######## gw_dpb_port_arbiter ########
gw_dpb_port_arbiter, M2 wires:
Scale bar: 20 µm.
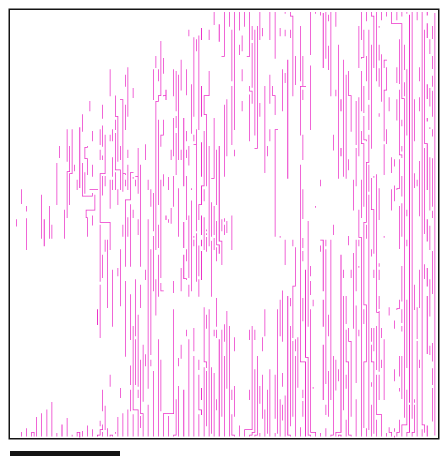

## config.mk

```make
export PLATFORM = sky130hd
export DESIGN_NAME = gw_dpb_port_arbiter
export DESIGN_NICKNAME = d
export VERILOG_FILES = /design/src/rtl/gw_dpb_arb_pkg.sv /design/src/rtl/gw_rr_picker.sv /design/src/rtl/gw_dpb_port_arbiter.sv
export SDC_FILE = /design/constraint.sdc
export NUM_CORES = 1
export LEC_CHECK = 0
export CORE_UTILIZATION = 34
export CTS_CLUSTER_DIAMETER = 120
export DETAILED_ROUTE_END_ITERATION = 6
export PLACE_DENSITY = 0.86
export REMOVE_ABC_BUFFERS = 1
export SLEW_MARGIN = 5
export SYNTH_ARGS = -nofsm -noshare
export SYNTH_HDL_FRONTEND = slang
export SYNTH_HIERARCHICAL = 1
export SYNTH_SLANG_ARGS = --single-unit
```

## constraint.sdc

```tcl
create_clock -name i_fpga_clk -period 3.5 [get_ports i_fpga_clk]
set_clock_uncertainty 0.1 [all_clocks]
set_input_delay 0.7 -clock i_fpga_clk [delete_from_list [all_inputs] [get_ports i_fpga_clk]]
set_output_delay 0.7 -clock i_fpga_clk [all_outputs]
set_load 0.02 [all_outputs]
```

## src/rtl/gw_dpb_arb_pkg.sv

```systemverilog
// -----------------------------------------------------------------------------
// gw_dpb_arb_pkg
// Shared types and helpers for the Gowin DPB port-B arbiter.
//   dpb_arb_state_t    : arbiter FSM state (IDLE between grants, GRANT while owned)
//   DPB_RD_LATENCY_DEF : read latency of a DPB with output register enabled (oce=1)
//   clog2()            : ceiling log2 usable in parameter/localparam expressions
// -----------------------------------------------------------------------------
package gw_dpb_arb_pkg;

    typedef enum logic [0:0] {
        IDLE  = 1'b0,
        GRANT = 1'b1
    } dpb_arb_state_t;

    localparam int unsigned DPB_RD_LATENCY_DEF = 2;

    // Number of bits needed to index 'value' distinct items; 0 for value <= 1.
    function automatic int unsigned clog2(input int unsigned value);
        int unsigned result;
        int unsigned remain;
        result = 0;
        remain = (value > 0) ? value - 1 : 0;
        while (remain > 0) begin
            result = result + 1;
            remain = remain >> 1;
        end
        return result;
    endfunction

endpackage

```

## src/rtl/gw_rr_picker.sv

```systemverilog
// -----------------------------------------------------------------------------
// gw_rr_picker
// Combinational round-robin pick: the first asserted request strictly after
// i_ptr, wrapping, so the requester at i_ptr itself is considered last.
// Ports:
//   i_req    : request vector
//   i_ptr    : index of the most recently served requester
//   o_grant  : one-hot pick (all zero when nothing requests)
//   o_idx    : index of the pick (0 when nothing requests)
//   o_any    : at least one request present
// -----------------------------------------------------------------------------
module gw_rr_picker
    import gw_dpb_arb_pkg::*;
#(
    parameter int unsigned NUM_REQ = 4,
    parameter int unsigned IDX_W   = 2
) (
    input  logic [NUM_REQ-1:0] i_req,
    input  logic [IDX_W-1:0]   i_ptr,
    output logic [NUM_REQ-1:0] o_grant,
    output logic [IDX_W-1:0]   o_idx,
    output logic               o_any
);

    always_comb begin
        int unsigned cand;
        cand    = 0;
        o_grant = '0;
        o_idx   = '0;
        o_any   = 1'b0;
        // Walk candidates in rotation order ptr+1 .. ptr+NUM_REQ; first hit wins.
        for (int unsigned k = 1; k <= NUM_REQ; k++) begin
            cand = (32'(i_ptr) + k) % NUM_REQ;
            for (int unsigned j = 0; j < NUM_REQ; j++) begin
                if (!o_any && (cand == j) && i_req[j]) begin
                    o_any      = 1'b1;
                    o_grant[j] = 1'b1;
                    o_idx      = IDX_W'(j);
                end
            end
        end
    end

endmodule

```

## src/rtl/gw_dpb_port_arbiter.sv

```systemverilog
// -----------------------------------------------------------------------------
// gw_dpb_port_arbiter
// Shares FPGA-side port B of the Gowin_DPB mailbox between NUM_REQ requesters.
// Round-robin grants with a bubble cycle between grants and a burst cap of
// MAX_BURST beats; the owner's beat is driven straight onto the RAM port and
// read data is returned, tagged to its issuer, RD_LATENCY cycles later.
// Ports:
//   i_fpga_clk, i_fpga_rst_n       : clock, synchronous active-low reset
//   i_req_valid/wren/last          : per-requester beat qualifiers
//   i_req_addr, i_req_wdata        : packed per-requester address / write data
//   o_req_ready                    : one-hot accept (valid & ready = beat taken)
//   o_rsp_valid, o_rsp_rdata       : one-hot read return strobe + data
//   o_ram_ce/wren/addr/wr_data     : DPB port B drive (ceb/wreb/adb/dinb)
//   i_ram_rd_data                  : DPB port B read data (doutb)
//   o_busy                         : grant held or read still in flight
// -----------------------------------------------------------------------------
module gw_dpb_port_arbiter
    import gw_dpb_arb_pkg::*;
#(
    parameter int unsigned NUM_REQ    = 4,
    parameter int unsigned ADDR_WIDTH = 7,
    parameter int unsigned DATA_WIDTH = 16,
    parameter int unsigned RD_LATENCY = DPB_RD_LATENCY_DEF,
    parameter int unsigned MAX_BURST  = 8
) (
    input  logic                          i_fpga_clk,
    input  logic                          i_fpga_rst_n,
    input  logic [NUM_REQ-1:0]            i_req_valid,
    input  logic [NUM_REQ-1:0]            i_req_wren,
    input  logic [NUM_REQ-1:0]            i_req_last,
    input  logic [NUM_REQ*ADDR_WIDTH-1:0] i_req_addr,
    input  logic [NUM_REQ*DATA_WIDTH-1:0] i_req_wdata,
    output logic [NUM_REQ-1:0]            o_req_ready,
    output logic [NUM_REQ-1:0]            o_rsp_valid,
    output logic [DATA_WIDTH-1:0]         o_rsp_rdata,
    output logic                          o_ram_ce,
    output logic                          o_ram_wren,
    output logic [ADDR_WIDTH-1:0]         o_ram_addr,
    output logic [DATA_WIDTH-1:0]         o_ram_wr_data,
    input  logic [DATA_WIDTH-1:0]         i_ram_rd_data,
    output logic                          o_busy
);

    localparam int unsigned IDX_W = (NUM_REQ > 1) ? clog2(NUM_REQ) : 1;
    localparam int unsigned CNT_W = clog2(MAX_BURST + 1);

    dpb_arb_state_t     r_state, w_state_nxt;
    logic [IDX_W-1:0]   r_owner, w_owner_nxt;
    logic [NUM_REQ-1:0] r_owner_oh, w_owner_oh_nxt;
    logic [IDX_W-1:0]   r_rr_ptr, w_rr_ptr_nxt;
    logic [CNT_W-1:0]   r_beat_cnt, w_beat_cnt_nxt;

    logic               r_pipe_vld [RD_LATENCY];
    logic [IDX_W-1:0]   r_pipe_id  [RD_LATENCY];

    logic [NUM_REQ-1:0]    w_pick_grant;
    logic [IDX_W-1:0]      w_pick_idx;
    logic                  w_pick_any;
    logic                  w_own_valid;
    logic                  w_own_wren;
    logic                  w_own_last;
    logic [ADDR_WIDTH-1:0] w_own_addr;
    logic [DATA_WIDTH-1:0] w_own_wdata;
    logic                  w_accept;
    logic                  w_tail_vld;
    logic                  w_pipe_any;

    gw_rr_picker #(
        .NUM_REQ (NUM_REQ),
        .IDX_W   (IDX_W)
    ) u_picker (
        .i_req   (i_req_valid),
        .i_ptr   (r_rr_ptr),
        .o_grant (w_pick_grant),
        .o_idx   (w_pick_idx),
        .o_any   (w_pick_any)
    );

    // Select the current owner's beat.
    always_comb begin
        w_own_valid = 1'b0;
        w_own_wren  = 1'b0;
        w_own_last  = 1'b0;
        w_own_addr  = '0;
        w_own_wdata = '0;
        for (int unsigned j = 0; j < NUM_REQ; j++) begin
            if (r_owner == IDX_W'(j)) begin
                w_own_valid = i_req_valid[j];
                w_own_wren  = i_req_wren[j];
                w_own_last  = i_req_last[j];
                w_own_addr  = i_req_addr[j*ADDR_WIDTH +: ADDR_WIDTH];
                w_own_wdata = i_req_wdata[j*DATA_WIDTH +: DATA_WIDTH];
            end
        end
    end

    // Reset is folded in so nothing is driven or accepted while it is held.
    assign w_accept = i_fpga_rst_n && (r_state == GRANT) && w_own_valid;

    always_comb begin
        w_state_nxt    = r_state;
        w_owner_nxt    = r_owner;
        w_owner_oh_nxt = r_owner_oh;
        w_rr_ptr_nxt   = r_rr_ptr;
        w_beat_cnt_nxt = r_beat_cnt;
        unique case (r_state)
            IDLE: begin
                if (w_pick_any) begin
                    w_state_nxt    = GRANT;
                    w_owner_nxt    = w_pick_idx;
                    w_owner_oh_nxt = w_pick_grant;
                    w_beat_cnt_nxt = '0;
                end
            end
            GRANT: begin
                if (!w_own_valid) begin
                    w_state_nxt  = IDLE;
                    w_rr_ptr_nxt = r_owner;
                end else begin
                    w_beat_cnt_nxt = r_beat_cnt + CNT_W'(1);
                    if (w_own_last || (w_beat_cnt_nxt == CNT_W'(MAX_BURST))) begin
                        w_state_nxt  = IDLE;
                        w_rr_ptr_nxt = r_owner;
                    end
                end
            end
            default: w_state_nxt = IDLE;
        endcase
    end

    always_ff @(posedge i_fpga_clk) begin
        if (!i_fpga_rst_n) begin
            r_state    <= IDLE;
            r_owner    <= '0;
            r_owner_oh <= NUM_REQ'(1);
            r_rr_ptr   <= IDX_W'(NUM_REQ - 1);
            r_beat_cnt <= '0;
        end else begin
            r_state    <= w_state_nxt;
            r_owner    <= w_owner_nxt;
            r_owner_oh <= w_owner_oh_nxt;
            r_rr_ptr   <= w_rr_ptr_nxt;
            r_beat_cnt <= w_beat_cnt_nxt;
        end
    end

    // Response pipe tracks which requester each in-flight read belongs to.
    always_ff @(posedge i_fpga_clk) begin
        if (!i_fpga_rst_n) begin
            for (int unsigned k = 0; k < RD_LATENCY; k++) begin
                r_pipe_vld[k] <= 1'b0;
                r_pipe_id[k]  <= '0;
            end
        end else begin
            r_pipe_vld[0] <= w_accept && !w_own_wren;
            r_pipe_id[0]  <= r_owner;
            for (int unsigned k = 1; k < RD_LATENCY; k++) begin
                r_pipe_vld[k] <= r_pipe_vld[k-1];
                r_pipe_id[k]  <= r_pipe_id[k-1];
            end
        end
    end

    always_comb begin
        w_pipe_any = 1'b0;
        for (int unsigned k = 0; k < RD_LATENCY; k++) begin
            w_pipe_any = w_pipe_any | r_pipe_vld[k];
        end
    end

    assign w_tail_vld = i_fpga_rst_n && r_pipe_vld[RD_LATENCY-1];

    always_comb begin
        o_rsp_valid = '0;
        for (int unsigned j = 0; j < NUM_REQ; j++) begin
            if (w_tail_vld && (r_pipe_id[RD_LATENCY-1] == IDX_W'(j))) begin
                o_rsp_valid[j] = 1'b1;
            end
        end
    end

    assign o_req_ready   = w_accept ? r_owner_oh : '0;
    assign o_rsp_rdata   = i_ram_rd_data;
    assign o_ram_ce      = w_accept;
    assign o_ram_wren    = w_accept && w_own_wren;
    assign o_ram_addr    = w_accept ? w_own_addr  : '0;
    assign o_ram_wr_data = w_accept ? w_own_wdata : '0;
    assign o_busy        = i_fpga_rst_n && ((r_state == GRANT) || w_pipe_any);

endmodule

```

######## ifid_hold_latch ########
$ cat config.mk
export PLATFORM = sky130hd
export DESIGN_NAME = ifid_hold_latch
export DESIGN_NICKNAME = d
export VERILOG_FILES = /design/src/rtl/ifid_hold_latch.sv
export SDC_FILE = /design/constraint.sdc
export NUM_CORES = 1
export LEC_CHECK = 0
export CORE_ASPECT_RATIO = 1.5
export CORE_MARGIN = 2
export CORE_UTILIZATION = 36
export DETAILED_ROUTE_END_ITERATION = 10
export PLACE_DENSITY = 0.75
export SYNTH_ARGS = -nofsm -noshare
export SYNTH_HDL_FRONTEND = slang
export SYNTH_SLANG_ARGS = --single-unit
$ cat constraint.sdc
create_clock -name clk -period 1.4 [get_ports clk]
set_clock_uncertainty 0.1 [all_clocks]
set_input_delay 0.21 -clock clk [delete_from_list [all_inputs] [get_ports clk]]
set_output_delay 0.21 -clock clk [all_outputs]
set_load 0.1 [all_outputs]
$ cat src/rtl/ifid_hold_latch.sv
// IF/ID pipeline register with fetch-hold control: stall/flush arbitration,
// HALT drain tracking and a sticky runaway-stall watchdog.
module ifid_hold_latch #(
  parameter logic [15:0] NOP_INSTR = 16'h0800,
  parameter int unsigned MAX_STALL = 8,
  parameter int unsigned CNT_W     = 4
) (
  input  logic             clk,
  input  logic             rst_n,
  input  logic [15:0]      instr_in,
  input  logic [15:0]      pc_inc_in,
  input  logic             fetch_valid,
  input  logic             STALL,
  input  logic             FLUSH,
  output logic [15:0]      instr_out,
  output logic [15:0]      pc_inc_out,
  output logic             valid_out,
  output logic             pc_write_en,
  output logic             idex_bubble,
  output logic             draining,
  output logic [CNT_W-1:0] stall_cycles,
  output logic             stall_err
);

  typedef enum logic {
    RUN   = 1'b0,
    DRAIN = 1'b1
  } state_t;

  state_t state;
  logic   hold;
  logic   halt_seen;

  assign hold      = STALL && !FLUSH;
  assign halt_seen = fetch_valid && (instr_in[15:11] == 5'b00000);

  always_comb begin
    pc_write_en = 1'b0;
    idex_bubble = FLUSH || STALL;
    draining    = (state == DRAIN);
    if (state == RUN) pc_write_en = !hold;
    else              pc_write_en = FLUSH;
  end

  always_ff @(posedge clk or negedge rst_n) begin
    if (!rst_n) begin
      instr_out    <= NOP_INSTR;
      pc_inc_out   <= '0;
      valid_out    <= 1'b0;
      state        <= RUN;
      stall_cycles <= '0;
      stall_err    <= 1'b0;
    end else begin
      // Watchdog samples the count before this edge's update, so it trails by one cycle.
      if (32'(stall_cycles) >= MAX_STALL) stall_err <= 1'b1;

      if (hold) begin
        if (stall_cycles != '1) stall_cycles <= stall_cycles + 1'b1;
      end else begin
        stall_cycles <= '0;
      end

      unique case (state)
        RUN: begin
          if (FLUSH) begin
            instr_out <= NOP_INSTR;
            valid_out <= 1'b0;
          end else if (!STALL) begin
            instr_out  <= fetch_valid ? instr_in : NOP_INSTR;
            pc_inc_out <= pc_inc_in;
            valid_out  <= fetch_valid;
            if (halt_seen) state <= DRAIN;
          end
        end
        DRAIN: begin
          // Fetch is frozen: any non-stall cycle pushes a NOP behind the HALT.
          if (FLUSH || !STALL) begin
            instr_out <= NOP_INSTR;
            valid_out <= 1'b0;
          end
          if (FLUSH) state <= RUN;
        end
        default: state <= RUN;
      endcase
    end
  end

endmodule

######## io_stream_port ########
<file path="src/rtl/io_stream_port.sv">
// Word-stream I/O device for non-frame LOAD/STORE syscalls.
// Host input goes through an RX FIFO and CPU output through a TX FIFO.
module io_stream_port #(
  parameter int unsigned DEPTH = 8,
  parameter int unsigned AW    = 3
) (
  input  logic          clock,
  input  logic          reset,
  input  logic          io_read,
  input  logic          io_write,
  input  logic          selframe,
  input  logic [15:0]   io_wdata,
  output logic [15:0]   io_rdata,
  output logic          ioack,
  input  logic [15:0]   in_data,
  input  logic          in_valid,
  output logic          in_ready,
  output logic [15:0]   out_data,
  output logic          out_valid,
  input  logic          out_ready,
  output logic [AW:0]   in_level,
  output logic [AW:0]   out_level
);

  typedef enum logic [0:0] {StIdle, StAck} state_e;

  localparam logic [AW:0] Full = (AW + 1)'(DEPTH);

  state_e        state_q;
  logic [15:0]   rx_mem [DEPTH];
  logic [15:0]   tx_mem [DEPTH];
  logic [AW-1:0] rx_wr_q, rx_rd_q, tx_wr_q, tx_rd_q;
  logic [AW:0]   rx_level_q, tx_level_q;
  logic          rd_req, wr_req, rx_push, rx_pop, tx_push, tx_pop;

  always_comb begin
    rd_req    = io_read & ~selframe;
    wr_req    = io_write & ~selframe & ~io_read;
    in_ready  = (rx_level_q != Full);
    out_valid = (tx_level_q != '0);
    out_data  = tx_mem[tx_rd_q];
    in_level  = rx_level_q;
    out_level = tx_level_q;
    rx_push   = in_valid & in_ready;
    tx_pop    = out_valid & out_ready;
    // Only IDLE issues a pop/push, so a held strobe moves exactly one word.
    rx_pop    = (state_q == StIdle) & rd_req & (rx_level_q != '0);
    tx_push   = (state_q == StIdle) & wr_req & (tx_level_q != Full);
  end

  // Storage is not reset; pointers and levels define what is valid.
  always_ff @(posedge clock) begin
    if (rx_push) rx_mem[rx_wr_q] <= in_data;
    if (tx_push) tx_mem[tx_wr_q] <= io_wdata;
  end

  always_ff @(posedge clock or negedge reset) begin
    if (!reset) begin
      rx_wr_q    <= '0;
      rx_rd_q    <= '0;
      tx_wr_q    <= '0;
      tx_rd_q    <= '0;
      rx_level_q <= '0;
      tx_level_q <= '0;
    end else begin
      if (rx_push) rx_wr_q <= rx_wr_q + AW'(1);
      if (rx_pop)  rx_rd_q <= rx_rd_q + AW'(1);
      if (tx_push) tx_wr_q <= tx_wr_q + AW'(1);
      if (tx_pop)  tx_rd_q <= tx_rd_q + AW'(1);
      if (rx_push && !rx_pop)      rx_level_q <= rx_level_q + (AW + 1)'(1);
      else if (!rx_push && rx_pop) rx_level_q <= rx_level_q - (AW + 1)'(1);
      if (tx_push && !tx_pop)      tx_level_q <= tx_level_q + (AW + 1)'(1);
      else if (!tx_push && tx_pop) tx_level_q <= tx_level_q - (AW + 1)'(1);
    end
  end

  always_ff @(posedge clock or negedge reset) begin
    if (!reset) begin
      state_q  <= StIdle;
      ioack    <= 1'b0;
      io_rdata <= '0;
    end else begin
      case (state_q)
        StIdle: begin
          if (rx_pop) begin
            io_rdata <= rx_mem[rx_rd_q];
            ioack    <= 1'b1;
            state_q  <= StAck;
          end else if (tx_push) begin
            ioack    <= 1'b1;
            state_q  <= StAck;
          end
        end
        StAck: begin
          if (!io_read && !io_write) begin
            ioack   <= 1'b0;
            state_q <= StIdle;
          end
        end
        default: state_q <= StIdle;
      endcase
    end
  end

endmodule

</file>
<file path="config.mk">
export PLATFORM = sky130hd
export DESIGN_NAME = io_stream_port
export DESIGN_NICKNAME = d
export VERILOG_FILES = /design/src/rtl/io_stream_port.sv
export SDC_FILE = /design/constraint.sdc
export NUM_CORES = 1
export LEC_CHECK = 0
export ABC_AREA = 1
export ABC_CLOCK_PERIOD_IN_PS = 2300
export CORE_MARGIN = 8
export CORE_UTILIZATION = 44
export CTS_BUF_LIST = sky130_fd_sc_hd__clkbuf_8
export CTS_CLUSTER_DIAMETER = 100
export DETAILED_ROUTE_END_ITERATION = 16
export GPL_TIMING_DRIVEN = 1
export SYNTH_ARGS = -nofsm -noshare
export SYNTH_HDL_FRONTEND = slang
export SYNTH_SLANG_ARGS = --single-unit
</file>
<file path="constraint.sdc">
create_clock -name clock -period 2.3 [get_ports clock]
set_input_delay 0.23 -clock clock [delete_from_list [all_inputs] [get_ports clock]]
set_output_delay 0.23 -clock clock [all_outputs]
set_load 0.05 [all_outputs]
</file>

==> gallery <==
Cell outlines without signal wires.
Plate I
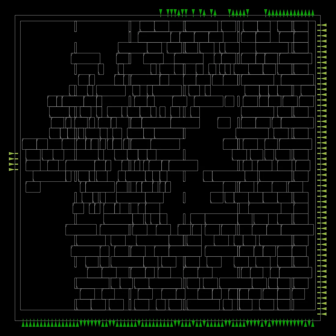
Plate II
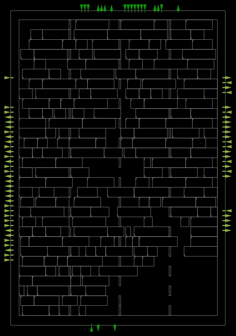
Plate III
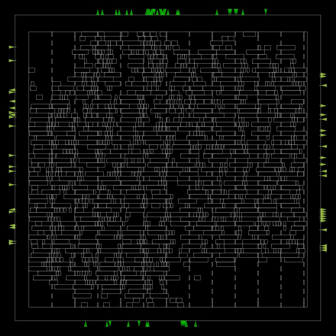
Plate I comes from gw_dpb_port_arbiter.
Plate III comes from io_stream_port.
Plate II comes from ifid_hold_latch.

ifid_hold_latch, M2 wires:
Scale bar: 20 µm.
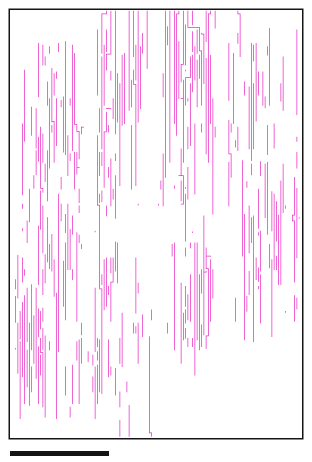
- wire length on this layer: 2550 µm
- nets with wire on the layer: 226
- share of all routed wire: 55%
- main direction: vertical

==> run summary, ifid_hold_latch <==
Implementation summary

Signal routing reaches up to met4. Switching power as a fraction of the total was reported as 0.3818. In the final report, the number of endpoints failing setup comes to 34. The max-cap violation count is 0. The multi-input logic cell count is 59. According to the report, the first pass of detailed routing completed in 4 iterations. The number of placed cells counting well taps is 241. The fraction of standard cell area in multi-input logic is 0.2032. The required time of the critical path is 1.09 ns. In the post-route analysis, the smallest setup slack over all paths is -0.1659 ns.

The non-filler instance count after layout is 252. Global route summary, busiest routing layer listed as met2. The cell resize tally after clock tree synthesis is 9. Once layout is complete, the utilization of the core stands at 0.7140. In the post-route report, total wirelength is listed as 4611 µm.

The flow ran to the end, but the final reports show violations. Of the cells placed in the final design, the portion with a size suffix greater than 1 is 0.4902. With fillers left out, the area of the finished cells amounts to 0.003189 mm². The final-layout clock-cell area share is 0.02746.

The final reports fail on setup timing.
## ifid_hold_latch: cell usage after synthesis
| cell type | instances | area (µm²) |
|---|---|---|
| a31o_2 | 2 | 17.52 |
| a21boi_0 | 1 | 7.510 |
| nand2b_1 | 2 | 12.51 |
| mux2i_1 | 1 | 10.01 |
| dfstp_2 | 1 | 26.28 |
| or4_1 | 1 | 7.510 |
| buf_12 | 1 | 20.02 |
| or2_2 | 2 | 12.51 |
| nor2b_1 | 2 | 12.51 |
| nand3b_1 | 3 | 22.52 |
| nor4b_1 | 1 | 8.760 |
| nand4_1 | 1 | 6.260 |
| a21o_1 | 1 | 7.510 |
| dfrtp_1 | 38 | 950.9 |
| nor3_4 | 1 | 16.27 |
| buf_4 | 3 | 22.52 |
| mux2_4 | 10 | 150.1 |
| o21bai_1 | 2 | 15.01 |
| inv_1 | 3 | 11.26 |
| ha_1 | 2 | 25.02 |
| o211a_1 | 2 | 20.02 |
| o32ai_1 | 1 | 8.760 |
| nor4b_4 | 1 | 23.77 |
| nand3_1 | 2 | 10.01 |
| a22o_1 | 15 | 131.4 |
| mux2_2 | 6 | 67.56 |
| buf_6 | 2 | 22.52 |
io_stream_port, wires at chosen ports, followed through buffers:
Scale bar: 50 µm.
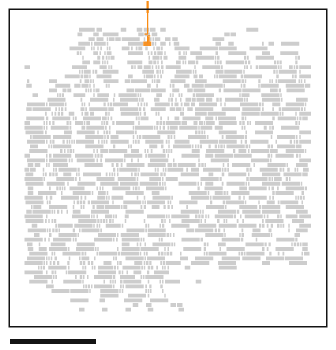
- orange: selframe (direction input; end cells 2; buffers 1; wire 21.4 µm)
number of I/O pins: 82
PortBufs: 81

==> run summary, io_stream_port <==
Implementation summary

For this design, the slowest cell found on the critical path is dfrtp_2. The commonest cells after synthesis are nand2_1, edfxtp_1, inv_1. The final tally of max-slew violations is 0. The clock tree has to reach 294 sinks. The number of OpenROAD warnings is 29. The area used by sequential logic in the layout is 0.008647 mm².

The floorplan row count is 61. The summed negative setup slack over all endpoints is 0 ns. The largest area contributor in the synthesized netlist is edfxtp_1. The number of buffers inserted during clock tree synthesis is 50. The xor and xnor area share after synthesis is 0.006330. The flow ran to the end, and the final reports show no timing, DRC or antenna violations. The number of antenna violations at the first check in global routing is 1. The first global-routing pass estimated 43300 µm of wire. For this sky-water flow run, the detailed-routed wirelength per cell is reported as 16.38 µm. The maximum number of pins on one net before global-route repair is 67. Measured on the final layout, buffering overhead outside the clock network stands at 0.09455. The number of well taps is 378. Per the layout area report, the combinational fraction of cell area is 0.2009. STA classifies the critical path endpoint as a primary output. The worst setup path is of the flip-flop to primary output kind. In this run, the synthesized area fraction spent on and/or/nand/nor cells is recorded as 0.1747. The largest power group is combinational logic. Summing every instance area after synthesis gives 0.01245 mm². The number of global-route vias before repair was 7978.

The die outline height is 184.2 µm. Detailed placement reports a standard cell area of 0.01393 mm². In the routed layout, each cell is associated on average with a via count of 4.875.

The core region area is 0.02786 mm².
[io_stream_port: path summary, 6_finish.rpt]
| path | from | end | slack (ns) | cells after the start |
|---|---|---|---|---|
| setup / recovery | tx_rd_q[0]$_DFFE_PN0P_ | out_data[15] | 0.09 | 7 |
| hold reg to reg | io_rdata[0]$_DFFE_PN0P_ | io_rdata[0]$_DFFE_PN0P_ | 0.49 | 2 |
| hold / removal | reset | io_rdata[7]$_DFFE_PN0P_ | 0.18 | 3 |
| min in group clock | out_ready | tx_rd_q[0]$_DFFE_PN0P_ | 0.35 | 3 |
| setup reg to reg | in_level[0]$_DFFE_PN0P_ | in_level[3]$_DFFE_PN0P_ | 0.18 | 12 |
| max in group asynchronous | reset | rx_rd_q[0]$_DFFE_PN0P_ | 1.79 | 3 |
[io_stream_port: worst reg2reg max path, stage by stage, from the launching register on]
cell      delay, ns
dfrtp_2        0.46
nor2_4         0.15
nand3b_4       0.10
nand2_4        0.08
inv_1          0.07
ha_1           0.23
inv_1          0.12
ha_1           0.26
or2_2          0.31
nand3_1        0.08
nand2_1        0.06
nand2_1        0.05
nand2_1        0.04
gw_dpb_port_arbiter, sequential cells grouped by signal name:
Other sequential cells in the stronger gray, the rest of the logic in the fainter gray.
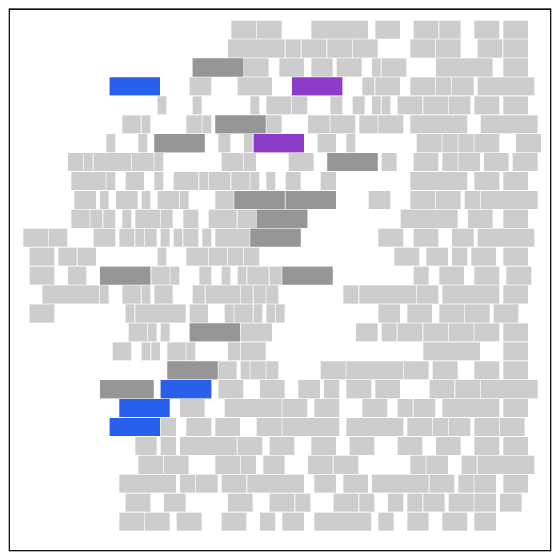
- blue: r_owner_oh (placed flops 4)
- purple: r_pipe_vld (placed flops 2)
utilization after layout: 0.6019
sequential power: 246 µW
flop share of the area: 0.1151
FF+latch area: 381.6 µm²

gw_dpb_port_arbiter, routed metal, one color a layer:
Only two layers are drawn.
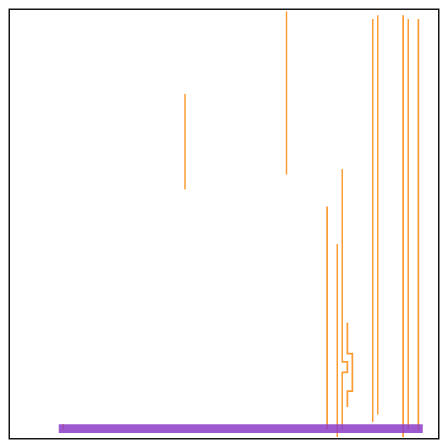
- purple: M5 (wire length 64.4 µm)
- orange: M4 (wire length 557 µm)
final wirelength: 8170 µm
post-DR wirelength/cell: 20.43 µm
total vias in the final route: 2095
total routing resource utilization after global routing: 0.2700

Notes on 'M2 wires' of gw_dpb_port_arbiter above:
- share of all routed wire: 48%
- wire length on this layer: 3890 µm
met2 demand-to-capacity share in global routing: 0.4504

==> run summary, gw_dpb_port_arbiter <==
Implementation summary

The flow ran to the end, and the final reports show no timing, DRC or antenna violations. The worst register-to-register path has a setup slack of 1.58 ns. The global-route wire length before repair is 11780 µm. STA on the placed design reports a worst setup slack of -0.1262 ns. The type of the most critical hold path is flip-flop to flip-flop.

The antenna violation net count after detailed routing is 0. Along the worst hold path, the cell count comes to 1. The layout has 479 filler cells. The count of buffer and inverter cells on the critical path is 3. The post-route cell area is 0.003314 mm².

Among all stages on the critical path, the largest delay is contributed by clkdlybuf4s50_1. The post-route worst setup slack is 0.06110 ns. Routability-driven placement finished with a final weighted congestion of 0.9289. The number of flip-flops and latches in the synthesized netlist is 19. The power dissipated by switching net loads is 227.0 µW.
## gw_dpb_port_arbiter: logic make-up (layout without fill, tap and decap cells)
family | count (synthesis) | count (layout) | synth area share
and+or+nand+nor | 87 | 87 | 0.2413
buffers and inverters | 39 | 162 | 0.1268
adders and majority gates | 1 | 1 | 0.006434
DFF | 19 | 19 | 0.1956
AOI/OAI and AO/OA | 32 | 32 | 0.1236
muxes | 27 | 27 | 0.3063
## gw_dpb_port_arbiter: worst min-delay path by stage
stage / from / to / slack (ns)
floorplan: r_pipe_id[0][0]$_SDFF_PN0_ / r_pipe_id[0][2]$_SDFF_PN0_ / 0.31
global route: r_pipe_id[0][1]$_SDFF_PN0_ / r_pipe_id[0][3]$_SDFF_PN0_ / 0.36
CTS: r_pipe_id[0][1]$_SDFF_PN0_ / r_pipe_id[0][3]$_SDFF_PN0_ / 0.34
detailed placement: r_pipe_id[0][1]$_SDFF_PN0_ / r_pipe_id[0][3]$_SDFF_PN0_ / 0.32
finish: r_pipe_id[0][1]$_SDFF_PN0_ / r_pipe_id[0][3]$_SDFF_PN0_ / 0.34
global placement: r_pipe_id[0][0]$_SDFF_PN0_ / r_pipe_id[0][2]$_SDFF_PN0_ / 0.32

######## fifo_wr_arbiter_flat ########
fifo_wr_arbiter_flat, M2 wires:
Scale bar: 20 µm.
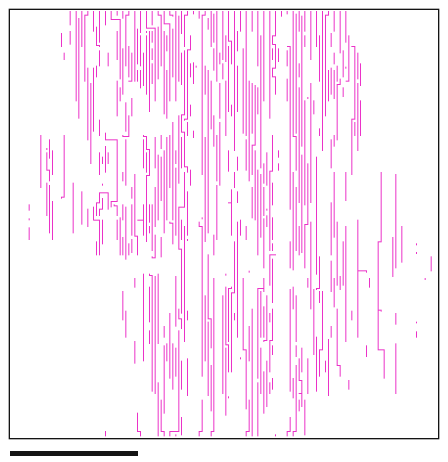

File: src/rtl/fifo_wr_arbiter_if.sv
// Write-port bundle between N_REQ producer streams, the arbiter and the FIFO write side.
// master: the arbiter; slave: the producers and FIFO that surround it.
interface fifo_wr_arbiter_if #(
   parameter int unsigned DATA_W = 8,
   parameter int unsigned N_REQ  = 4
);
   logic [N_REQ-1:0]        req_valid;
   logic [N_REQ-1:0]        req_last;
   logic [N_REQ*DATA_W-1:0] req_data;
   logic [N_REQ-1:0]        req_ready;
   logic                    buf_full;
   logic [DATA_W-1:0]       buf_in;
   logic                    wr_en;

   modport master (
      input  req_valid, req_last, req_data, buf_full,
      output req_ready, buf_in, wr_en
   );

   modport slave (
      output req_valid, req_last, req_data, buf_full,
      input  req_ready, buf_in, wr_en
   );
endinterface

File: src/rtl/fifo_wr_arbiter.sv
// Round-robin arbiter sharing one FIFO write port between N_REQ streams,
// with bounded bursts, packet-aware release and a wrapping beat counter.
module fifo_wr_arbiter #(
   parameter  int unsigned DATA_W    = 8,
   parameter  int unsigned N_REQ     = 4,
   parameter  int unsigned MAX_BURST = 4,
   parameter  int unsigned CNT_W     = 16,
   localparam int unsigned ID_W      = (N_REQ > 1) ? $clog2(N_REQ) : 1
) (
   input  logic                 clk,
   input  logic                 rst_n,
   fifo_wr_arbiter_if.master    bus,
   output logic [ID_W-1:0]      grant_id,
   output logic                 busy,
   output logic [CNT_W-1:0]     total_beats
);

   localparam int unsigned BC_W = (MAX_BURST > 1) ? $clog2(MAX_BURST) : 1;

   typedef enum logic {
      IDLE  = 1'b0,
      GRANT = 1'b1
   } state_t;

   state_t          state;
   logic [ID_W-1:0] rr_ptr;
   logic [BC_W-1:0] burst_cnt;

   logic            pick_vld;
   logic [ID_W-1:0] pick_id;
   logic            xfer;
   logic            rel;

   // First valid requester scanning upward from rr_ptr, wrapping at N_REQ.
   always_comb begin
      int unsigned     idx;
      logic [ID_W-1:0] cand;
      pick_vld = 1'b0;
      pick_id  = '0;
      idx      = 0;
      cand     = '0;
      for (int unsigned k = 0; k < N_REQ; k++) begin
         idx  = (32'(rr_ptr) + k) % N_REQ;
         cand = ID_W'(idx);
         if (!pick_vld && bus.req_valid[cand]) begin
            pick_vld = 1'b1;
            pick_id  = cand;
         end
      end
   end

   // Combinational write path from the granted requester straight to the FIFO.
   always_comb begin
      bus.req_ready = '0;
      bus.buf_in    = '0;
      for (int unsigned i = 0; i < N_REQ; i++) begin
         if (grant_id == ID_W'(i)) begin
            bus.buf_in = bus.req_data[i*DATA_W +: DATA_W];
         end
      end
      if (state == GRANT) begin
         bus.req_ready[grant_id] = !bus.buf_full;
      end
      xfer       = (state == GRANT) && bus.req_valid[grant_id] && !bus.buf_full;
      bus.wr_en  = xfer;
      rel        = xfer && (bus.req_last[grant_id] || (burst_cnt == BC_W'(MAX_BURST - 1)));
   end

   always_ff @(posedge clk or negedge rst_n) begin
      if (!rst_n) begin
         state       <= IDLE;
         rr_ptr      <= '0;
         grant_id    <= '0;
         burst_cnt   <= '0;
         total_beats <= '0;
      end else begin
         case (state)
            IDLE: begin
               if (pick_vld) begin
                  grant_id  <= pick_id;
                  burst_cnt <= '0;
                  state     <= GRANT;
               end
            end
            GRANT: begin
               if (xfer) begin
                  total_beats <= total_beats + CNT_W'(1);
                  if (rel) begin
                     // The requester just served drops to lowest priority.
                     rr_ptr    <= (grant_id == ID_W'(N_REQ - 1)) ? '0 : grant_id + ID_W'(1);
                     burst_cnt <= '0;
                     state     <= IDLE;
                  end else begin
                     burst_cnt <= burst_cnt + BC_W'(1);
                  end
               end
            end
         endcase
      end
   end

   assign busy = (state == GRANT);

endmodule

File: src/flat_wrapper.sv
// flat-port wrapper written by rule: the top's interface ports become plain ports
module fifo_wr_arbiter_flat 
#(
   parameter  int unsigned DATA_W    = 8,
   parameter  int unsigned N_REQ     = 4,
   parameter  int unsigned MAX_BURST = 4,
   parameter  int unsigned CNT_W     = 16,
   localparam int unsigned ID_W      = (N_REQ > 1) ? $clog2(N_REQ) : 1
)
  (clk, rst_n, grant_id, busy, total_beats, bus_req_valid, bus_req_last, bus_req_data, bus_buf_full, bus_req_ready, bus_buf_in, bus_wr_en);
  fifo_wr_arbiter_if #(.DATA_W(DATA_W), .N_REQ(N_REQ)) bus_i ();
  input  logic clk;
  input  logic rst_n;
  output logic [ID_W-1:0] grant_id;
  output logic busy;
  output logic [CNT_W-1:0] total_beats;
  input wire logic [$bits(bus_i.req_valid)-1:0] bus_req_valid;
  input wire logic [$bits(bus_i.req_last)-1:0] bus_req_last;
  input wire logic [$bits(bus_i.req_data)-1:0] bus_req_data;
  input wire logic [$bits(bus_i.buf_full)-1:0] bus_buf_full;
  output wire logic [$bits(bus_i.req_ready)-1:0] bus_req_ready;
  output wire logic [$bits(bus_i.buf_in)-1:0] bus_buf_in;
  output wire logic [$bits(bus_i.wr_en)-1:0] bus_wr_en;
  assign bus_i.req_valid = bus_req_valid;
  assign bus_i.req_last = bus_req_last;
  assign bus_i.req_data = bus_req_data;
  assign bus_i.buf_full = bus_buf_full;
  assign bus_req_ready = bus_i.req_ready;
  assign bus_buf_in = bus_i.buf_in;
  assign bus_wr_en = bus_i.wr_en;
  fifo_wr_arbiter #(.DATA_W(DATA_W), .N_REQ(N_REQ), .MAX_BURST(MAX_BURST), .CNT_W(CNT_W)) u_core (.clk(clk), .rst_n(rst_n), .bus(bus_i), .grant_id(grant_id), .busy(busy), .total_beats(total_beats));
endmodule
File: config.mk
export PLATFORM = sky130hd
export DESIGN_NAME = fifo_wr_arbiter_flat
export DESIGN_NICKNAME = d
export VERILOG_FILES = /design/src/rtl/fifo_wr_arbiter_if.sv /design/src/rtl/fifo_wr_arbiter.sv /design/src/flat_wrapper.sv
export SDC_FILE = /design/constraint.sdc
export NUM_CORES = 1
export LEC_CHECK = 0
export CAP_MARGIN = 20
export CORE_MARGIN = 1.5
export CORE_UTILIZATION = 36
export CTS_CLUSTER_SIZE = 20
export DETAILED_ROUTE_END_ITERATION = 7
export GPL_ROUTABILITY_DRIVEN = 0
export MAX_ROUTING_LAYER = met4
export PLACE_DENSITY = 0.83
export SKIP_CTS_REPAIR_TIMING = 1
export SLEW_MARGIN = 20
export SYNTH_ARGS = -nofsm -noshare
export SYNTH_HDL_FRONTEND = slang
export SYNTH_SLANG_ARGS = --single-unit
File: constraint.sdc
create_clock -name clk -period 1.62 [get_ports clk]
set_input_delay 0.162 -clock clk [delete_from_list [all_inputs] [get_ports clk]]
set_output_delay 0.162 -clock clk [all_outputs]
set_load 0.01 [all_outputs]
######## hex_scan_ctrl ########
File: src/rtl/hex_scan_ctrl.sv
// Time-multiplexed hex-to-7-segment scheduler: one shared decoder walks a digit
// register file and latches each digit's (optionally blanked/blinking) pattern.
module hex_scan_ctrl #(
  parameter int NUM_DIGITS   = 6,
  parameter int REFRESH_DIV  = 50000,
  parameter int BLINK_FRAMES = 50
) (
  input  logic                    clk,
  input  logic                    rst,
  input  logic                    wr_valid,
  output logic                    wr_ready,
  input  logic [2:0]              wr_addr,
  input  logic [3:0]              wr_data,
  input  logic [NUM_DIGITS-1:0]   blank_mask,
  input  logic [NUM_DIGITS-1:0]   blink_mask,
  output logic [7*NUM_DIGITS-1:0] seg_out,
  output logic [2:0]              scan_idx,
  output logic                    frame_tick,
  output logic                    wr_err
);

  localparam int         DIV_W    = $clog2(REFRESH_DIV);
  localparam int         FRM_W    = (BLINK_FRAMES > 1) ? $clog2(BLINK_FRAMES) : 1;
  localparam logic [3:0] ND       = 4'(NUM_DIGITS);
  localparam logic [2:0] LAST_IDX = 3'(NUM_DIGITS - 1);

  typedef enum logic [1:0] {IDLE, FETCH, LATCH} state_t;

  state_t                  state_q, state_d;
  logic [DIV_W-1:0]        cnt_q, cnt_d;
  logic [2:0]              scan_q, scan_d;
  logic [7*NUM_DIGITS-1:0] seg_q, seg_d;
  logic [3:0]              digit_q [NUM_DIGITS];
  logic [3:0]              digit_d [NUM_DIGITS];
  logic [3:0]              cap_q, cap_d;
  logic                    dark_q, dark_d;
  logic                    blink_q, blink_d;
  logic [FRM_W-1:0]        frm_q, frm_d;
  logic                    ftick_q, ftick_d;
  logic                    err_q, err_d;
  logic                    tick;
  logic                    wr_fire;

  function automatic logic [6:0] hex_decode(input logic [3:0] n);
    case (n)
      4'h0: hex_decode = 7'h40;  4'h1: hex_decode = 7'h79;
      4'h2: hex_decode = 7'h24;  4'h3: hex_decode = 7'h30;
      4'h4: hex_decode = 7'h19;  4'h5: hex_decode = 7'h12;
      4'h6: hex_decode = 7'h02;  4'h7: hex_decode = 7'h78;
      4'h8: hex_decode = 7'h00;  4'h9: hex_decode = 7'h10;
      4'hA: hex_decode = 7'h08;  4'hB: hex_decode = 7'h03;
      4'hC: hex_decode = 7'h46;  4'hD: hex_decode = 7'h21;
      4'hE: hex_decode = 7'h06;  default: hex_decode = 7'h0E;
    endcase
  endfunction

  assign tick     = (cnt_q == DIV_W'(REFRESH_DIV - 1));
  assign wr_ready = (state_q != FETCH);
  assign wr_fire  = wr_valid && wr_ready;

  always_comb begin
    state_d = state_q;
    cnt_d   = tick ? '0 : cnt_q + 1'b1;
    scan_d  = scan_q;
    seg_d   = seg_q;
    digit_d = digit_q;
    cap_d   = cap_q;
    dark_d  = dark_q;
    blink_d = blink_q;
    frm_d   = frm_q;
    ftick_d = 1'b0;
    err_d   = err_q;

    // Out-of-range writes still complete the handshake but only flag the error.
    if (wr_fire) begin
      if ({1'b0, wr_addr} < ND) digit_d[wr_addr] = wr_data;
      else                      err_d = 1'b1;
    end

    case (state_q)
      IDLE: if (tick) state_d = FETCH;
      FETCH: begin
        cap_d   = digit_q[scan_q];
        dark_d  = blank_mask[scan_q] | (blink_mask[scan_q] & blink_q);
        state_d = LATCH;
      end
      LATCH: begin
        seg_d[int'(scan_q)*7 +: 7] = dark_q ? 7'h7F : hex_decode(cap_q);
        if (scan_q == LAST_IDX) begin
          scan_d  = '0;
          ftick_d = 1'b1;
          if (frm_q == FRM_W'(BLINK_FRAMES - 1)) begin
            frm_d   = '0;
            blink_d = ~blink_q;
          end else begin
            frm_d = frm_q + 1'b1;
          end
        end else begin
          scan_d = scan_q + 3'd1;
        end
        state_d = IDLE;
      end
      default: state_d = IDLE;
    endcase
  end

  always_ff @(posedge clk or posedge rst) begin
    if (rst) begin
      state_q <= IDLE;
      cnt_q   <= '0;
      scan_q  <= '0;
      seg_q   <= '1;
      cap_q   <= '0;
      dark_q  <= 1'b0;
      blink_q <= 1'b0;
      frm_q   <= '0;
      ftick_q <= 1'b0;
      err_q   <= 1'b0;
      for (int i = 0; i < NUM_DIGITS; i++) digit_q[i] <= 4'h0;
    end else begin
      state_q <= state_d;
      cnt_q   <= cnt_d;
      scan_q  <= scan_d;
      seg_q   <= seg_d;
      cap_q   <= cap_d;
      dark_q  <= dark_d;
      blink_q <= blink_d;
      frm_q   <= frm_d;
      ftick_q <= ftick_d;
      err_q   <= err_d;
      digit_q <= digit_d;
    end
  end

  assign seg_out    = seg_q;
  assign scan_idx   = scan_q;
  assign frame_tick = ftick_q;
  assign wr_err     = err_q;

endmodule

File: config.mk
export PLATFORM = sky130hd
export DESIGN_NAME = hex_scan_ctrl
export DESIGN_NICKNAME = d
export VERILOG_FILES = /design/src/rtl/hex_scan_ctrl.sv
export SDC_FILE = /design/constraint.sdc
export NUM_CORES = 1
export LEC_CHECK = 0
export CAP_MARGIN = 0
export CORE_UTILIZATION = 40
export DETAILED_ROUTE_END_ITERATION = 8
export PLACE_DENSITY = 0.62
export SLEW_MARGIN = 15
export SYNTH_ARGS = -nofsm -noshare
export SYNTH_HDL_FRONTEND = slang
export SYNTH_SLANG_ARGS = --single-unit
File: constraint.sdc
create_clock -name clk -period 3.95 [get_ports clk]
set_input_delay 0.79 -clock clk [delete_from_list [all_inputs] [get_ports clk]]
set_output_delay 0.79 -clock clk [all_outputs]
set_load 0.01 [all_outputs]
fifo_wr_arbiter_flat, sequential cells grouped by signal name:
Other sequential cells in the stronger gray, the rest of the logic in the fainter gray.
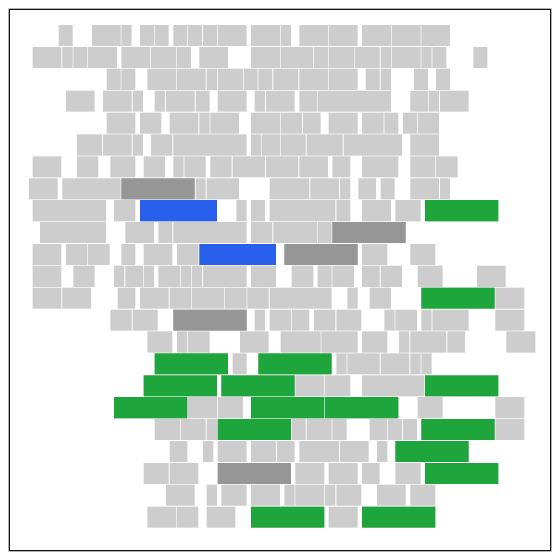
- green: u_core.total_beats (placed flops 16)
- blue: u_core.grant_id (placed flops 2)
- not colored: 5

fifo_wr_arbiter_flat, routed metal, one color a layer:
Only two layers are drawn.
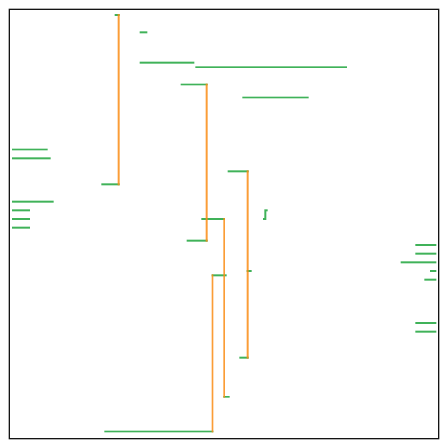
- green: M3 (wire length 126 µm)
- orange: M4 (wire length 133 µm)

Notes on 'M2 wires' of fifo_wr_arbiter_flat above:
- share of all routed wire: 52%
- main direction: vertical
- nets with wire on the layer: 264
- longest straight run: 25.5 µm
- wire length on this layer: 2530 µm

==> run summary, fifo_wr_arbiter_flat <==
Implementation summary

The run finished, with violations left. The checks that failed: setup timing. TritonCTS built the clock tree. Warnings raised by the tools during the run amount to 32. The final tally of max-slew violations is 0.

Of all the cell area in the finished design, non-clock buffers hold 0.3615. The final-report setup violation count is 29. The first global-routing pass estimated 6203 µm of wire. The remaining global-route overflow is 0.

Setup slack on the critical path of the routed design comes to -0.3833 ns. The number of DRC violations after detailed routing is 0. Of the total synthesized cell area, the portion taken by AND-OR and OR-AND cells is 0.1387. The synthesized-area fraction occupied by and/or/nand/nor cells is 0.2547. The synthesis report lists the most area-consuming cells as dfrtp_1, nand2_1, xnor2_1, a21oi_1, ha_1. The most common cell in the netlist is nand2_1. The number of flip-flops and latches in the synthesized netlist is 23. Among the non-sequential cells, simple AND/OR/NAND/NOR gates take the most area. STA classifies the critical path startpoint as a flip-flop. At the worst endpoint, the required time is 1.46 ns. The largest area contributor in the synthesized netlist is dfrtp_1. The script computed the net switching share of total power as 0.4052. The layout inverter count without the clock tree is 3. The total track usage is 0.1851. The region available for standard cell placement spans 0.003971 mm². The number of antenna violations at the first check in global routing was 0.

Yosys reported that registers with async set or reset make up 1.000. The final report lists a non-filler cell total of 311. The floorplan report gives the top-level pin count as 75.

The worst path arrival time is 1.84 ns. The most used flip-flop cell after synthesis is dfrtp_1.
## fifo_wr_arbiter_flat: per-layer routing
| metal | global-route usage | wire (µm) | part of all wire | vias up |
|---|---|---|---|---|
| met2 | 0.2822 | 2534 | 0.52 | 34 |
| li1 | - | - | - | 770 |
| met4 | 0.06888 | 132 | 0.027 | 0 |
| met1 | 0.2560 | 2066 | 0.43 | 767 |
| met3 | 0.01520 | 126 | 0.026 | 11 |
| met5 | - | 0 | 0 | - |
## fifo_wr_arbiter_flat: how the worst max path moves through the flow
stage | endpoint | slack (ns)
2_1_floorplan | u_core.rr_ptr[1]$_DFFE_PN0P_ | -0.06
3_3_place_gp | bus_buf_in[7] | -0.41
3_5_place_dp | bus_buf_in[7] | -0.47
4_1_cts | bus_buf_in[7] | -0.77
5_1_grt | bus_buf_in[1] | -0.43
6_report | bus_buf_in[1] | -0.38
## fifo_wr_arbiter_flat: registers in the layout (all words and copies together) (netlist names)
register and count:
u_core.rr_ptr 2, u_core.grant_id 2, u_core.busy 1, u_core.total_beats 16, u_core.burst_cnt 2
hex_scan_ctrl, wires at chosen ports, followed through buffers:
Scale bar: 20 µm.
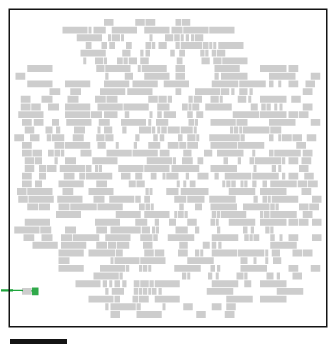
- green: rst (direction input; end cells 1; buffers 1; wire 4.50 µm)

==> run summary, hex_scan_ctrl <==
Implementation summary

The final count of hold timing violations is 0. The final report lists the setup-violating endpoint count as 0. The maximum fanout count along the critical path is 14. The reg-to-reg startpoint is scan_idx[1]$_DFFE_PP0P_. In this run the power spent charging and discharging nets is 442.0 µW. The main area contributors are dfrtp_1, dfstp_2, mux2_2, ha_1, nand2_1. The final reports fail on DRC.

The layout report lists the clock-cell share of area as 0.05313. The worst-margin pin slew is 1.201 ns. The run finished, with violations left. The vertical die dimension reported for this design is 111.8 µm. The leakage power figure is 2.317 nW. Per the detail_route report, DRC violations left total 9.

The fraction of standard cell area in multi-input logic is 0.3562. The shortest period the worst path allows is 2.882 ns. The sequential cell fraction of total power is 0.512.
[hex_scan_ctrl: sequential cells by signal (all words and copies together), names as in the netlist]
| name | flops |
|---|---|
| scan_idx | 3 |
| frm_q | 6 |
| wr_err | 1 |
| state_q | 2 |
| cnt_q | 16 |
| frame_tick | 1 |
| seg_out | 42 |
| digit_q | 24 |
| cap_q | 4 |
| blink_q | 1 |
| dark_q | 1 |
[hex_scan_ctrl: critical path, delay by kind of cell, from the launching register on]
family / cells / cell delay, ns
flip-flops: 1 / 0.65
multiplexers: 1 / 0.42
AND/OR/NAND/NOR: 1 / 0.41
adder cells (fa/ha/maj): 1 / 0.32
buffers and inverters: 1 / 0.18
AND-OR/OR-AND: 1 / 0.83
[hex_scan_ctrl: cells by family after synthesis]
kind of cell	Yosys count	synth area share
DFF	101	0.5346
and+or+nand+nor	143	0.1556
muxes	40	0.1047
xor gates and xnor gates	15	0.03111
adders and majority gates	15	0.03889
AOI/OAI and AO/OA	79	0.1094
buffers and inverters	27	0.02567
[hex_scan_ctrl: routing by layer]
layer  global-route usage  share of wire  routed length (µm)
met1               0.2478           0.48                5126
met5                    0              0                   0
met2               0.2882           0.46                4897
met3              0.03484          0.046                 492
met4              0.07297          0.013                 136

######## rv_mem_bus_bridge_flat ########
**src/rtl/rv_bridge_pkg.sv**
```systemverilog
// Shared types and constants for the picorv32-to-OBI memory bridge.
package rv_bridge_pkg;

    typedef enum logic [1:0] {
        IDLE,
        REQ,
        RESP,
        DONE
    } bridge_state_t;

    typedef enum logic {
        PORT_INSTR,
        PORT_DATA
    } port_sel_t;

    localparam logic [31:0] ERR_RDATA_DEFAULT = 32'hDEAD_BEEF;

endpackage

```
**src/rtl/rv_mem_bus_bridge_if.sv**
```systemverilog
// OBI-style instruction and data ports of the bridge; master = bridge side, slave = interconnect.
interface rv_mem_bus_bridge_if #(
    parameter int unsigned ADDR_W = 32,
    parameter int unsigned DATA_W = 32
);
    localparam int unsigned BE_W = DATA_W / 8;

    logic              instr_req_o;
    logic              instr_gnt_i;
    logic              instr_rvalid_i;
    logic [ADDR_W-1:0] instr_addr_o;
    logic [DATA_W-1:0] instr_rdata_i;
    logic              instr_err_i;

    logic              data_req_o;
    logic              data_gnt_i;
    logic              data_rvalid_i;
    logic              data_we_o;
    logic [BE_W-1:0]   data_be_o;
    logic [ADDR_W-1:0] data_addr_o;
    logic [DATA_W-1:0] data_wdata_o;
    logic [DATA_W-1:0] data_rdata_i;
    logic              data_err_i;

    modport master (
        output instr_req_o, instr_addr_o,
        input  instr_gnt_i, instr_rvalid_i, instr_rdata_i, instr_err_i,
        output data_req_o, data_we_o, data_be_o, data_addr_o, data_wdata_o,
        input  data_gnt_i, data_rvalid_i, data_rdata_i, data_err_i
    );

    modport slave (
        input  instr_req_o, instr_addr_o,
        output instr_gnt_i, instr_rvalid_i, instr_rdata_i, instr_err_i,
        input  data_req_o, data_we_o, data_be_o, data_addr_o, data_wdata_o,
        output data_gnt_i, data_rvalid_i, data_rdata_i, data_err_i
    );

endinterface

```
**src/rtl/rv_bridge_watchdog.sv**
```systemverilog
// Request watchdog: counts busy cycles since clear; expired is high during the
// TIMEOUT_CYCLES-th enabled cycle. TIMEOUT_CYCLES = 0 ties it off.
module rv_bridge_watchdog #(
    parameter int unsigned TIMEOUT_CYCLES = 256
) (
    input  logic clk,
    input  logic rst,
    input  logic clear,
    input  logic en,
    output logic expired
);

    if (TIMEOUT_CYCLES == 0) begin : g_off
        logic unused_inputs;
        assign unused_inputs = clk ^ rst ^ clear ^ en;
        assign expired       = 1'b0;
    end else begin : g_on
        localparam int unsigned CntW = (TIMEOUT_CYCLES > 1) ? $clog2(TIMEOUT_CYCLES) : 1;
        localparam logic [CntW-1:0] Last = CntW'(TIMEOUT_CYCLES - 1);

        logic [CntW-1:0] count_q;

        // Saturates at Last so expired stays asserted until the FSM reacts.
        always_ff @(posedge clk) begin
            if (rst || clear) begin
                count_q <= '0;
            end else if (en && (count_q != Last)) begin
                count_q <= count_q + CntW'(1);
            end
        end

        assign expired = en && (count_q == Last);
    end

endmodule

```
**src/rtl/rv_mem_bus_bridge.sv**
```systemverilog
// picorv32 native memory interface to OBI instruction/data ports, one transaction in flight.
// bus_err_o and timeout_o pulse in the DONE cycle, alongside mem_ready.
module rv_mem_bus_bridge
    import rv_bridge_pkg::*;
#(
    parameter int unsigned ADDR_W         = 32,
    parameter int unsigned DATA_W         = 32,
    parameter int unsigned TIMEOUT_CYCLES = 256,
    parameter logic [31:0] ERR_RDATA      = ERR_RDATA_DEFAULT,
    localparam int unsigned BE_W          = DATA_W / 8
) (
    input  logic              clk,
    input  logic              rst,

    input  logic              mem_valid,
    input  logic              mem_instr,
    input  logic [ADDR_W-1:0] mem_addr,
    input  logic [DATA_W-1:0] mem_wdata,
    input  logic [BE_W-1:0]   mem_wstrb,
    output logic              mem_ready,
    output logic [DATA_W-1:0] mem_rdata,

    rv_mem_bus_bridge_if.master bus,

    output logic              bus_err_o,
    output logic              timeout_o,
    output logic [ADDR_W-1:0] fault_addr_o
);

    localparam logic [DATA_W-1:0] ErrData = DATA_W'(ERR_RDATA);

    bridge_state_t     state_q, state_d;
    port_sel_t         sel_q, sel_new;
    logic [ADDR_W-1:0] addr_q;
    logic [DATA_W-1:0] wdata_q;
    logic [BE_W-1:0]   be_q;
    logic              we_q;
    logic [DATA_W-1:0] rdata_q;
    logic [1:0]        drain_q, drain_d;
    logic              bus_err_q, timeout_q;
    logic [ADDR_W-1:0] fault_addr_q;

    logic              load, resp_cap, abort;
    logic              wd_clear, wd_en, wd_expired;
    logic              gnt_sel, rvalid_sel, err_sel;
    logic [DATA_W-1:0] rdata_sel;
    logic              instr_req, data_req;

    assign sel_new = (mem_instr && (mem_wstrb == '0)) ? PORT_INSTR : PORT_DATA;

    assign gnt_sel    = (sel_q == PORT_INSTR) ? bus.instr_gnt_i    : bus.data_gnt_i;
    assign rvalid_sel = (sel_q == PORT_INSTR) ? bus.instr_rvalid_i : bus.data_rvalid_i;
    assign err_sel    = (sel_q == PORT_INSTR) ? bus.instr_err_i    : bus.data_err_i;
    assign rdata_sel  = (sel_q == PORT_INSTR) ? bus.instr_rdata_i  : bus.data_rdata_i;

    assign wd_en = (state_q == REQ) || (state_q == RESP);

    rv_bridge_watchdog #(
        .TIMEOUT_CYCLES(TIMEOUT_CYCLES)
    ) u_watchdog (
        .clk    (clk),
        .rst    (rst),
        .clear  (wd_clear),
        .en     (wd_en),
        .expired(wd_expired)
    );

    // Handshake events take priority over a watchdog expiring in the same cycle.
    always_comb begin
        state_d  = state_q;
        load     = 1'b0;
        wd_clear = 1'b0;
        resp_cap = 1'b0;
        abort    = 1'b0;
        unique case (state_q)
            IDLE: begin
                if (mem_valid && !drain_q[sel_new]) begin
                    state_d  = REQ;
                    load     = 1'b1;
                    wd_clear = 1'b1;
                end
            end
            REQ: begin
                if (gnt_sel) begin
                    state_d = RESP;
                end else if (wd_expired) begin
                    state_d = DONE;
                    abort   = 1'b1;
                end
            end
            RESP: begin
                if (rvalid_sel) begin
                    state_d  = DONE;
                    resp_cap = 1'b1;
                end else if (wd_expired) begin
                    state_d = DONE;
                    abort   = 1'b1;
                end
            end
            DONE:    state_d = IDLE;
            default: state_d = IDLE;
        endcase
    end

    // A response still owed by the interconnect after an abort must be swallowed.
    always_comb begin
        drain_d = drain_q;
        if (drain_q[PORT_INSTR] && bus.instr_rvalid_i) begin
            drain_d[PORT_INSTR] = 1'b0;
        end
        if (drain_q[PORT_DATA] && bus.data_rvalid_i) begin
            drain_d[PORT_DATA] = 1'b0;
        end
        if (abort && (state_q == RESP)) begin
            drain_d[sel_q] = 1'b1;
        end
    end

    always_ff @(posedge clk) begin
        if (rst) begin
            state_q      <= IDLE;
            sel_q        <= PORT_INSTR;
            addr_q       <= '0;
            wdata_q      <= '0;
            be_q         <= '0;
            we_q         <= 1'b0;
            rdata_q      <= '0;
            drain_q      <= '0;
            bus_err_q    <= 1'b0;
            timeout_q    <= 1'b0;
            fault_addr_q <= '0;
        end else begin
            state_q   <= state_d;
            drain_q   <= drain_d;
            bus_err_q <= 1'b0;
            timeout_q <= 1'b0;
            if (load) begin
                sel_q   <= sel_new;
                addr_q  <= mem_addr;
                we_q    <= |mem_wstrb;
                be_q    <= (|mem_wstrb) ? mem_wstrb : '1;
                wdata_q <= (|mem_wstrb) ? mem_wdata : '0;
            end
            if (resp_cap) begin
                rdata_q <= we_q ? '0 : (err_sel ? ErrData : rdata_sel);
                if (err_sel) begin
                    bus_err_q    <= 1'b1;
                    fault_addr_q <= addr_q;
                end
            end
            if (abort) begin
                rdata_q      <= we_q ? '0 : ErrData;
                timeout_q    <= 1'b1;
                fault_addr_q <= addr_q;
            end
        end
    end

    assign instr_req = (state_q == REQ) && (sel_q == PORT_INSTR);
    assign data_req  = (state_q == REQ) && (sel_q == PORT_DATA);

    assign bus.instr_req_o  = instr_req;
    assign bus.instr_addr_o = instr_req ? addr_q : '0;

    assign bus.data_req_o   = data_req;
    assign bus.data_we_o    = data_req && we_q;
    assign bus.data_be_o    = data_req ? be_q : '0;
    assign bus.data_addr_o  = data_req ? addr_q : '0;
    assign bus.data_wdata_o = data_req ? wdata_q : '0;

    assign mem_ready    = (state_q == DONE);
    assign mem_rdata    = mem_ready ? rdata_q : '0;
    assign bus_err_o    = bus_err_q;
    assign timeout_o    = timeout_q;
    assign fault_addr_o = fault_addr_q;

endmodule

```
**src/flat_wrapper.sv**
```systemverilog
// flat-port wrapper written by rule: the top's interface ports become plain ports
module rv_mem_bus_bridge_flat import rv_bridge_pkg::*;
#(
    parameter int unsigned ADDR_W         = 32,
    parameter int unsigned DATA_W         = 32,
    parameter int unsigned TIMEOUT_CYCLES = 256,
    parameter logic [31:0] ERR_RDATA      = ERR_RDATA_DEFAULT,
    localparam int unsigned BE_W          = DATA_W / 8
)
  (clk, rst, mem_valid, mem_instr, mem_addr, mem_wdata, mem_wstrb, mem_ready, mem_rdata, bus_err_o, timeout_o, fault_addr_o, bus_instr_req_o, bus_instr_addr_o, bus_instr_gnt_i, bus_instr_rvalid_i, bus_instr_rdata_i, bus_instr_err_i, bus_data_req_o, bus_data_we_o, bus_data_be_o, bus_data_addr_o, bus_data_wdata_o, bus_data_gnt_i, bus_data_rvalid_i, bus_data_rdata_i, bus_data_err_i);
  rv_mem_bus_bridge_if #(.ADDR_W(ADDR_W), .DATA_W(DATA_W)) bus_i ();
  input  logic clk;
  input  logic rst;
  input  logic mem_valid;
  input  logic mem_instr;
  input  logic [ADDR_W-1:0] mem_addr;
  input  logic [DATA_W-1:0] mem_wdata;
  input  logic [BE_W-1:0] mem_wstrb;
  output logic mem_ready;
  output logic [DATA_W-1:0] mem_rdata;
  output logic bus_err_o;
  output logic timeout_o;
  output logic [ADDR_W-1:0] fault_addr_o;
  output wire logic [$bits(bus_i.instr_req_o)-1:0] bus_instr_req_o;
  output wire logic [$bits(bus_i.instr_addr_o)-1:0] bus_instr_addr_o;
  input wire logic [$bits(bus_i.instr_gnt_i)-1:0] bus_instr_gnt_i;
  input wire logic [$bits(bus_i.instr_rvalid_i)-1:0] bus_instr_rvalid_i;
  input wire logic [$bits(bus_i.instr_rdata_i)-1:0] bus_instr_rdata_i;
  input wire logic [$bits(bus_i.instr_err_i)-1:0] bus_instr_err_i;
  output wire logic [$bits(bus_i.data_req_o)-1:0] bus_data_req_o;
  output wire logic [$bits(bus_i.data_we_o)-1:0] bus_data_we_o;
  output wire logic [$bits(bus_i.data_be_o)-1:0] bus_data_be_o;
  output wire logic [$bits(bus_i.data_addr_o)-1:0] bus_data_addr_o;
  output wire logic [$bits(bus_i.data_wdata_o)-1:0] bus_data_wdata_o;
  input wire logic [$bits(bus_i.data_gnt_i)-1:0] bus_data_gnt_i;
  input wire logic [$bits(bus_i.data_rvalid_i)-1:0] bus_data_rvalid_i;
  input wire logic [$bits(bus_i.data_rdata_i)-1:0] bus_data_rdata_i;
  input wire logic [$bits(bus_i.data_err_i)-1:0] bus_data_err_i;
  assign bus_instr_req_o = bus_i.instr_req_o;
  assign bus_instr_addr_o = bus_i.instr_addr_o;
  assign bus_i.instr_gnt_i = bus_instr_gnt_i;
  assign bus_i.instr_rvalid_i = bus_instr_rvalid_i;
  assign bus_i.instr_rdata_i = bus_instr_rdata_i;
  assign bus_i.instr_err_i = bus_instr_err_i;
  assign bus_data_req_o = bus_i.data_req_o;
  assign bus_data_we_o = bus_i.data_we_o;
  assign bus_data_be_o = bus_i.data_be_o;
  assign bus_data_addr_o = bus_i.data_addr_o;
  assign bus_data_wdata_o = bus_i.data_wdata_o;
  assign bus_i.data_gnt_i = bus_data_gnt_i;
  assign bus_i.data_rvalid_i = bus_data_rvalid_i;
  assign bus_i.data_rdata_i = bus_data_rdata_i;
  assign bus_i.data_err_i = bus_data_err_i;
  rv_mem_bus_bridge #(.ADDR_W(ADDR_W), .DATA_W(DATA_W), .TIMEOUT_CYCLES(TIMEOUT_CYCLES), .ERR_RDATA(ERR_RDATA)) u_core (.clk(clk), .rst(rst), .mem_valid(mem_valid), .mem_instr(mem_instr), .mem_addr(mem_addr), .mem_wdata(mem_wdata), .mem_wstrb(mem_wstrb), .mem_ready(mem_ready), .mem_rdata(mem_rdata), .bus(bus_i), .bus_err_o(bus_err_o), .timeout_o(timeout_o), .fault_addr_o(fault_addr_o));
endmodule
```
**config.mk**
```make
export PLATFORM = sky130hd
export DESIGN_NAME = rv_mem_bus_bridge_flat
export DESIGN_NICKNAME = d
export VERILOG_FILES = /design/src/rtl/rv_bridge_pkg.sv /design/src/rtl/rv_mem_bus_bridge_if.sv /design/src/rtl/rv_bridge_watchdog.sv /design/src/rtl/rv_mem_bus_bridge.sv /design/src/flat_wrapper.sv
export SDC_FILE = /design/constraint.sdc
export NUM_CORES = 1
export LEC_CHECK = 0
export CORE_AREA = 2 2 132 134
export CTS_CLUSTER_SIZE = 12
export DETAILED_ROUTE_END_ITERATION = 10
export DIE_AREA = 0 0 134 136
export PLACE_DENSITY_LB_ADDON = 0.1
export SETUP_SLACK_MARGIN = 0.4
export SYNTH_ARGS = -nofsm -noshare
export SYNTH_HDL_FRONTEND = slang
export SYNTH_HIERARCHICAL = 1
export SYNTH_SLANG_ARGS = --single-unit
```
**constraint.sdc**
```tcl
create_clock -name clk -period 3.05 [get_ports clk]
set_input_delay 0.7625 -clock clk [delete_from_list [all_inputs] [get_ports clk]]
set_output_delay 0.7625 -clock clk [all_outputs]
set_load 0.005 [all_outputs]
```
######## register_file_banked ########
$ cat config.mk
export PLATFORM = sky130hd
export DESIGN_NAME = register_file_banked
export DESIGN_NICKNAME = d
export VERILOG_FILES = /design/src/rtl/rf_pkg.sv /design/src/rtl/rf_clear_seq.sv /design/src/rtl/register_file_banked.sv
export SDC_FILE = /design/constraint.sdc
export NUM_CORES = 1
export LEC_CHECK = 0
export CORE_MARGIN = 5
export CORE_UTILIZATION = 55
export CTS_BUF_LIST = sky130_fd_sc_hd__clkbuf_8
export DETAILED_ROUTE_END_ITERATION = 6
export GPL_TIMING_DRIVEN = 0
export PLACE_DENSITY = 0.77
export SETUP_SLACK_MARGIN = 0.5
export SLEW_MARGIN = 15
export SYNTH_ARGS = -nofsm -noshare
export SYNTH_HDL_FRONTEND = slang
export SYNTH_SLANG_ARGS = --single-unit
$ cat constraint.sdc
create_clock -name clk -period 2.8 [get_ports clk]
set_input_delay 0.56 -clock clk [delete_from_list [all_inputs] [get_ports clk]]
set_output_delay 0.56 -clock clk [all_outputs]
set_load 0.02 [all_outputs]
$ cat src/rtl/rf_pkg.sv
// Shared types and helpers for the banked register file.
package rf_pkg;

    typedef enum logic [0:0] {
        RF_IDLE  = 1'b0,
        RF_CLEAR = 1'b1
    } rf_state_t;

    // Bank index width, clamped so a single-bank build still has a 1-bit port.
    function automatic int bank_w(input int banks);
        if (banks <= 2) begin
            return 1;
        end else begin
            return $clog2(banks);
        end
    endfunction

endpackage

$ cat src/rtl/rf_clear_seq.sv
// Clear sequencer: walks a pointer over every entry of the active bank,
// raising busy for exactly one cycle per entry.
module rf_clear_seq
    import rf_pkg::*;
#(
    parameter int ADDR_W = 2
) (
    input  logic              clk,
    input  logic              reset,
    input  logic              clear_req,
    output logic              busy,
    output logic              clr_en,
    output logic [ADDR_W-1:0] clr_addr
);

    rf_state_t         state_r;
    rf_state_t         state_s;
    logic [ADDR_W-1:0] ptr_r;
    logic [ADDR_W-1:0] ptr_s;
    logic              busy_r;
    logic              busy_s;

    // State, pointer and busy registers.
    always_ff @(posedge clk) begin
        if (reset) begin
            state_r <= RF_IDLE;
            ptr_r   <= {ADDR_W{1'b0}};
            busy_r  <= 1'b0;
        end else begin
            state_r <= state_s;
            ptr_r   <= ptr_s;
            busy_r  <= busy_s;
        end
    end

    // Next-state logic; a request arriving while clearing is simply dropped.
    always_comb begin
        state_s = state_r;
        ptr_s   = ptr_r;
        busy_s  = busy_r;
        case (state_r)
            RF_IDLE: begin
                if (clear_req) begin
                    state_s = RF_CLEAR;
                    ptr_s   = {ADDR_W{1'b0}};
                    busy_s  = 1'b1;
                end else begin
                    busy_s  = 1'b0;
                end
            end
            RF_CLEAR: begin
                if (ptr_r == {ADDR_W{1'b1}}) begin
                    state_s = RF_IDLE;
                    ptr_s   = {ADDR_W{1'b0}};
                    busy_s  = 1'b0;
                end else begin
                    ptr_s   = ptr_r + ADDR_W'(1'b1);
                    busy_s  = 1'b1;
                end
            end
            default: begin
                state_s = RF_IDLE;
                ptr_s   = {ADDR_W{1'b0}};
                busy_s  = 1'b0;
            end
        endcase
    end

    assign busy     = busy_r;
    assign clr_en   = busy_r;
    assign clr_addr = ptr_r;

endmodule

$ cat src/rtl/register_file_banked.sv
// Banked 2R/1W register file with registered, write-first reads,
// a wrapping active-bank counter and a sequenced clear of the active bank.
module register_file_banked
    import rf_pkg::*;
#(
    parameter int WIDTH  = 8,
    parameter int ADDR_W = 2,
    parameter int BANKS  = 2
) (
    input  logic                      clk,
    input  logic                      reset,
    input  logic [ADDR_W-1:0]         rd_addr1,
    input  logic [ADDR_W-1:0]         rd_addr2,
    input  logic [ADDR_W-1:0]         wr_addr,
    input  logic                      wr_en,
    input  logic [WIDTH-1:0]          wr_data,
    input  logic                      bank_swap,
    input  logic                      clear_req,
    output logic [WIDTH-1:0]          rd_data1,
    output logic [WIDTH-1:0]          rd_data2,
    output logic [bank_w(BANKS)-1:0]  active_bank,
    output logic                      busy
);

    localparam int DEPTH  = 1 << ADDR_W;
    localparam int BANK_W = bank_w(BANKS);

    logic [WIDTH-1:0]  cell_s [BANKS][DEPTH];
    logic [BANK_W-1:0] active_bank_r;
    logic [BANK_W-1:0] bank_next_s;
    logic [WIDTH-1:0]  rd_data1_r;
    logic [WIDTH-1:0]  rd_data2_r;
    logic [WIDTH-1:0]  rd_next1_s;
    logic [WIDTH-1:0]  rd_next2_s;
    logic              busy_s;
    logic              clr_en_s;
    logic [ADDR_W-1:0] clr_addr_s;
    logic              wr_acc_s;
    logic              wr_any_s;
    logic [ADDR_W-1:0] wr_sel_addr_s;
    logic [WIDTH-1:0]  wr_sel_data_s;

    rf_clear_seq #(
        .ADDR_W (ADDR_W)
    ) u_clear_seq (
        .clk       (clk),
        .reset     (reset),
        .clear_req (clear_req),
        .busy      (busy_s),
        .clr_en    (clr_en_s),
        .clr_addr  (clr_addr_s)
    );

    // Write-port arbitration: the clear sequencer owns the port while busy.
    always_comb begin
        wr_acc_s = wr_en & ~busy_s;
        if (clr_en_s) begin
            wr_any_s      = 1'b1;
            wr_sel_addr_s = clr_addr_s;
            wr_sel_data_s = {WIDTH{1'b0}};
        end else begin
            wr_any_s      = wr_acc_s;
            wr_sel_addr_s = wr_addr;
            wr_sel_data_s = wr_data;
        end
    end

    for (genvar b = 0; b < BANKS; b++) begin : g_bank
        for (genvar a = 0; a < DEPTH; a++) begin : g_entry
            logic [WIDTH-1:0] cell_r;

            // One storage entry; only the active bank ever sees a write.
            always_ff @(posedge clk) begin
                if (reset) begin
                    cell_r <= {WIDTH{1'b0}};
                end else if (wr_any_s && (active_bank_r == BANK_W'(b))
                             && (wr_sel_addr_s == ADDR_W'(a))) begin
                    cell_r <= wr_sel_data_s;
                end
            end

            assign cell_s[b][a] = cell_r;
        end
    end

    // Read muxes with write-first bypass of an accepted write.
    always_comb begin
        if (wr_acc_s && (wr_addr == rd_addr1)) begin
            rd_next1_s = wr_data;
        end else begin
            rd_next1_s = cell_s[active_bank_r][rd_addr1];
        end
        if (wr_acc_s && (wr_addr == rd_addr2)) begin
            rd_next2_s = wr_data;
        end else begin
            rd_next2_s = cell_s[active_bank_r][rd_addr2];
        end
    end

    // Registered read data.
    always_ff @(posedge clk) begin
        if (reset) begin
            rd_data1_r <= {WIDTH{1'b0}};
            rd_data2_r <= {WIDTH{1'b0}};
        end else begin
            rd_data1_r <= rd_next1_s;
            rd_data2_r <= rd_next2_s;
        end
    end

    // Wrapping successor of the active bank.
    always_comb begin
        if (active_bank_r == BANK_W'(BANKS - 1)) begin
            bank_next_s = {BANK_W{1'b0}};
        end else begin
            bank_next_s = active_bank_r + BANK_W'(1'b1);
        end
    end

    // Active bank counter; swaps are ignored while a clear is running.
    always_ff @(posedge clk) begin
        if (reset) begin
            active_bank_r <= {BANK_W{1'b0}};
        end else if (bank_swap && !busy_s) begin
            active_bank_r <= bank_next_s;
        end
    end

    assign rd_data1    = rd_data1_r;
    assign rd_data2    = rd_data2_r;
    assign active_bank = active_bank_r;
    assign busy        = busy_s;

endmodule
######## levit_input_feeder ########
### src/rtl/levit_input_feeder.sv
// levit_input_feeder: buffers a 16 x NCOL pixel frame and a 3x3 weight file, then streams
// one column per cycle (with the first three weight taps) to the downstream accelerator.
module levit_input_feeder #(
    parameter int DATA_W = 8,
    parameter int NCOL   = 16,
    parameter int COL_AW = 8
) (
    input  logic              clk,
    input  logic              rstn,
    input  logic              wr_en,
    input  logic              wr_sel,
    input  logic [3:0]        wr_row,
    input  logic [COL_AW-1:0] wr_col,
    input  logic [DATA_W-1:0] wr_data,
    input  logic              start,
    output logic [DATA_W-1:0] i_r1,
    output logic [DATA_W-1:0] i_r2,
    output logic [DATA_W-1:0] i_r3,
    output logic [DATA_W-1:0] i_r4,
    output logic [DATA_W-1:0] i_r5,
    output logic [DATA_W-1:0] i_r6,
    output logic [DATA_W-1:0] i_r7,
    output logic [DATA_W-1:0] i_r8,
    output logic [DATA_W-1:0] i_r9,
    output logic [DATA_W-1:0] i_r10,
    output logic [DATA_W-1:0] i_r11,
    output logic [DATA_W-1:0] i_r12,
    output logic [DATA_W-1:0] i_r13,
    output logic [DATA_W-1:0] i_r14,
    output logic [DATA_W-1:0] i_r15,
    output logic [DATA_W-1:0] i_r16,
    output logic [DATA_W-1:0] conv16_f1,
    output logic [DATA_W-1:0] conv16_f2,
    output logic [DATA_W-1:0] conv16_f3,
    output logic              en,
    output logic              busy,
    output logic              done
);
    localparam int CW = $clog2(NCOL);

    typedef enum logic [1:0] {IDLE, STREAM, DONE} state_t;

    state_t            state, state_n;
    logic [COL_AW-1:0] col;
    logic              last_col;
    logic              pix_wr, wgt_wr;
    logic [DATA_W-1:0] pix [16][NCOL];
    logic [DATA_W-1:0] wgt [3][3];
    logic [DATA_W-1:0] row_d [16];
    logic [DATA_W-1:0] row_q [16];
    logic [DATA_W-1:0] f_d [3];
    logic [DATA_W-1:0] f_q [3];
    logic              en_d, busy_d, done_d;

    assign last_col = (col == COL_AW'(NCOL - 1));
    assign pix_wr   = rstn && state == IDLE && wr_en && !wr_sel && 32'(wr_col) < NCOL;
    assign wgt_wr   = rstn && state == IDLE && wr_en && wr_sel && wr_row < 4'd3 && wr_col < COL_AW'(3);

    always_ff @(posedge clk) begin
        if (!rstn) state <= IDLE;
        else       state <= state_n;
    end

    always_comb begin
        state_n = (state == IDLE)   ? (start ? STREAM : IDLE) :
                  (state == STREAM) ? (last_col ? DONE : STREAM) : IDLE;
    end

    always_comb begin
        en_d   = (state == STREAM);
        busy_d = (state != IDLE);
        done_d = (state == DONE);
        for (int r = 0; r < 16; r++)
            row_d[r] = en_d ? pix[r][col[CW-1:0]] : '0;
        for (int f = 0; f < 3; f++)
            f_d[f] = (en_d && col < COL_AW'(3)) ? wgt[f][col[1:0]] : '0;
    end

    // Counter idles at zero so it is already cleared on entry, and holds at the last column.
    always_ff @(posedge clk) begin
        if (!rstn || state != STREAM) col <= '0;
        else if (!last_col)           col <= col + 1'b1;
    end

    // Storage is deliberately left out of reset so contents survive it.
    always_ff @(posedge clk) begin
        if (pix_wr) pix[wr_row][wr_col[CW-1:0]] <= wr_data;
        if (wgt_wr) wgt[wr_row[1:0]][wr_col[1:0]] <= wr_data;
    end

    always_ff @(posedge clk) begin
        if (!rstn) begin
            en   <= 1'b0;
            busy <= 1'b0;
            done <= 1'b0;
            for (int r = 0; r < 16; r++) row_q[r] <= '0;
            for (int f = 0; f < 3; f++) f_q[f] <= '0;
        end else begin
            en   <= en_d;
            busy <= busy_d;
            done <= done_d;
            for (int r = 0; r < 16; r++) row_q[r] <= row_d[r];
            for (int f = 0; f < 3; f++) f_q[f] <= f_d[f];
        end
    end

    assign i_r1      = row_q[0];
    assign i_r2      = row_q[1];
    assign i_r3      = row_q[2];
    assign i_r4      = row_q[3];
    assign i_r5      = row_q[4];
    assign i_r6      = row_q[5];
    assign i_r7      = row_q[6];
    assign i_r8      = row_q[7];
    assign i_r9      = row_q[8];
    assign i_r10     = row_q[9];
    assign i_r11     = row_q[10];
    assign i_r12     = row_q[11];
    assign i_r13     = row_q[12];
    assign i_r14     = row_q[13];
    assign i_r15     = row_q[14];
    assign i_r16     = row_q[15];
    assign conv16_f1 = f_q[0];
    assign conv16_f2 = f_q[1];
    assign conv16_f3 = f_q[2];
endmodule

### config.mk
export PLATFORM = sky130hd
export DESIGN_NAME = levit_input_feeder
export DESIGN_NICKNAME = d
export VERILOG_FILES = /design/src/rtl/levit_input_feeder.sv
export SDC_FILE = /design/constraint.sdc
export NUM_CORES = 2
export LEC_CHECK = 0
export ABC_CLOCK_PERIOD_IN_PS = 7900
export CORE_ASPECT_RATIO = 1.25
export CORE_MARGIN = 2
export CORE_UTILIZATION = 42
export DETAILED_ROUTE_END_ITERATION = 12
export GPL_ROUTABILITY_DRIVEN = 0
export REMOVE_ABC_BUFFERS = 1
export SETUP_SLACK_MARGIN = 0.05
export SYNTH_ARGS = -nofsm -noshare
export SYNTH_HDL_FRONTEND = slang
export SYNTH_SLANG_ARGS = --single-unit
### constraint.sdc
create_clock -name clk -period 7.9 [get_ports clk]
set_input_delay 1.58 -clock clk [delete_from_list [all_inputs] [get_ports clk]]
set_output_delay 1.58 -clock clk [all_outputs]
set_load 0.1 [all_outputs]
######## display_scan ########
`config.mk`:
```
export PLATFORM = sky130hd
export DESIGN_NAME = display_scan
export DESIGN_NICKNAME = d
export VERILOG_FILES = /design/src/rtl/display_scan.sv
export SDC_FILE = /design/constraint.sdc
export NUM_CORES = 1
export LEC_CHECK = 0
export CORE_ASPECT_RATIO = 2
export CORE_MARGIN = 2
export CORE_UTILIZATION = 61
export DETAILED_ROUTE_END_ITERATION = 8
export MAX_ROUTING_LAYER = met4
export PLACE_DENSITY_LB_ADDON = 0.08
export SLEW_MARGIN = 20
export SYNTH_ARGS = -nofsm -noshare
export SYNTH_HDL_FRONTEND = slang
export SYNTH_SLANG_ARGS = --single-unit
export TNS_END_PERCENT = 1
```
`constraint.sdc`:
```
create_clock -name clk -period 4.9 [get_ports clk]
set_input_delay 0.49 -clock clk [delete_from_list [all_inputs] [get_ports clk]]
set_output_delay 0.49 -clock clk [all_outputs]
set_load 0.01 [all_outputs]
```
`src/rtl/display_scan.sv`:
```
// Multiplexed numeric display scanner: prescaled digit scan with frame-synchronous
// (tear-free) update of the displayed value, sign digit, decimal point and zero blanking.
module display_scan #(
  parameter int NUM_DIGITS  = 4,
  parameter int REFRESH_DIV = 50000,
  parameter int SIGN_EN     = 1
) (
  input  logic                          clk,
  input  logic                          reset_n,
  input  logic [NUM_DIGITS*4-1:0]       val,
  input  logic                          neg,
  input  logic [$clog2(NUM_DIGITS)-1:0] dp_pos,
  input  logic                          dp_en,
  input  logic                          blank_lz,
  input  logic                          load,
  output logic [NUM_DIGITS-1:0]         an,
  output logic [3:0]                    num,
  output logic                          decimal,
  output logic                          frame_start
);

  localparam int IW  = $clog2(NUM_DIGITS);
  localparam int CW  = $clog2(REFRESH_DIV);
  localparam int MAG = (SIGN_EN != 0) ? NUM_DIGITS - 1 : NUM_DIGITS;

  typedef struct packed {
    logic [NUM_DIGITS*4-1:0] val;
    logic                    neg;
    logic [IW-1:0]           dp_pos;
    logic                    dp_en;
    logic                    blank_lz;
  } disp_t;

  logic [CW-1:0] cnt;
  logic [IW-1:0] idx;
  logic          tick, last, boundary;
  logic          pend_valid, wrap_q;
  disp_t         pend, act, incoming;
  logic [MAG:0]  lead;
  logic [3:0]    digit, code;
  logic          blank, dp_hit;

  assign tick     = (cnt == CW'(REFRESH_DIV - 1));
  assign last     = (idx == IW'(NUM_DIGITS - 1));
  assign boundary = tick && last;
  assign incoming = '{val: val, neg: neg, dp_pos: dp_pos, dp_en: dp_en, blank_lz: blank_lz};

  always_ff @(posedge clk) begin
    if (!reset_n) begin
      cnt          <= '0;
      idx          <= '0;
      pend_valid   <= 1'b0;
      pend         <= '0;
      wrap_q       <= 1'b0;
      act.val      <= '0;
      act.neg      <= 1'b0;
      act.dp_pos   <= '0;
      act.dp_en    <= 1'b0;
      act.blank_lz <= 1'b1;
    end else begin
      cnt    <= tick ? '0 : cnt + 1'b1;
      wrap_q <= boundary;
      if (tick) idx <= last ? '0 : idx + 1'b1;
      // The displayed value only moves at a frame boundary; a coincident load wins over pending.
      if (boundary) begin
        pend_valid <= 1'b0;
        if (load)            act <= incoming;
        else if (pend_valid) act <= pend;
      end else if (load) begin
        pend       <= incoming;
        pend_valid <= 1'b1;
      end
    end
  end

  always_comb begin
    lead = '1;
    for (int i = MAG - 1; i >= 0; i--)
      lead[i] = lead[i+1] && (act.val[i*4 +: 4] == 4'd0);
    digit  = act.val[int'(idx)*4 +: 4];
    blank  = act.blank_lz && lead[idx] && (idx != '0) && !(act.dp_en && (idx <= act.dp_pos));
    code   = blank ? 4'd11 : digit;
    if ((SIGN_EN != 0) && last) code = act.neg ? 4'd10 : 4'd11;
    dp_hit = act.dp_en && (idx == act.dp_pos);
  end

  always_ff @(posedge clk) begin
    if (!reset_n) begin
      an          <= '1;
      num         <= 4'd11;
      decimal     <= 1'b0;
      frame_start <= 1'b0;
    end else begin
      an          <= ~(NUM_DIGITS'(1) << idx);
      num         <= code;
      decimal     <= dp_hit;
      frame_start <= wrap_q;
    end
  end

endmodule

```
levit_input_feeder, sequential cells grouped by signal name:
Other sequential cells in the stronger gray, the rest of the logic in the fainter gray.
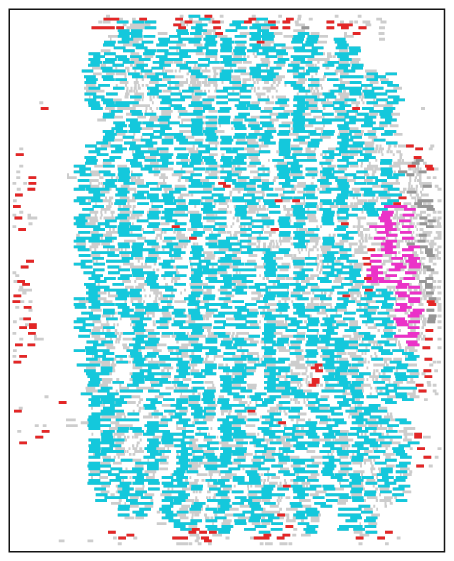
- magenta: wgt (placed flops 72; where middle right)
- cyan: pix (placed flops 2048)
- red: row_q (placed flops 128; where widely spread)
- not colored: 37
FF+latch area: 0.06698 mm²
utilization after layout: 0.4864
sequential power: 13.3 mW

==> run summary, levit_input_feeder <==
Implementation summary

After clock tree synthesis, the repair step resized 0 gates. STA puts the critical path data arrival time at 6.01 ns. The most common cell in the netlist is edfxtp_1.

Ranked by total cell area, the synthesized netlist is headed by edfxtp_1, mux4_2, dfxtp_1, nand3_1, nor3_1. Derived from the worst setup path, the maximum achievable clock frequency is 183.2 MHz. The worst setup path is captured at a flip-flop. The area share of and-or/or-and cells after synthesis is 0.003456. After detailed placement, the design holds a cell count of 6918. According to the floorplan report, the die height is 510.4 µm. The tally of unique sky130hd cells used after synthesis is 41.

The count of instantiated cells in the yosys netlist is 4213. The flow ran to the end, and the final reports show no timing, DRC or antenna violations. After synthesis the cells add up to 0.08617 mm². The register with the most flip-flops in the layout has 2048 of them. Among the non-sequential cells, multiplexers take the most area. The final-report setup violation count is 0. The clock input transition at the sequential cells of the worst setup and hold paths is 0.06 ns. The antenna violation net count after detailed routing is 0. Setup repair after global routing left no endpoint under its margin.
levit_input_feeder: power by group:
group | leakage [nW] | internal (mW) | switching, mW | total, mW
Sequential | 20.4 | 13.2 | 0.0266 | 13.3
Clock | 3.71 | 6.47 | 4.56 | 11.0
Combinational | 5.38 | 0.368 | 0.896 | 1.26
Total | 29.5 | 20.1 | 5.48 | 25.6
levit_input_feeder: metal layers:
layer	track usage	part of all wire	wire length, µm
met1	0.2812	0.41	88590
met3	0.03889	0.072	15380
met5	0	0.000061	13
met4	0.06791	0.031	6695
met2	0.3302	0.48	104000
levit_input_feeder: worst max-delay path, stage by stage:
cell and delay, ns:
clkdlybuf4s50_1 0.54, nor3b_1 1.04, nand3b_1 1.04, buf_4 0.63, nor4_1 0.86, buf_4 0.27
levit_input_feeder: cell type report:
| cell class | instances | share of cell area |
|---|---|---|
| Sequential cell | 2285 | 0.6760 |
| Multi-Input combinational cell | 1605 | 0.1819 |
| Clock buffer | 274 | 0.05932 |
| Tap cell | 2711 | 0.03424 |
| Timing Repair Buffer | 315 | 0.03054 |
| Clock inverter | 133 | 0.01767 |
| Inverter | 2 | 0.0001516 |
| Antenna cell | 5 | 0.0001263 |
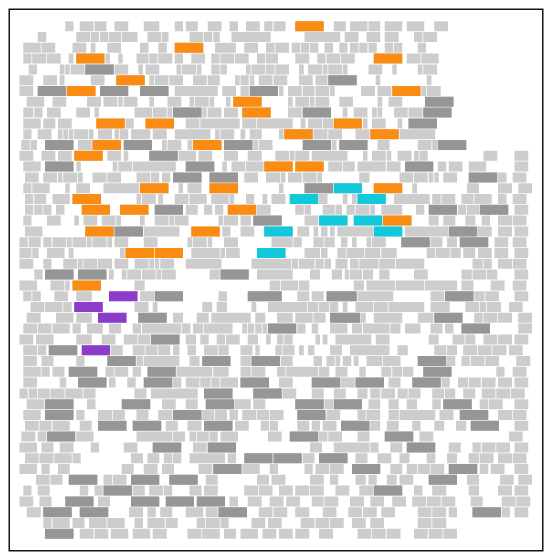
rv_mem_bus_bridge_flat: sequential cells grouped by signal name
Other sequential cells in the stronger gray, the rest of the logic in the fainter gray.
- orange: u_core/addr_q (placed flops 32)
- cyan: u_core/u_watchdog/g_on.count_q (placed flops 8)
- purple: u_core/be_q (placed flops 4; where middle left)
flop share of the area: 0.2582
sequential power: 2.29 mW
utilization after layout: 0.6813
FF+latch area: 0.002969 mm²

==> run summary, rv_mem_bus_bridge_flat <==
Implementation summary

Counting every sink on the clock net gives 148. Per the synthesis report, the simple-gate share of the synthesized area is 0.2142. The number of port buffers is 311. For this run the aggregate overflow at the end of global routing stands at 0. The cell resize tally after clock tree synthesis is 45. Ranked by total cell area, the synthesized netlist is headed by dfxtp_1, mux2i_1, a22o_1, and3_1, and2_1.

The fraction of power spent switching nets is 0.3026. The number of well taps is 225. The top logic cell family in the synthesized netlist is simple AND/OR/NAND/NOR gates.

The clock group total power is 2.16 mW. In the layout the commonest cells are clkdlybuf4s50_1, dfxtp_1, nand2_1, mux2i_1, and3_1. Overall routing resource usage recorded by global route was 0.2454.

Of the total power, registers draw 0.350. According to the timing report, the data required time at the worst endpoint equals 2.29 ns. In the floorplan report the effective utilization is 0.4139. The largest power group is sequential cells. The worst setup skew after layout is 0.009585 ns. The number of flip-flops and latches in the synthesized netlist is 148. Setup repair after global routing could not meet its margin everywhere. The relative slew slack is 0.6904. Looking at the gate-level netlist, the highest instance count belongs to dfxtp_1. The flow ran to the end, and the final reports show no timing, DRC or antenna violations. The cell depth of the worst flop-to-flop path is 11.

The area share of and-or/or-and cells after synthesis is 0.1542. The core region is 0.01688 mm². The cell group occupying the most layout area is buffers. The multi-input logic cell count is 515. TritonCTS built the clock tree.
-- rv_mem_bus_bridge_flat: sequential cells by signal (all words and copies together), names as in the netlist --
register	cells
u_core/addr_q	32
u_core/be_q	4
u_core/bus_err_o	1
u_core/drain_q	2
u_core/fault_addr_o	32
u_core/rdata_q	32
u_core/sel_q	1
u_core/state_q	2
u_core/timeout_o	1
u_core/u_watchdog/g_on.count_q	8
u_core/wdata_q	32
u_core/we_q	1
-- rv_mem_bus_bridge_flat: stage by stage --
stage	hold slack, ns	std cells
3_5_place_dp	0.4404	1231
6_report	0.4551	1289
4_1_cts	0.4574	1279
3_3_place_gp	0.4387	1231
5_1_grt	0.4700	1289
2_1_floorplan	0.4242	732
-- rv_mem_bus_bridge_flat: worst reg2reg max path, cell delays in order, from the launching register on --
cell and delay, ns:
dfxtp_2 0.33, inv_2 0.05, buf_4 0.12, buf_4 0.14, ha_1 0.28, and3_2 0.27
and3_2 0.26, nand2_2 0.14, mux2i_1 0.13, a21boi_4 0.29, clkbuf_16 0.27, mux2i_1 0.21
-- rv_mem_bus_bridge_flat: per-layer routing --
metal,track usage,vias to the layer above
met1,0.2971,3172
met3,0.08874,35
met4,0.1005,0
met5,0,-
met2,0.3963,230
li1,-,3279
register_file_banked, M2 wires:
Scale bar: 20 µm.
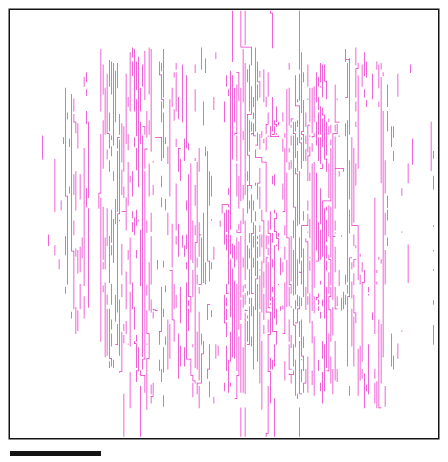
- longest straight run: 54.1 µm
- main direction: vertical
- share of all routed wire: 45%
- wire length on this layer: 4510 µm

==> run summary, register_file_banked <==
Implementation summary

Synthesis produced a netlist with a net count of 397. The number of warnings reported in the stage logs is 26. The net count of the finished layout is 445. The share of the clock period used by the worst path is 0.7828. The number of antenna violations at the first check in global routing is 0. In the detailed route, the total length drawn on met3 is 867 µm. The H-tree was split into 3 levels. The total placed instance area is 0.004368 mm². The number of DRC violations after detailed routing is 0. The detailed router finished its first iteration with 261 violations. The antenna violation net count after detailed routing is 0. The antenna diode count is 0.

The power report attributes to the clock group a share of 0.326. The fraction of layout instances using a drive strength above 1 is 0.08837. On met3, the global router reports a usage of 0.04728.

The share of the core area taken by cells at floorplan is 0.5705. After layout, the design draws a total of 2.596 mW. The die covers 0.008870 mm².

The chip area line of the yosys report is 0.003897 mm². The width of the die is 94.18 µm. The global routing met2 resource utilization is 0.3582. The most heavily used metal layer in global routing is met2. The run finished with clean final reports.
register_file_banked: worst max-delay path, stage by stage:
cell,delay [ns]
clkdlybuf4s50_1,0.54
mux2_8,0.40
a211oi_4,0.58
mux2i_1,0.28
nor2_1,0.05
register_file_banked: worst paths after layout:
| path | end | cells after the start | start |
|---|---|---|---|
| worst min-delay path | g_bank[0].g_entry[3].cell_r[1]$_SDFFE_PP0P_ | 2 | g_bank[0].g_entry[3].cell_r[1]$_SDFFE_PP0P_ |
| worst max register to register | g_bank[0].g_entry[2].cell_r[1]$_SDFFE_PP0P_ | 5 | u_clear_seq.busy$_SDFF_PP0_ |
| worst max-delay path | g_bank[0].g_entry[2].cell_r[1]$_SDFFE_PP0P_ | 5 | wr_addr[0] |
| worst min register to register | g_bank[0].g_entry[3].cell_r[1]$_SDFFE_PP0P_ | 2 | g_bank[0].g_entry[3].cell_r[1]$_SDFFE_PP0P_ |
register_file_banked: area by class of cell:
type	instances	area [µm²]	area share
multi-input cells	262	2086	0.4526
well taps	96	120.1	0.02607
clock inverters	7	67.56	0.01466
clock buffers	9	123.9	0.02688
flip-flops and latches	84	1682	0.3649
inverters	1	3.754	0.0008146
plain buffers	30	135.1	0.02932
repair buffers	37	390.4	0.08471
display_scan, M2 wires:
Scale bar: 20 µm.
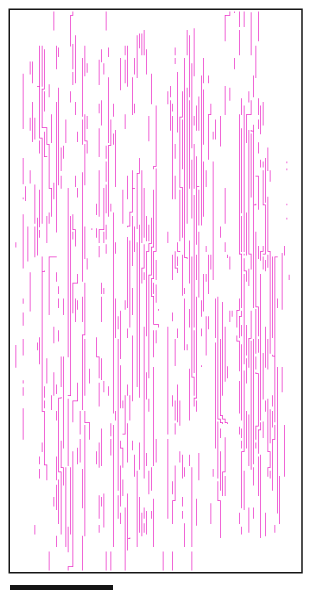
- main direction: vertical
- nets with wire on the layer: 341
final wirelength: 6180 µm
met2 demand-to-capacity share in global routing: 0.4151
total vias in the final route: 2421

==> run summary, display_scan <==
Implementation summary

The worst voltage drop across the vdd grid is 261.7 µV. Per the final layout report, the fraction of cells sized above drive strength 1 comes to 0.1293. The area share of buffers outside the clock network is 0.09076.

The chip occupies 0.006137 mm². The number of enable-type register cells in the synthesized netlist is 0. The flow ran to the end, and the final reports show no timing, DRC or antenna violations. The reg-to-reg startpoint is cnt[0]$_SDFF_PP0_.

The non-filler instance count after layout is 439. Cell internal power was estimated by the tool at 869.5 µW. The slew check shows that the tightest pin keeps a relative margin of 0.4700. Data arrives at the worst endpoint at 2.30 ns. The area used by sequential logic in the layout is 0.001441 mm².

The count of clock buffers in the final design is 14. The kind of start point of the critical path is a flip-flop. The combined area of all synthesized cells is 0.003351 mm². In the synthesized netlist the dominant register cell turns out to be dfxtp_1.

The core region area is 0.005373 mm². Clock latency on the worst-skew pair, taken at its later pin, is 0.34 ns. The TritonCTS clock tree is built. The count of buffer and inverter cells on the critical path is 0. The DRC violation total left in the routed layout is recorded as 0.

The endpoint type of the worst setup path is a flip-flop. The beginning of the worst hold path is reset_n. The cell depth of the worst flop-to-flop path is 5.

The count of mapped cells out of synthesis is 350.
-- display_scan: Yosys cell counts, drive strengths merged, types with 4 or more instances --
cell type	instances	area [µm²]
inv	6	22.52
mux2i	42	420.4
ha	7	87.58
dfxtp	72	1441
a21oi	5	25.02
nand3	5	37.54
or4	4	30.03
xor2	4	35.03
xnor2	7	61.31
nand4	4	31.28
clkbuf	11	41.29
buf	10	72.57
nand2	99	371.6
nor2	13	48.80
mux2	21	236.5
mux4	4	90.09
-- display_scan: stage by stage --
stage / setup slack [ns] / power (mW)
6_report: 2.830 / 1.112
5_1_grt: 2.688 / 1.159
4_1_cts: 2.829 / 1.123
3_5_place_dp: 2.563 / 0.7130
3_3_place_gp: 2.598 / 0.7103
2_1_floorplan: 3.243 / 0.6791
-- display_scan: kinds of logic after synthesis --
group                    synth area share
XOR/XNOR                          0.02875
flip-flops                         0.4302
buffers and inverters             0.04070
multiplexers                       0.2229
AND-OR/OR-AND                     0.03099
AND/OR/NAND/NOR                    0.2203
adder cells (fa/ha/maj)           0.02614
-- display_scan: layer usage --
layer	wire (µm)	track usage	vias to the layer above
met5	0	-	-
met3	139	0.04864	13
li1	-	-	1246
met4	151	0.1241	0
met2	3473	0.4151	32
met1	2416	0.2311	1130

==> screenshots <==
Routed metal, one color a layer.
Only two layers are drawn.
shot_01.png
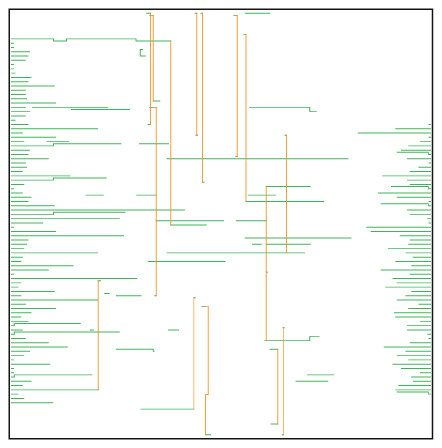
shot_02.png
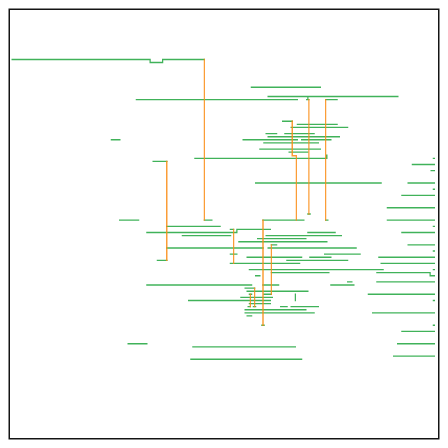
shot_03.png
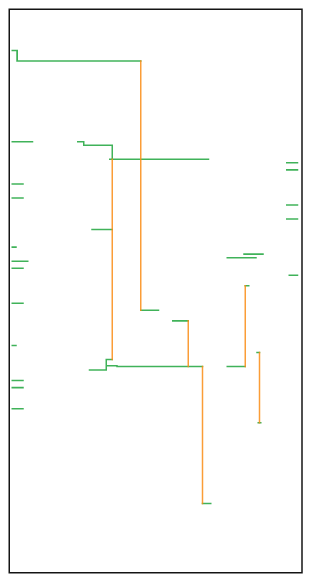
shot_04.png
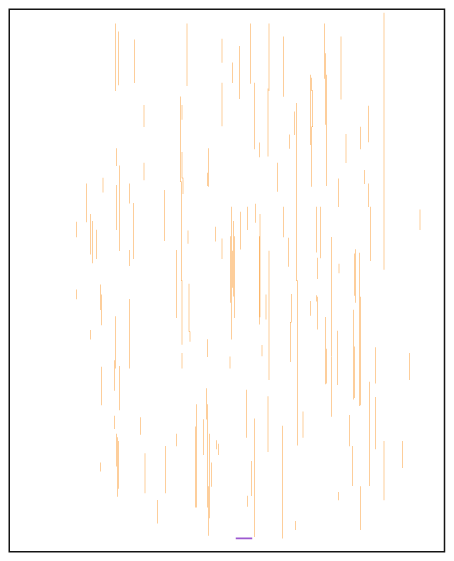
- least wire: shot_03.png
- most wire: shot_04.png
display_scan: shot_03.png
rv_mem_bus_bridge_flat: shot_01.png
levit_input_feeder: shot_04.png
register_file_banked: shot_02.png


######## ckpt_allocator ########
ckpt_allocator, sequential cells grouped by signal name:
Other sequential cells in the stronger gray, the rest of the logic in the fainter gray.
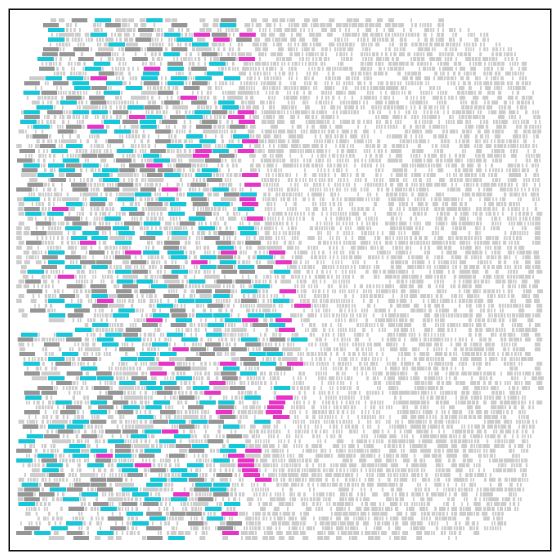

File: src/rtl/ckpt_allocator.sv
// Free-pool allocator with compacted multi-grant and branch checkpoints.
// Grants come combinationally from the registered pool; restore rebuilds the pool from a snapshot.
module ckpt_allocator #(
    parameter int                       NUM_RESOURCES = 64,
    parameter int                       NUM_REQUESTS  = 3,
    parameter int                       NUM_CKPT      = 4,
    parameter bit                       ATOMIC        = 1'b1,
    parameter logic [NUM_RESOURCES-1:0] RESET_FREE    = '1,
    localparam int                      CW            = (NUM_CKPT > 1) ? $clog2(NUM_CKPT) : 1,
    localparam int                      FCW           = $clog2(NUM_RESOURCES + 1)
) (
    input  logic                                         clock,
    input  logic                                         reset,
    input  logic [NUM_REQUESTS-1:0]                      req,
    input  logic [NUM_RESOURCES-1:0]                     clear,
    input  logic                                         ckpt_save,
    input  logic [CW-1:0]                                ckpt_save_id,
    input  logic                                         ckpt_restore,
    input  logic [CW-1:0]                                ckpt_restore_id,
    output logic [NUM_REQUESTS-1:0][NUM_RESOURCES-1:0]   grant,
    output logic [NUM_REQUESTS-1:0]                      grant_valid,
    output logic                                         stall,
    output logic [NUM_RESOURCES-1:0]                     free_mask,
    output logic [FCW-1:0]                               free_count
);

    logic [NUM_RESOURCES-1:0] status_q, status_d;
    logic [NUM_RESOURCES-1:0] snap_q  [NUM_CKPT];
    logic [NUM_RESOURCES-1:0] snap_d  [NUM_CKPT];
    logic [NUM_RESOURCES-1:0] freed_q [NUM_CKPT];
    logic [NUM_RESOURCES-1:0] freed_d [NUM_CKPT];

    logic [NUM_RESOURCES-1:0]                    avail;
    logic [NUM_REQUESTS-1:0][NUM_RESOURCES-1:0]  cand;
    logic [NUM_RESOURCES-1:0]                    alloc;
    logic [NUM_RESOURCES-1:0]                    restore_img;
    logic                                        grant_ok;
    logic                                        save_en;
    int unsigned                                 n_req;
    int unsigned                                 n_free;

    // Each asserted requester peels the lowest remaining free bit, giving compacted order.
    always_comb begin
        avail  = status_q;
        cand   = '0;
        n_req  = 0;
        n_free = 0;
        for (int r = 0; r < NUM_RESOURCES; r++) begin
            if (status_q[r]) n_free++;
        end
        for (int i = 0; i < NUM_REQUESTS; i++) begin
            if (req[i]) begin
                cand[i] = avail & (~avail + NUM_RESOURCES'(1));
                avail   = avail & ~cand[i];
                n_req++;
            end
        end

        grant_ok = !reset && !ckpt_restore;
        if (ATOMIC && (n_req > n_free)) grant_ok = 1'b0;

        grant       = '0;
        grant_valid = '0;
        alloc       = '0;
        for (int i = 0; i < NUM_REQUESTS; i++) begin
            grant_valid[i] = grant_ok && req[i] && (cand[i] != '0);
            if (grant_valid[i]) grant[i] = cand[i];
            alloc = alloc | grant[i];
        end
        stall      = |(req & ~grant_valid);
        free_mask  = status_q;
        free_count = FCW'(n_free);
    end

    // Restore beats save; every slot except a freshly saved one accumulates this cycle's clears.
    always_comb begin
        save_en     = ckpt_save && !ckpt_restore;
        restore_img = '0;
        if (int'(ckpt_restore_id) < NUM_CKPT)
            restore_img = snap_q[ckpt_restore_id] | freed_q[ckpt_restore_id];

        status_d = (status_q & ~alloc) | clear;
        if (ckpt_restore) status_d = restore_img | clear;

        for (int j = 0; j < NUM_CKPT; j++) begin
            snap_d[j]  = snap_q[j];
            freed_d[j] = freed_q[j] | clear;
            if (save_en && (int'(ckpt_save_id) == j)) begin
                snap_d[j]  = status_d;
                freed_d[j] = '0;
            end
        end
    end

    always_ff @(posedge clock or posedge reset) begin
        if (reset) begin
            status_q <= RESET_FREE;
            for (int j = 0; j < NUM_CKPT; j++) begin
                snap_q[j]  <= RESET_FREE;
                freed_q[j] <= '0;
            end
        end else begin
            status_q <= status_d;
            for (int j = 0; j < NUM_CKPT; j++) begin
                snap_q[j]  <= snap_d[j];
                freed_q[j] <= freed_d[j];
            end
        end
    end

endmodule
File: config.mk
export PLATFORM = sky130hd
export DESIGN_NAME = ckpt_allocator
export DESIGN_NICKNAME = d
export VERILOG_FILES = /design/src/rtl/ckpt_allocator.sv
export SDC_FILE = /design/constraint.sdc
export NUM_CORES = 2
export LEC_CHECK = 0
export ABC_AREA = 1
export CAP_MARGIN = 20
export CORE_MARGIN = 3
export CORE_UTILIZATION = 60
export CTS_CLUSTER_DIAMETER = 50
export DETAILED_ROUTE_END_ITERATION = 8
export GPL_ROUTABILITY_DRIVEN = 0
export PLACE_DENSITY_LB_ADDON = 0.05
export SLEW_MARGIN = 20
export SYNTH_ARGS = -nofsm -noshare
export SYNTH_HDL_FRONTEND = slang
export SYNTH_SLANG_ARGS = --single-unit
export TNS_END_PERCENT = 30
File: constraint.sdc
create_clock -name clock -period 63.3 [get_ports clock]
set_input_delay 6.33 -clock clock [delete_from_list [all_inputs] [get_ports clock]]
set_output_delay 6.33 -clock clock [all_outputs]
set_load 0.01 [all_outputs]
######## glb_tile_pcfg_dma ########
==> src/rtl/glb_tile_pcfg_dma.sv <==
// glb_tile_pcfg_dma: streams {addr,data} words from the tile bank into CGRA config write packets.
module glb_tile_pcfg_dma #(
    parameter int BANK_ADDR_WIDTH     = 17,
    parameter int BANK_DATA_WIDTH     = 64,
    parameter int CGRA_CFG_ADDR_WIDTH = 32,
    parameter int CGRA_CFG_DATA_WIDTH = 32,
    parameter int NUM_CFG_WIDTH       = 16
) (
    input  logic                           clk,
    input  logic                           reset,
    input  logic                           i_cfg_pcfg_dma_mode,
    input  logic [BANK_ADDR_WIDTH-1:0]     i_cfg_pcfg_start_addr,
    input  logic [NUM_CFG_WIDTH-1:0]       i_cfg_pcfg_num_cfg,
    input  logic                           i_pcfg_start_pulse,
    output logic                           o_bank_rd_en,
    output logic [BANK_ADDR_WIDTH-1:0]     o_bank_rd_addr,
    input  logic [BANK_DATA_WIDTH-1:0]     i_bank_rd_data,
    input  logic                           i_bank_rd_data_valid,
    output logic                           o_cgra_cfg_c2sw_wr_en,
    output logic                           o_cgra_cfg_c2sw_rd_en,
    output logic [CGRA_CFG_ADDR_WIDTH-1:0] o_cgra_cfg_c2sw_addr,
    output logic [CGRA_CFG_DATA_WIDTH-1:0] o_cgra_cfg_c2sw_data,
    output logic                           o_pcfg_busy,
    output logic                           o_pcfg_done_pulse
);
    localparam logic [1:0] S_IDLE  = 2'd0;
    localparam logic [1:0] S_READ  = 2'd1;
    localparam logic [1:0] S_DRAIN = 2'd2;
    localparam logic [1:0] S_DONE  = 2'd3;

    logic [1:0]                     r_state;
    logic [1:0]                     w_next;
    logic [BANK_ADDR_WIDTH-1:0]     r_base;
    logic [NUM_CFG_WIDTH:0]         r_num;
    logic [NUM_CFG_WIDTH:0]         r_req_cnt;
    logic [NUM_CFG_WIDTH:0]         r_resp_cnt;
    logic                           r_wr_en;
    logic [CGRA_CFG_ADDR_WIDTH-1:0] r_addr;
    logic [CGRA_CFG_DATA_WIDTH-1:0] r_data;
    logic                           w_start;
    logic                           w_active;
    logic                           w_rd_en;
    logic                           w_resp;

    assign w_start  = i_pcfg_start_pulse && i_cfg_pcfg_dma_mode;
    // Gating with mode drops a response landing in the very cycle the engine is aborted.
    assign w_active = (r_state == S_READ || r_state == S_DRAIN) && i_cfg_pcfg_dma_mode;
    assign w_rd_en  = (r_state == S_READ) && (r_req_cnt != r_num);
    assign w_resp   = w_active && i_bank_rd_data_valid;

    // A zero-length job still spends one busy cycle in DRAIN so done lands two cycles after start.
    always_comb begin
        w_next = S_IDLE;
        if (r_state == S_IDLE)
            w_next = w_start ? ((i_cfg_pcfg_num_cfg == '0) ? S_DRAIN : S_READ) : S_IDLE;
        else if (!i_cfg_pcfg_dma_mode && r_state != S_DONE)
            w_next = S_IDLE;
        else if (r_state == S_READ)
            w_next = w_rd_en ? S_READ : S_DRAIN;
        else if (r_state == S_DRAIN)
            w_next = (r_resp_cnt == r_num) ? S_DONE : S_DRAIN;
    end

    always_ff @(posedge clk or posedge reset) begin
        if (reset) begin
            r_state    <= S_IDLE;
            r_base     <= '0;
            r_num      <= '0;
            r_req_cnt  <= '0;
            r_resp_cnt <= '0;
            r_wr_en    <= 1'b0;
            r_addr     <= '0;
            r_data     <= '0;
        end else begin
            r_state <= w_next;
            if (r_state == S_IDLE && w_start) begin
                r_base     <= i_cfg_pcfg_start_addr & ~BANK_ADDR_WIDTH'(7);
                r_num      <= {1'b0, i_cfg_pcfg_num_cfg};
                r_req_cnt  <= '0;
                r_resp_cnt <= '0;
            end else begin
                if (w_rd_en) r_req_cnt <= r_req_cnt + 1'b1;
                if (w_resp) r_resp_cnt <= r_resp_cnt + 1'b1;
            end
            r_wr_en <= w_resp;
            r_addr  <= w_resp ? i_bank_rd_data[CGRA_CFG_ADDR_WIDTH+CGRA_CFG_DATA_WIDTH-1:CGRA_CFG_DATA_WIDTH] : '0;
            r_data  <= w_resp ? i_bank_rd_data[CGRA_CFG_DATA_WIDTH-1:0] : '0;
        end
    end

    assign o_bank_rd_en          = w_rd_en;
    assign o_bank_rd_addr        = w_rd_en ? r_base + BANK_ADDR_WIDTH'({r_req_cnt, 3'b000}) : '0;
    assign o_cgra_cfg_c2sw_wr_en = r_wr_en;
    assign o_cgra_cfg_c2sw_rd_en = 1'b0;
    assign o_cgra_cfg_c2sw_addr  = r_addr;
    assign o_cgra_cfg_c2sw_data  = r_data;
    assign o_pcfg_busy           = (r_state == S_READ) || (r_state == S_DRAIN);
    assign o_pcfg_done_pulse     = (r_state == S_DONE);
endmodule

==> config.mk <==
export PLATFORM = sky130hd
export DESIGN_NAME = glb_tile_pcfg_dma
export DESIGN_NICKNAME = d
export VERILOG_FILES = /design/src/rtl/glb_tile_pcfg_dma.sv
export SDC_FILE = /design/constraint.sdc
export NUM_CORES = 1
export LEC_CHECK = 0
export ABC_AREA = 1
export CORE_MARGIN = 5
export CORE_UTILIZATION = 40
export DETAILED_ROUTE_END_ITERATION = 10
export PLACE_DENSITY = 0.71
export SLEW_MARGIN = 20
export SYNTH_ARGS = -nofsm -noshare
export SYNTH_HDL_FRONTEND = slang
export SYNTH_SLANG_ARGS = --single-unit
export TNS_END_PERCENT = 5
==> constraint.sdc <==
create_clock -name clk -period 4 [get_ports clk]
set_input_delay 0.8 -clock clk [delete_from_list [all_inputs] [get_ports clk]]
set_output_delay 0.8 -clock clk [all_outputs]
set_load 0.02 [all_outputs]
######## l2_arbiter ########
**src/rtl/lc3b_types.sv**
```systemverilog
// lc3b_types: shared LC-3b type definitions for the L2 arbiter slice
package lc3b_types;
  typedef logic [127:0] lc3b_line;
  typedef enum logic [1:0] {IDLE, GRANT_I, GRANT_D, RELEASE} arb_state_t;
  typedef enum logic {SIDE_I, SIDE_D} arb_side_t;
endpackage

```
**src/rtl/sat_counter.sv**
```systemverilog
// sat_counter: saturating up-counter with synchronous clear taking priority
module sat_counter #(
  parameter int WIDTH = 16
) (
  input  logic             clk,
  input  logic             clr,
  input  logic             inc,
  output logic [WIDTH-1:0] count
);
  always_ff @(posedge clk)
    count <= clr ? '0 : (inc && !(&count)) ? count + WIDTH'(1) : count;
endmodule

```
**src/rtl/l2_arbiter.sv**
```systemverilog
// l2_arbiter: round-robin arbiter sharing one L2 port between I-cache and D-cache misses
module l2_arbiter
  import lc3b_types::*;
#(
  parameter int LINE_WIDTH = 128,
  parameter int ADDR_WIDTH = 16,
  parameter int CNT_WIDTH  = 16
) (
  input  logic                  clk,
  input  logic                  rst,
  input  logic                  i_read,
  input  logic [ADDR_WIDTH-1:0] i_address,
  output logic [LINE_WIDTH-1:0] i_rdata,
  output logic                  i_resp,
  input  logic                  d_read,
  input  logic                  d_write,
  input  logic [ADDR_WIDTH-1:0] d_address,
  input  logic [LINE_WIDTH-1:0] d_wdata,
  output logic [LINE_WIDTH-1:0] d_rdata,
  output logic                  d_resp,
  output logic                  l2_read,
  output logic                  l2_write,
  output logic [ADDR_WIDTH-1:0] l2_address,
  output logic [LINE_WIDTH-1:0] l2_wdata,
  input  logic [LINE_WIDTH-1:0] l2_rdata,
  input  logic                  l2_resp,
  input  logic                  counters_reset,
  output logic [CNT_WIDTH-1:0]  contention_count
);
  arb_state_t state, next_state;
  arb_side_t  last_served;
  logic       i_req, d_req;
  assign i_req = i_read;
  assign d_req = d_read | d_write;
  always_ff @(posedge clk)
    if (rst) begin
      state       <= IDLE;
      last_served <= SIDE_I;
    end else begin
      state <= next_state;
      if (l2_resp && state == GRANT_I) last_served <= SIDE_I;
      else if (l2_resp && state == GRANT_D) last_served <= SIDE_D;
    end
  // On a tie the side that was not served last wins
  always_comb
    case (state)
      IDLE:             next_state = (i_req && d_req) ? (last_served == SIDE_I ? GRANT_D : GRANT_I) :
                                     i_req ? GRANT_I : d_req ? GRANT_D : IDLE;
      GRANT_I, GRANT_D: next_state = l2_resp ? RELEASE : state;
      default:          next_state = IDLE;
    endcase
  always_comb begin
    l2_read    = (state == GRANT_I) || (state == GRANT_D && d_read && !d_write);
    l2_write   = state == GRANT_D && d_write;
    l2_address = state == GRANT_I ? i_address : state == GRANT_D ? d_address : '0;
    l2_wdata   = state == GRANT_D ? d_wdata : '0;
    i_resp     = state == GRANT_I && l2_resp;
    d_resp     = state == GRANT_D && l2_resp;
  end
  assign i_rdata = l2_rdata;
  assign d_rdata = l2_rdata;
  sat_counter #(.WIDTH(CNT_WIDTH)) u_contention (
    .clk  (clk),
    .clr  (rst || counters_reset),
    .inc  (state == IDLE && i_req && d_req),
    .count(contention_count)
  );
endmodule
```
**config.mk**
```make
export PLATFORM = sky130hd
export DESIGN_NAME = l2_arbiter
export DESIGN_NICKNAME = d
export VERILOG_FILES = /design/src/rtl/lc3b_types.sv /design/src/rtl/sat_counter.sv /design/src/rtl/l2_arbiter.sv
export SDC_FILE = /design/constraint.sdc
export NUM_CORES = 1
export LEC_CHECK = 0
export ABC_CLOCK_PERIOD_IN_PS = 3700
export CAP_MARGIN = 20
export CORE_AREA = 8 8 271 273
export CTS_CLUSTER_DIAMETER = 200
export CTS_CLUSTER_SIZE = 20
export DETAILED_ROUTE_END_ITERATION = 8
export DIE_AREA = 0 0 279 281
export GPL_TIMING_DRIVEN = 0
export PLACE_DENSITY = 0.3
export SYNTH_ARGS = -nofsm -noshare
export SYNTH_HDL_FRONTEND = slang
export SYNTH_HIERARCHICAL = 1
export SYNTH_SLANG_ARGS = --single-unit
```
**constraint.sdc**
```tcl
create_clock -name clk -period 3.7 [get_ports clk]
set_input_delay 0.74 -clock clk [delete_from_list [all_inputs] [get_ports clk]]
set_output_delay 0.74 -clock clk [all_outputs]
set_load 0.01 [all_outputs]
```
l2_arbiter, routed metal, one color a layer:
Only two layers are drawn.
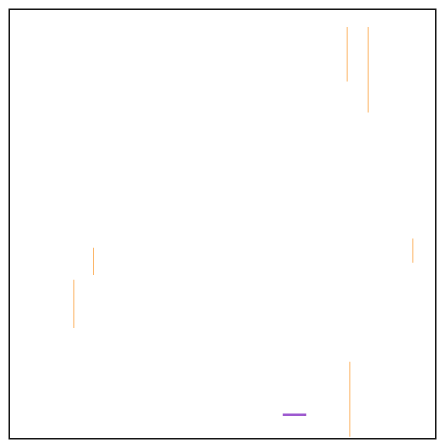
- orange: M4 (wire length 205 µm)
- purple: M5 (wire length 13.8 µm)

==> run summary, l2_arbiter <==
Implementation summary

The flow ran to the end, and the final reports show no timing, DRC or antenna violations. The average detailed-routed wire length per instance is 17.12 µm. Once layout is done, the placed cells without fillers occupy 0.01117 mm². The routed via count divided by cell count is 2.608. Sorting the synthesis cell report by count puts at the top buf_4.

The antenna violation net count after detailed routing is 0. The required time of the critical path is 2.96 ns. The relative slew slack is 0.3797. From bottom edge to top edge, the die measures 281 µm. The number of port buffers is 586. The remaining global-route overflow is 0.

The maximum buffer depth of the clock tree is 2. The buffer cell driving the clock tree root is clkbuf_16. The reg-to-reg startpoint is state[0]$_SDFFE_PP0P_.

The end point of the worst hold path is last_served$_SDFFE_PP0P_. Before CTS, the worst setup slack after placement is 0.2937 ns. In the routed design, unresolved DRC markers number 0. The launch point of the critical path was reported as state[0]$_SDFFE_PP0P_.
l2_arbiter: registers in the layout, summed over array words and instances (netlist names):
name	count
state	2
u_contention/count	16
last_served	1
l2_arbiter: cell type report:
cell class	instances	share of cell area
sequential	19	0.03404
buffer	276	0.1842
inverter	5	0.001680
antenna	1	0.0002239
tap	940	0.1053
clock buffer	4	0.007054
timing repair buffer	586	0.5249
multi-input combinational	245	0.1426
l2_arbiter: placed cells by master, fill, tap and decap left out, types with 3 or more instances in the layout:
master / count
and2_1: 131
dfxtp_1: 19
o21ai_0: 4
o31ai_1: 4
clkdlybuf4s50_1: 586
nor4_1: 3
nand4_1: 4
nor3_1: 4
a21oi_1: 7
nand2_1: 12
buf_4: 267
inv_1: 5
a22o_1: 15
clkbuf_1: 5
clkbuf_16: 3
or4_1: 3
nand3_1: 7
nor2_1: 14
ha_1: 4
and4_1: 3
l2_arbiter: worst min-delay path, cell delays in order, from the launching register on:
cell     delay [ns]
dfxtp_1        0.33
nor2_1         0.10
nor3_1         0.05
l2_arbiter: layer usage:
layer / up-vias / GRT usage
met5: - / 0
met4: 2 / 0.006551
met1: 2381 / 0.07906
met3: 14 / 0.03220
li1: 2669 / -
met2: 349 / 0.1625
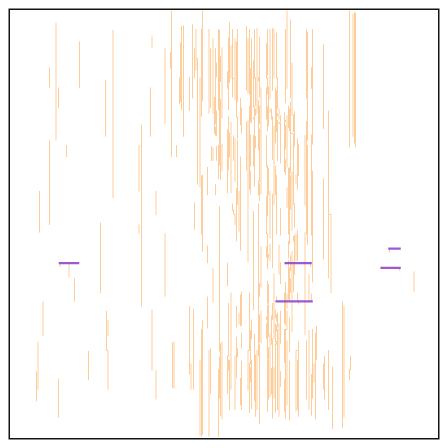
ckpt_allocator: routed metal, one color a layer
Only two layers are drawn.
- orange: M4 (wire length 11100 µm)
- purple: M5 (wire length 75.7 µm)

About 'sequential cells grouped by signal name' of ckpt_allocator:
- cyan: snap_q (placed flops 256)
- magenta: free_mask (placed flops 64)
FF+latch area: 0.01481 mm²
flop share of the area: 0.2554

==> run summary, ckpt_allocator <==
Implementation summary

The number of OpenROAD warnings is 43. STA classifies the critical path endpoint as a primary output. The type of the most critical hold path is flip-flop to flip-flop. The relative slew slack is 0.2734.

For the worst reg-to-reg path, the endpoint reported by OpenROAD is snap_q[13]$_DFFE_PP1P_. The count of buffers added on input and output ports is 341. The final count of hold timing violations is 0. The via count of the routed design is 52250. Relative to the synthesized area, the layout overhead comes to 9.155%. The wire length on met2 is 69810 µm. The maximum number of pins on one net before global-route repair is 193. In this run the most critical hold path is launched from freed_q[50]$_DFF_PP0_. The number of global-route vias before repair is 48980. The run finished with clean final reports. The detailed router's first-iteration violation count is 5235. The layer flagged by global routing as most heavily used is met2. The number of DRC violations after detailed routing is 0. The max-cap violation count is 0.

The arrival time of data at the worst endpoint is listed as 33.90 ns. The clock latency at the later pin of the worst-skew pair is 0.59 ns. The summed negative setup slack over all endpoints is 0 ns. The longest incremental delay of any stage on the critical path is reported as 0.90 ns.
==> ckpt_allocator: logic make-up (layout without fill, tap and decap cells) <==
logic type / count (synthesis) / count (layout)
AOI/OAI and AO/OA: 356 / 356
xor gates and xnor gates: 31 / 31
adders and majority gates: 71 / 71
buffers and inverters: 1828 / 2071
DFF: 576 / 576
other: 0 / 5
and+or+nand+nor: 5076 / 5076
==> ckpt_allocator: area by class of cell <==
cell class	count	area [µm²]	area share
clock buffer	79	1624	0.02799
clock inverter	19	292.8	0.005047
tap	1155	1445	0.02491
timing repair buffer	373	3701	0.06380
inverter	1600	6045	0.1042
antenna	5	12.51	0.0002157
multi-input combinational	5534	30080	0.5185
sequential	576	14810	0.2554
==> ckpt_allocator: critical path, delay by kind of cell (launching register included) <==
kind	cells	cell delay (ns)
fa+ha+maj	47	13.72
simple gates	99	10.04
compound gates	26	5.84
xor+xnor	11	1.83
buf+inv	10	1.31
flops	1	0.58
==> ckpt_allocator: flip-flops by register name, indices dropped and copies added, names as in the netlist <==
signal,count
freed_q,256
snap_q,256
free_mask,64
glb_tile_pcfg_dma, routed metal, one color a layer:
Only two layers are drawn.
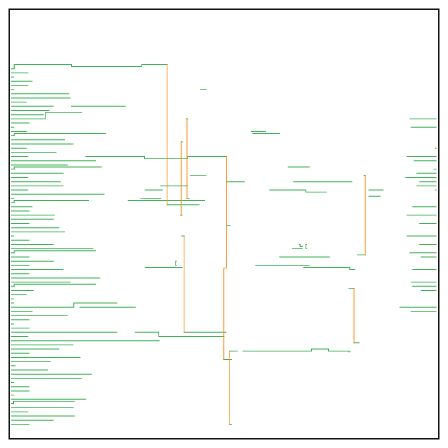
- green: M3 (wire length 1730 µm)
- orange: M4 (wire length 261 µm)
post-DR wirelength/cell: 13.15 µm
total routing resource utilization after global routing: 0.1770
final wirelength: 16530 µm

==> run summary, glb_tile_pcfg_dma <==
Implementation summary

The flow ran to the end, and the final reports show no timing, DRC or antenna violations. The number of signal-net buffers in the layout is 186. During I/O placement, the number of pins put on the boundary was 188. The HPWL reported at the end of detailed placement is 12000 µm. The number of cells traversed by the worst hold path is 2. Of the total synthesized cell area, the portion taken by AND-OR and OR-AND cells is 0.05500. Setup repair after global routing left no endpoint under its margin. The clock reaches the later pin of the worst-skew pair after 0.42 ns. On met1, the global router reports a usage of 0.2005. The number of antenna violations at the first check in global routing came to 0. The capturing instance or port of the critical path is o_bank_rd_addr[13].

The first detailed-routing pass took 5 iterations. The TritonCTS clock tree is built. The summed negative setup slack over all endpoints is 0 ns.

The final layout report lists a non-clock inverter count of 144. The fraction of registers with async set/reset is 1.000. The number of global-route vias before repair was 5800.

Among the stages of the critical path, the cell type that occurs most often is nand2_1. The number of hold buffers added after CTS is 0. Using the TritonRoute via totals, the vias-per-cell ratio works out to 4.660. The count of instantiated cells in the yosys netlist is 850. The chip area line of the yosys report is 0.006665 mm². The critical path class is flip-flop to primary output. The antenna diode count is 0. For this run, global-route usage on met2 was measured as 0.2928. Of the post-synthesis cell area, the part taken by muxes is 0.
==> glb_tile_pcfg_dma: synthesized netlist by cell type (6+ instances only) <==
library cell	number	area [µm²]
inv_1	139	521.8
nor2_1	131	491.7
clkbuf_1	21	78.83
nor3_1	6	30.03
nand2_1	186	698.2
ha_1	19	237.7
o21ai_0	35	175.2
a21oi_1	26	130.1
nand4_1	32	200.2
dfrtp_1	131	3278
xor2_1	14	122.6
nand3_1	50	250.2
xnor2_1	19	166.4
==> glb_tile_pcfg_dma: metrics by stage <==
step | hold WS [ns] | instance area [µm²] | setup WS, ns | cells
finish | 0.4900 | 9299 | 0.2196 | 1257
global route | 0.5102 | 9299 | 0.02436 | 1257
CTS | 0.4929 | 9294 | 0.1705 | 1257
detailed placement | 0.4792 | 8668 | 0.6390 | 1226
global placement | 0.4679 | 8668 | 0.6637 | 1226
floorplan | 0.4553 | 6680 | 1.329 | 853

## Gallery

Wires at chosen ports, followed through buffers.
picture 1
Scale bar: 100 µm.
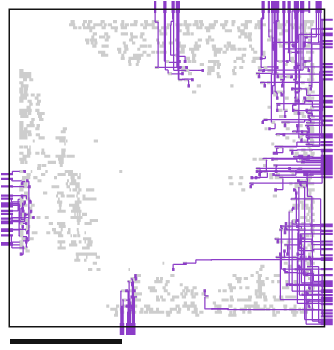
picture 2
Scale bar: 100 µm.
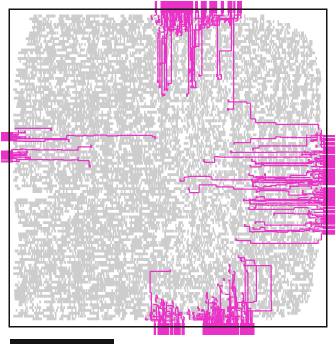
picture 3
Scale bar: 50 µm.
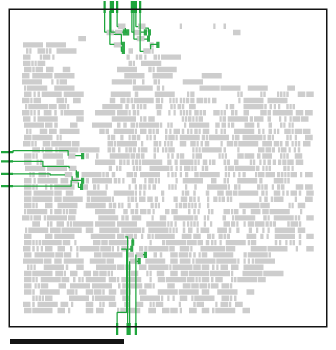
ckpt_allocator: picture 2
l2_arbiter: picture 1
glb_tile_pcfg_dma: picture 3
- fewest cells: picture 3



## Gallery

Cell outlines without signal wires.
image #1
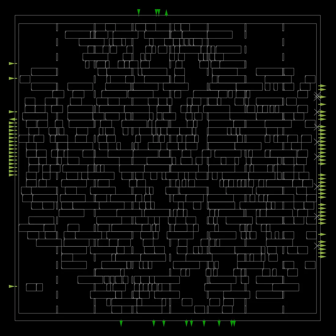
image #2
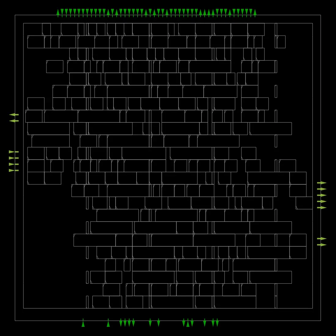
image #3
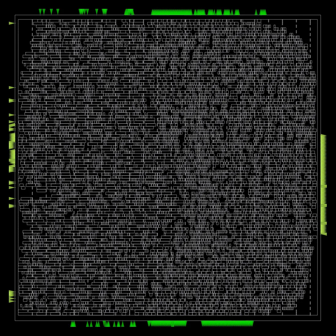
image #4
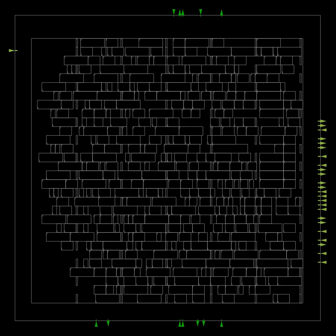
image #5
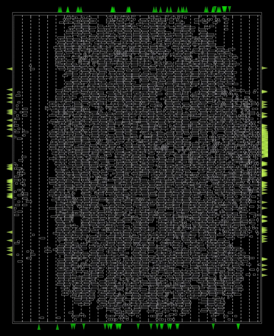
image #6
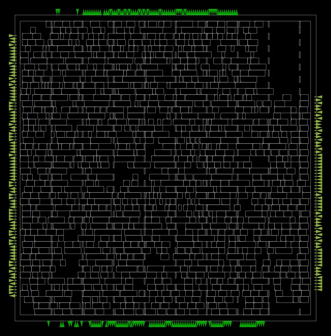
- most cells: image #3
- fewest sequential cells: image #2
ckpt_allocator -> image #3
rv_mem_bus_bridge_flat -> image #6
hex_scan_ctrl -> image #1
levit_input_feeder -> image #5
fifo_wr_arbiter_flat -> image #2
register_file_banked -> image #4


==> notes/layouts.md <==
Pictures saved along the way, in no particular order.

Sequential cells grouped by signal name.
Other sequential cells in the stronger gray, the rest of the logic in the fainter gray.
(a)
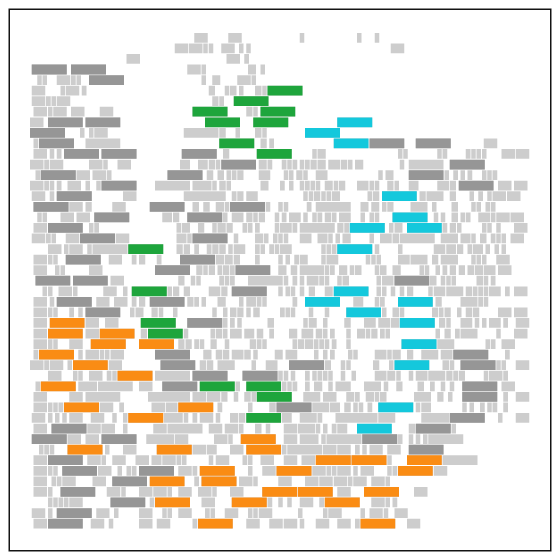
(b)
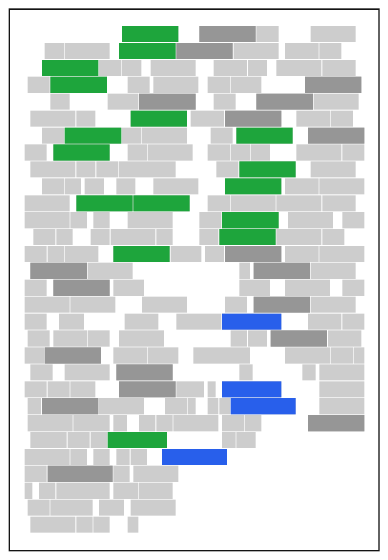
(c)
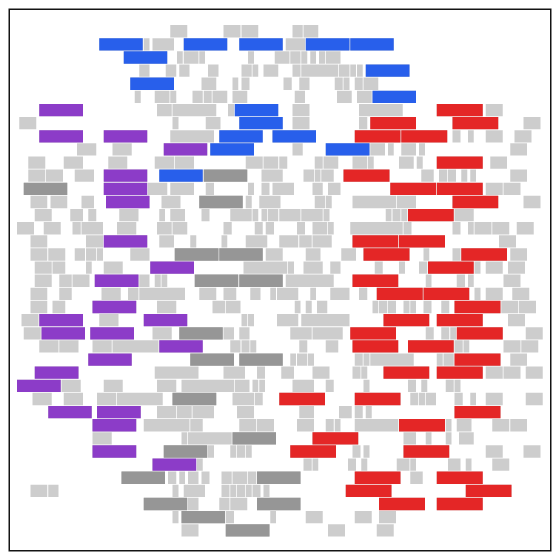
(d)
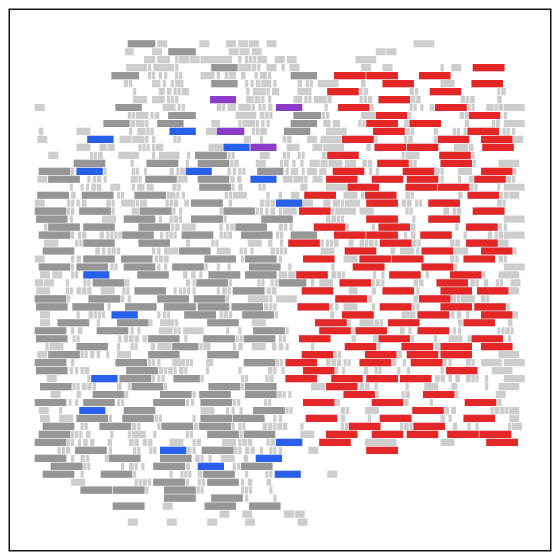
(e)
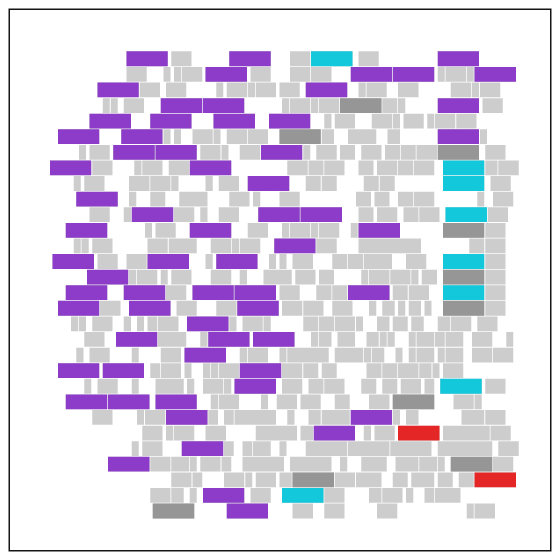
(f)
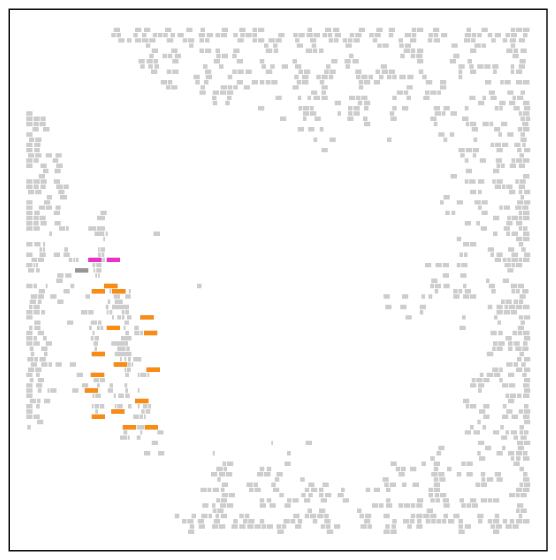
io_stream_port: (d)
glb_tile_pcfg_dma: (a)
ifid_hold_latch: (b)
l2_arbiter: (f)
hex_scan_ctrl: (c)
register_file_banked: (e)

Key to (e):
- purple: g_bank.g_entry.cell_r (placed flops 64)
- cyan: rd_data2 (placed flops 8)
- red: u_clear_seq.clr_addr (placed flops 2)
- not colored: 10

Power is estimated from default activity; no workload was simulated.
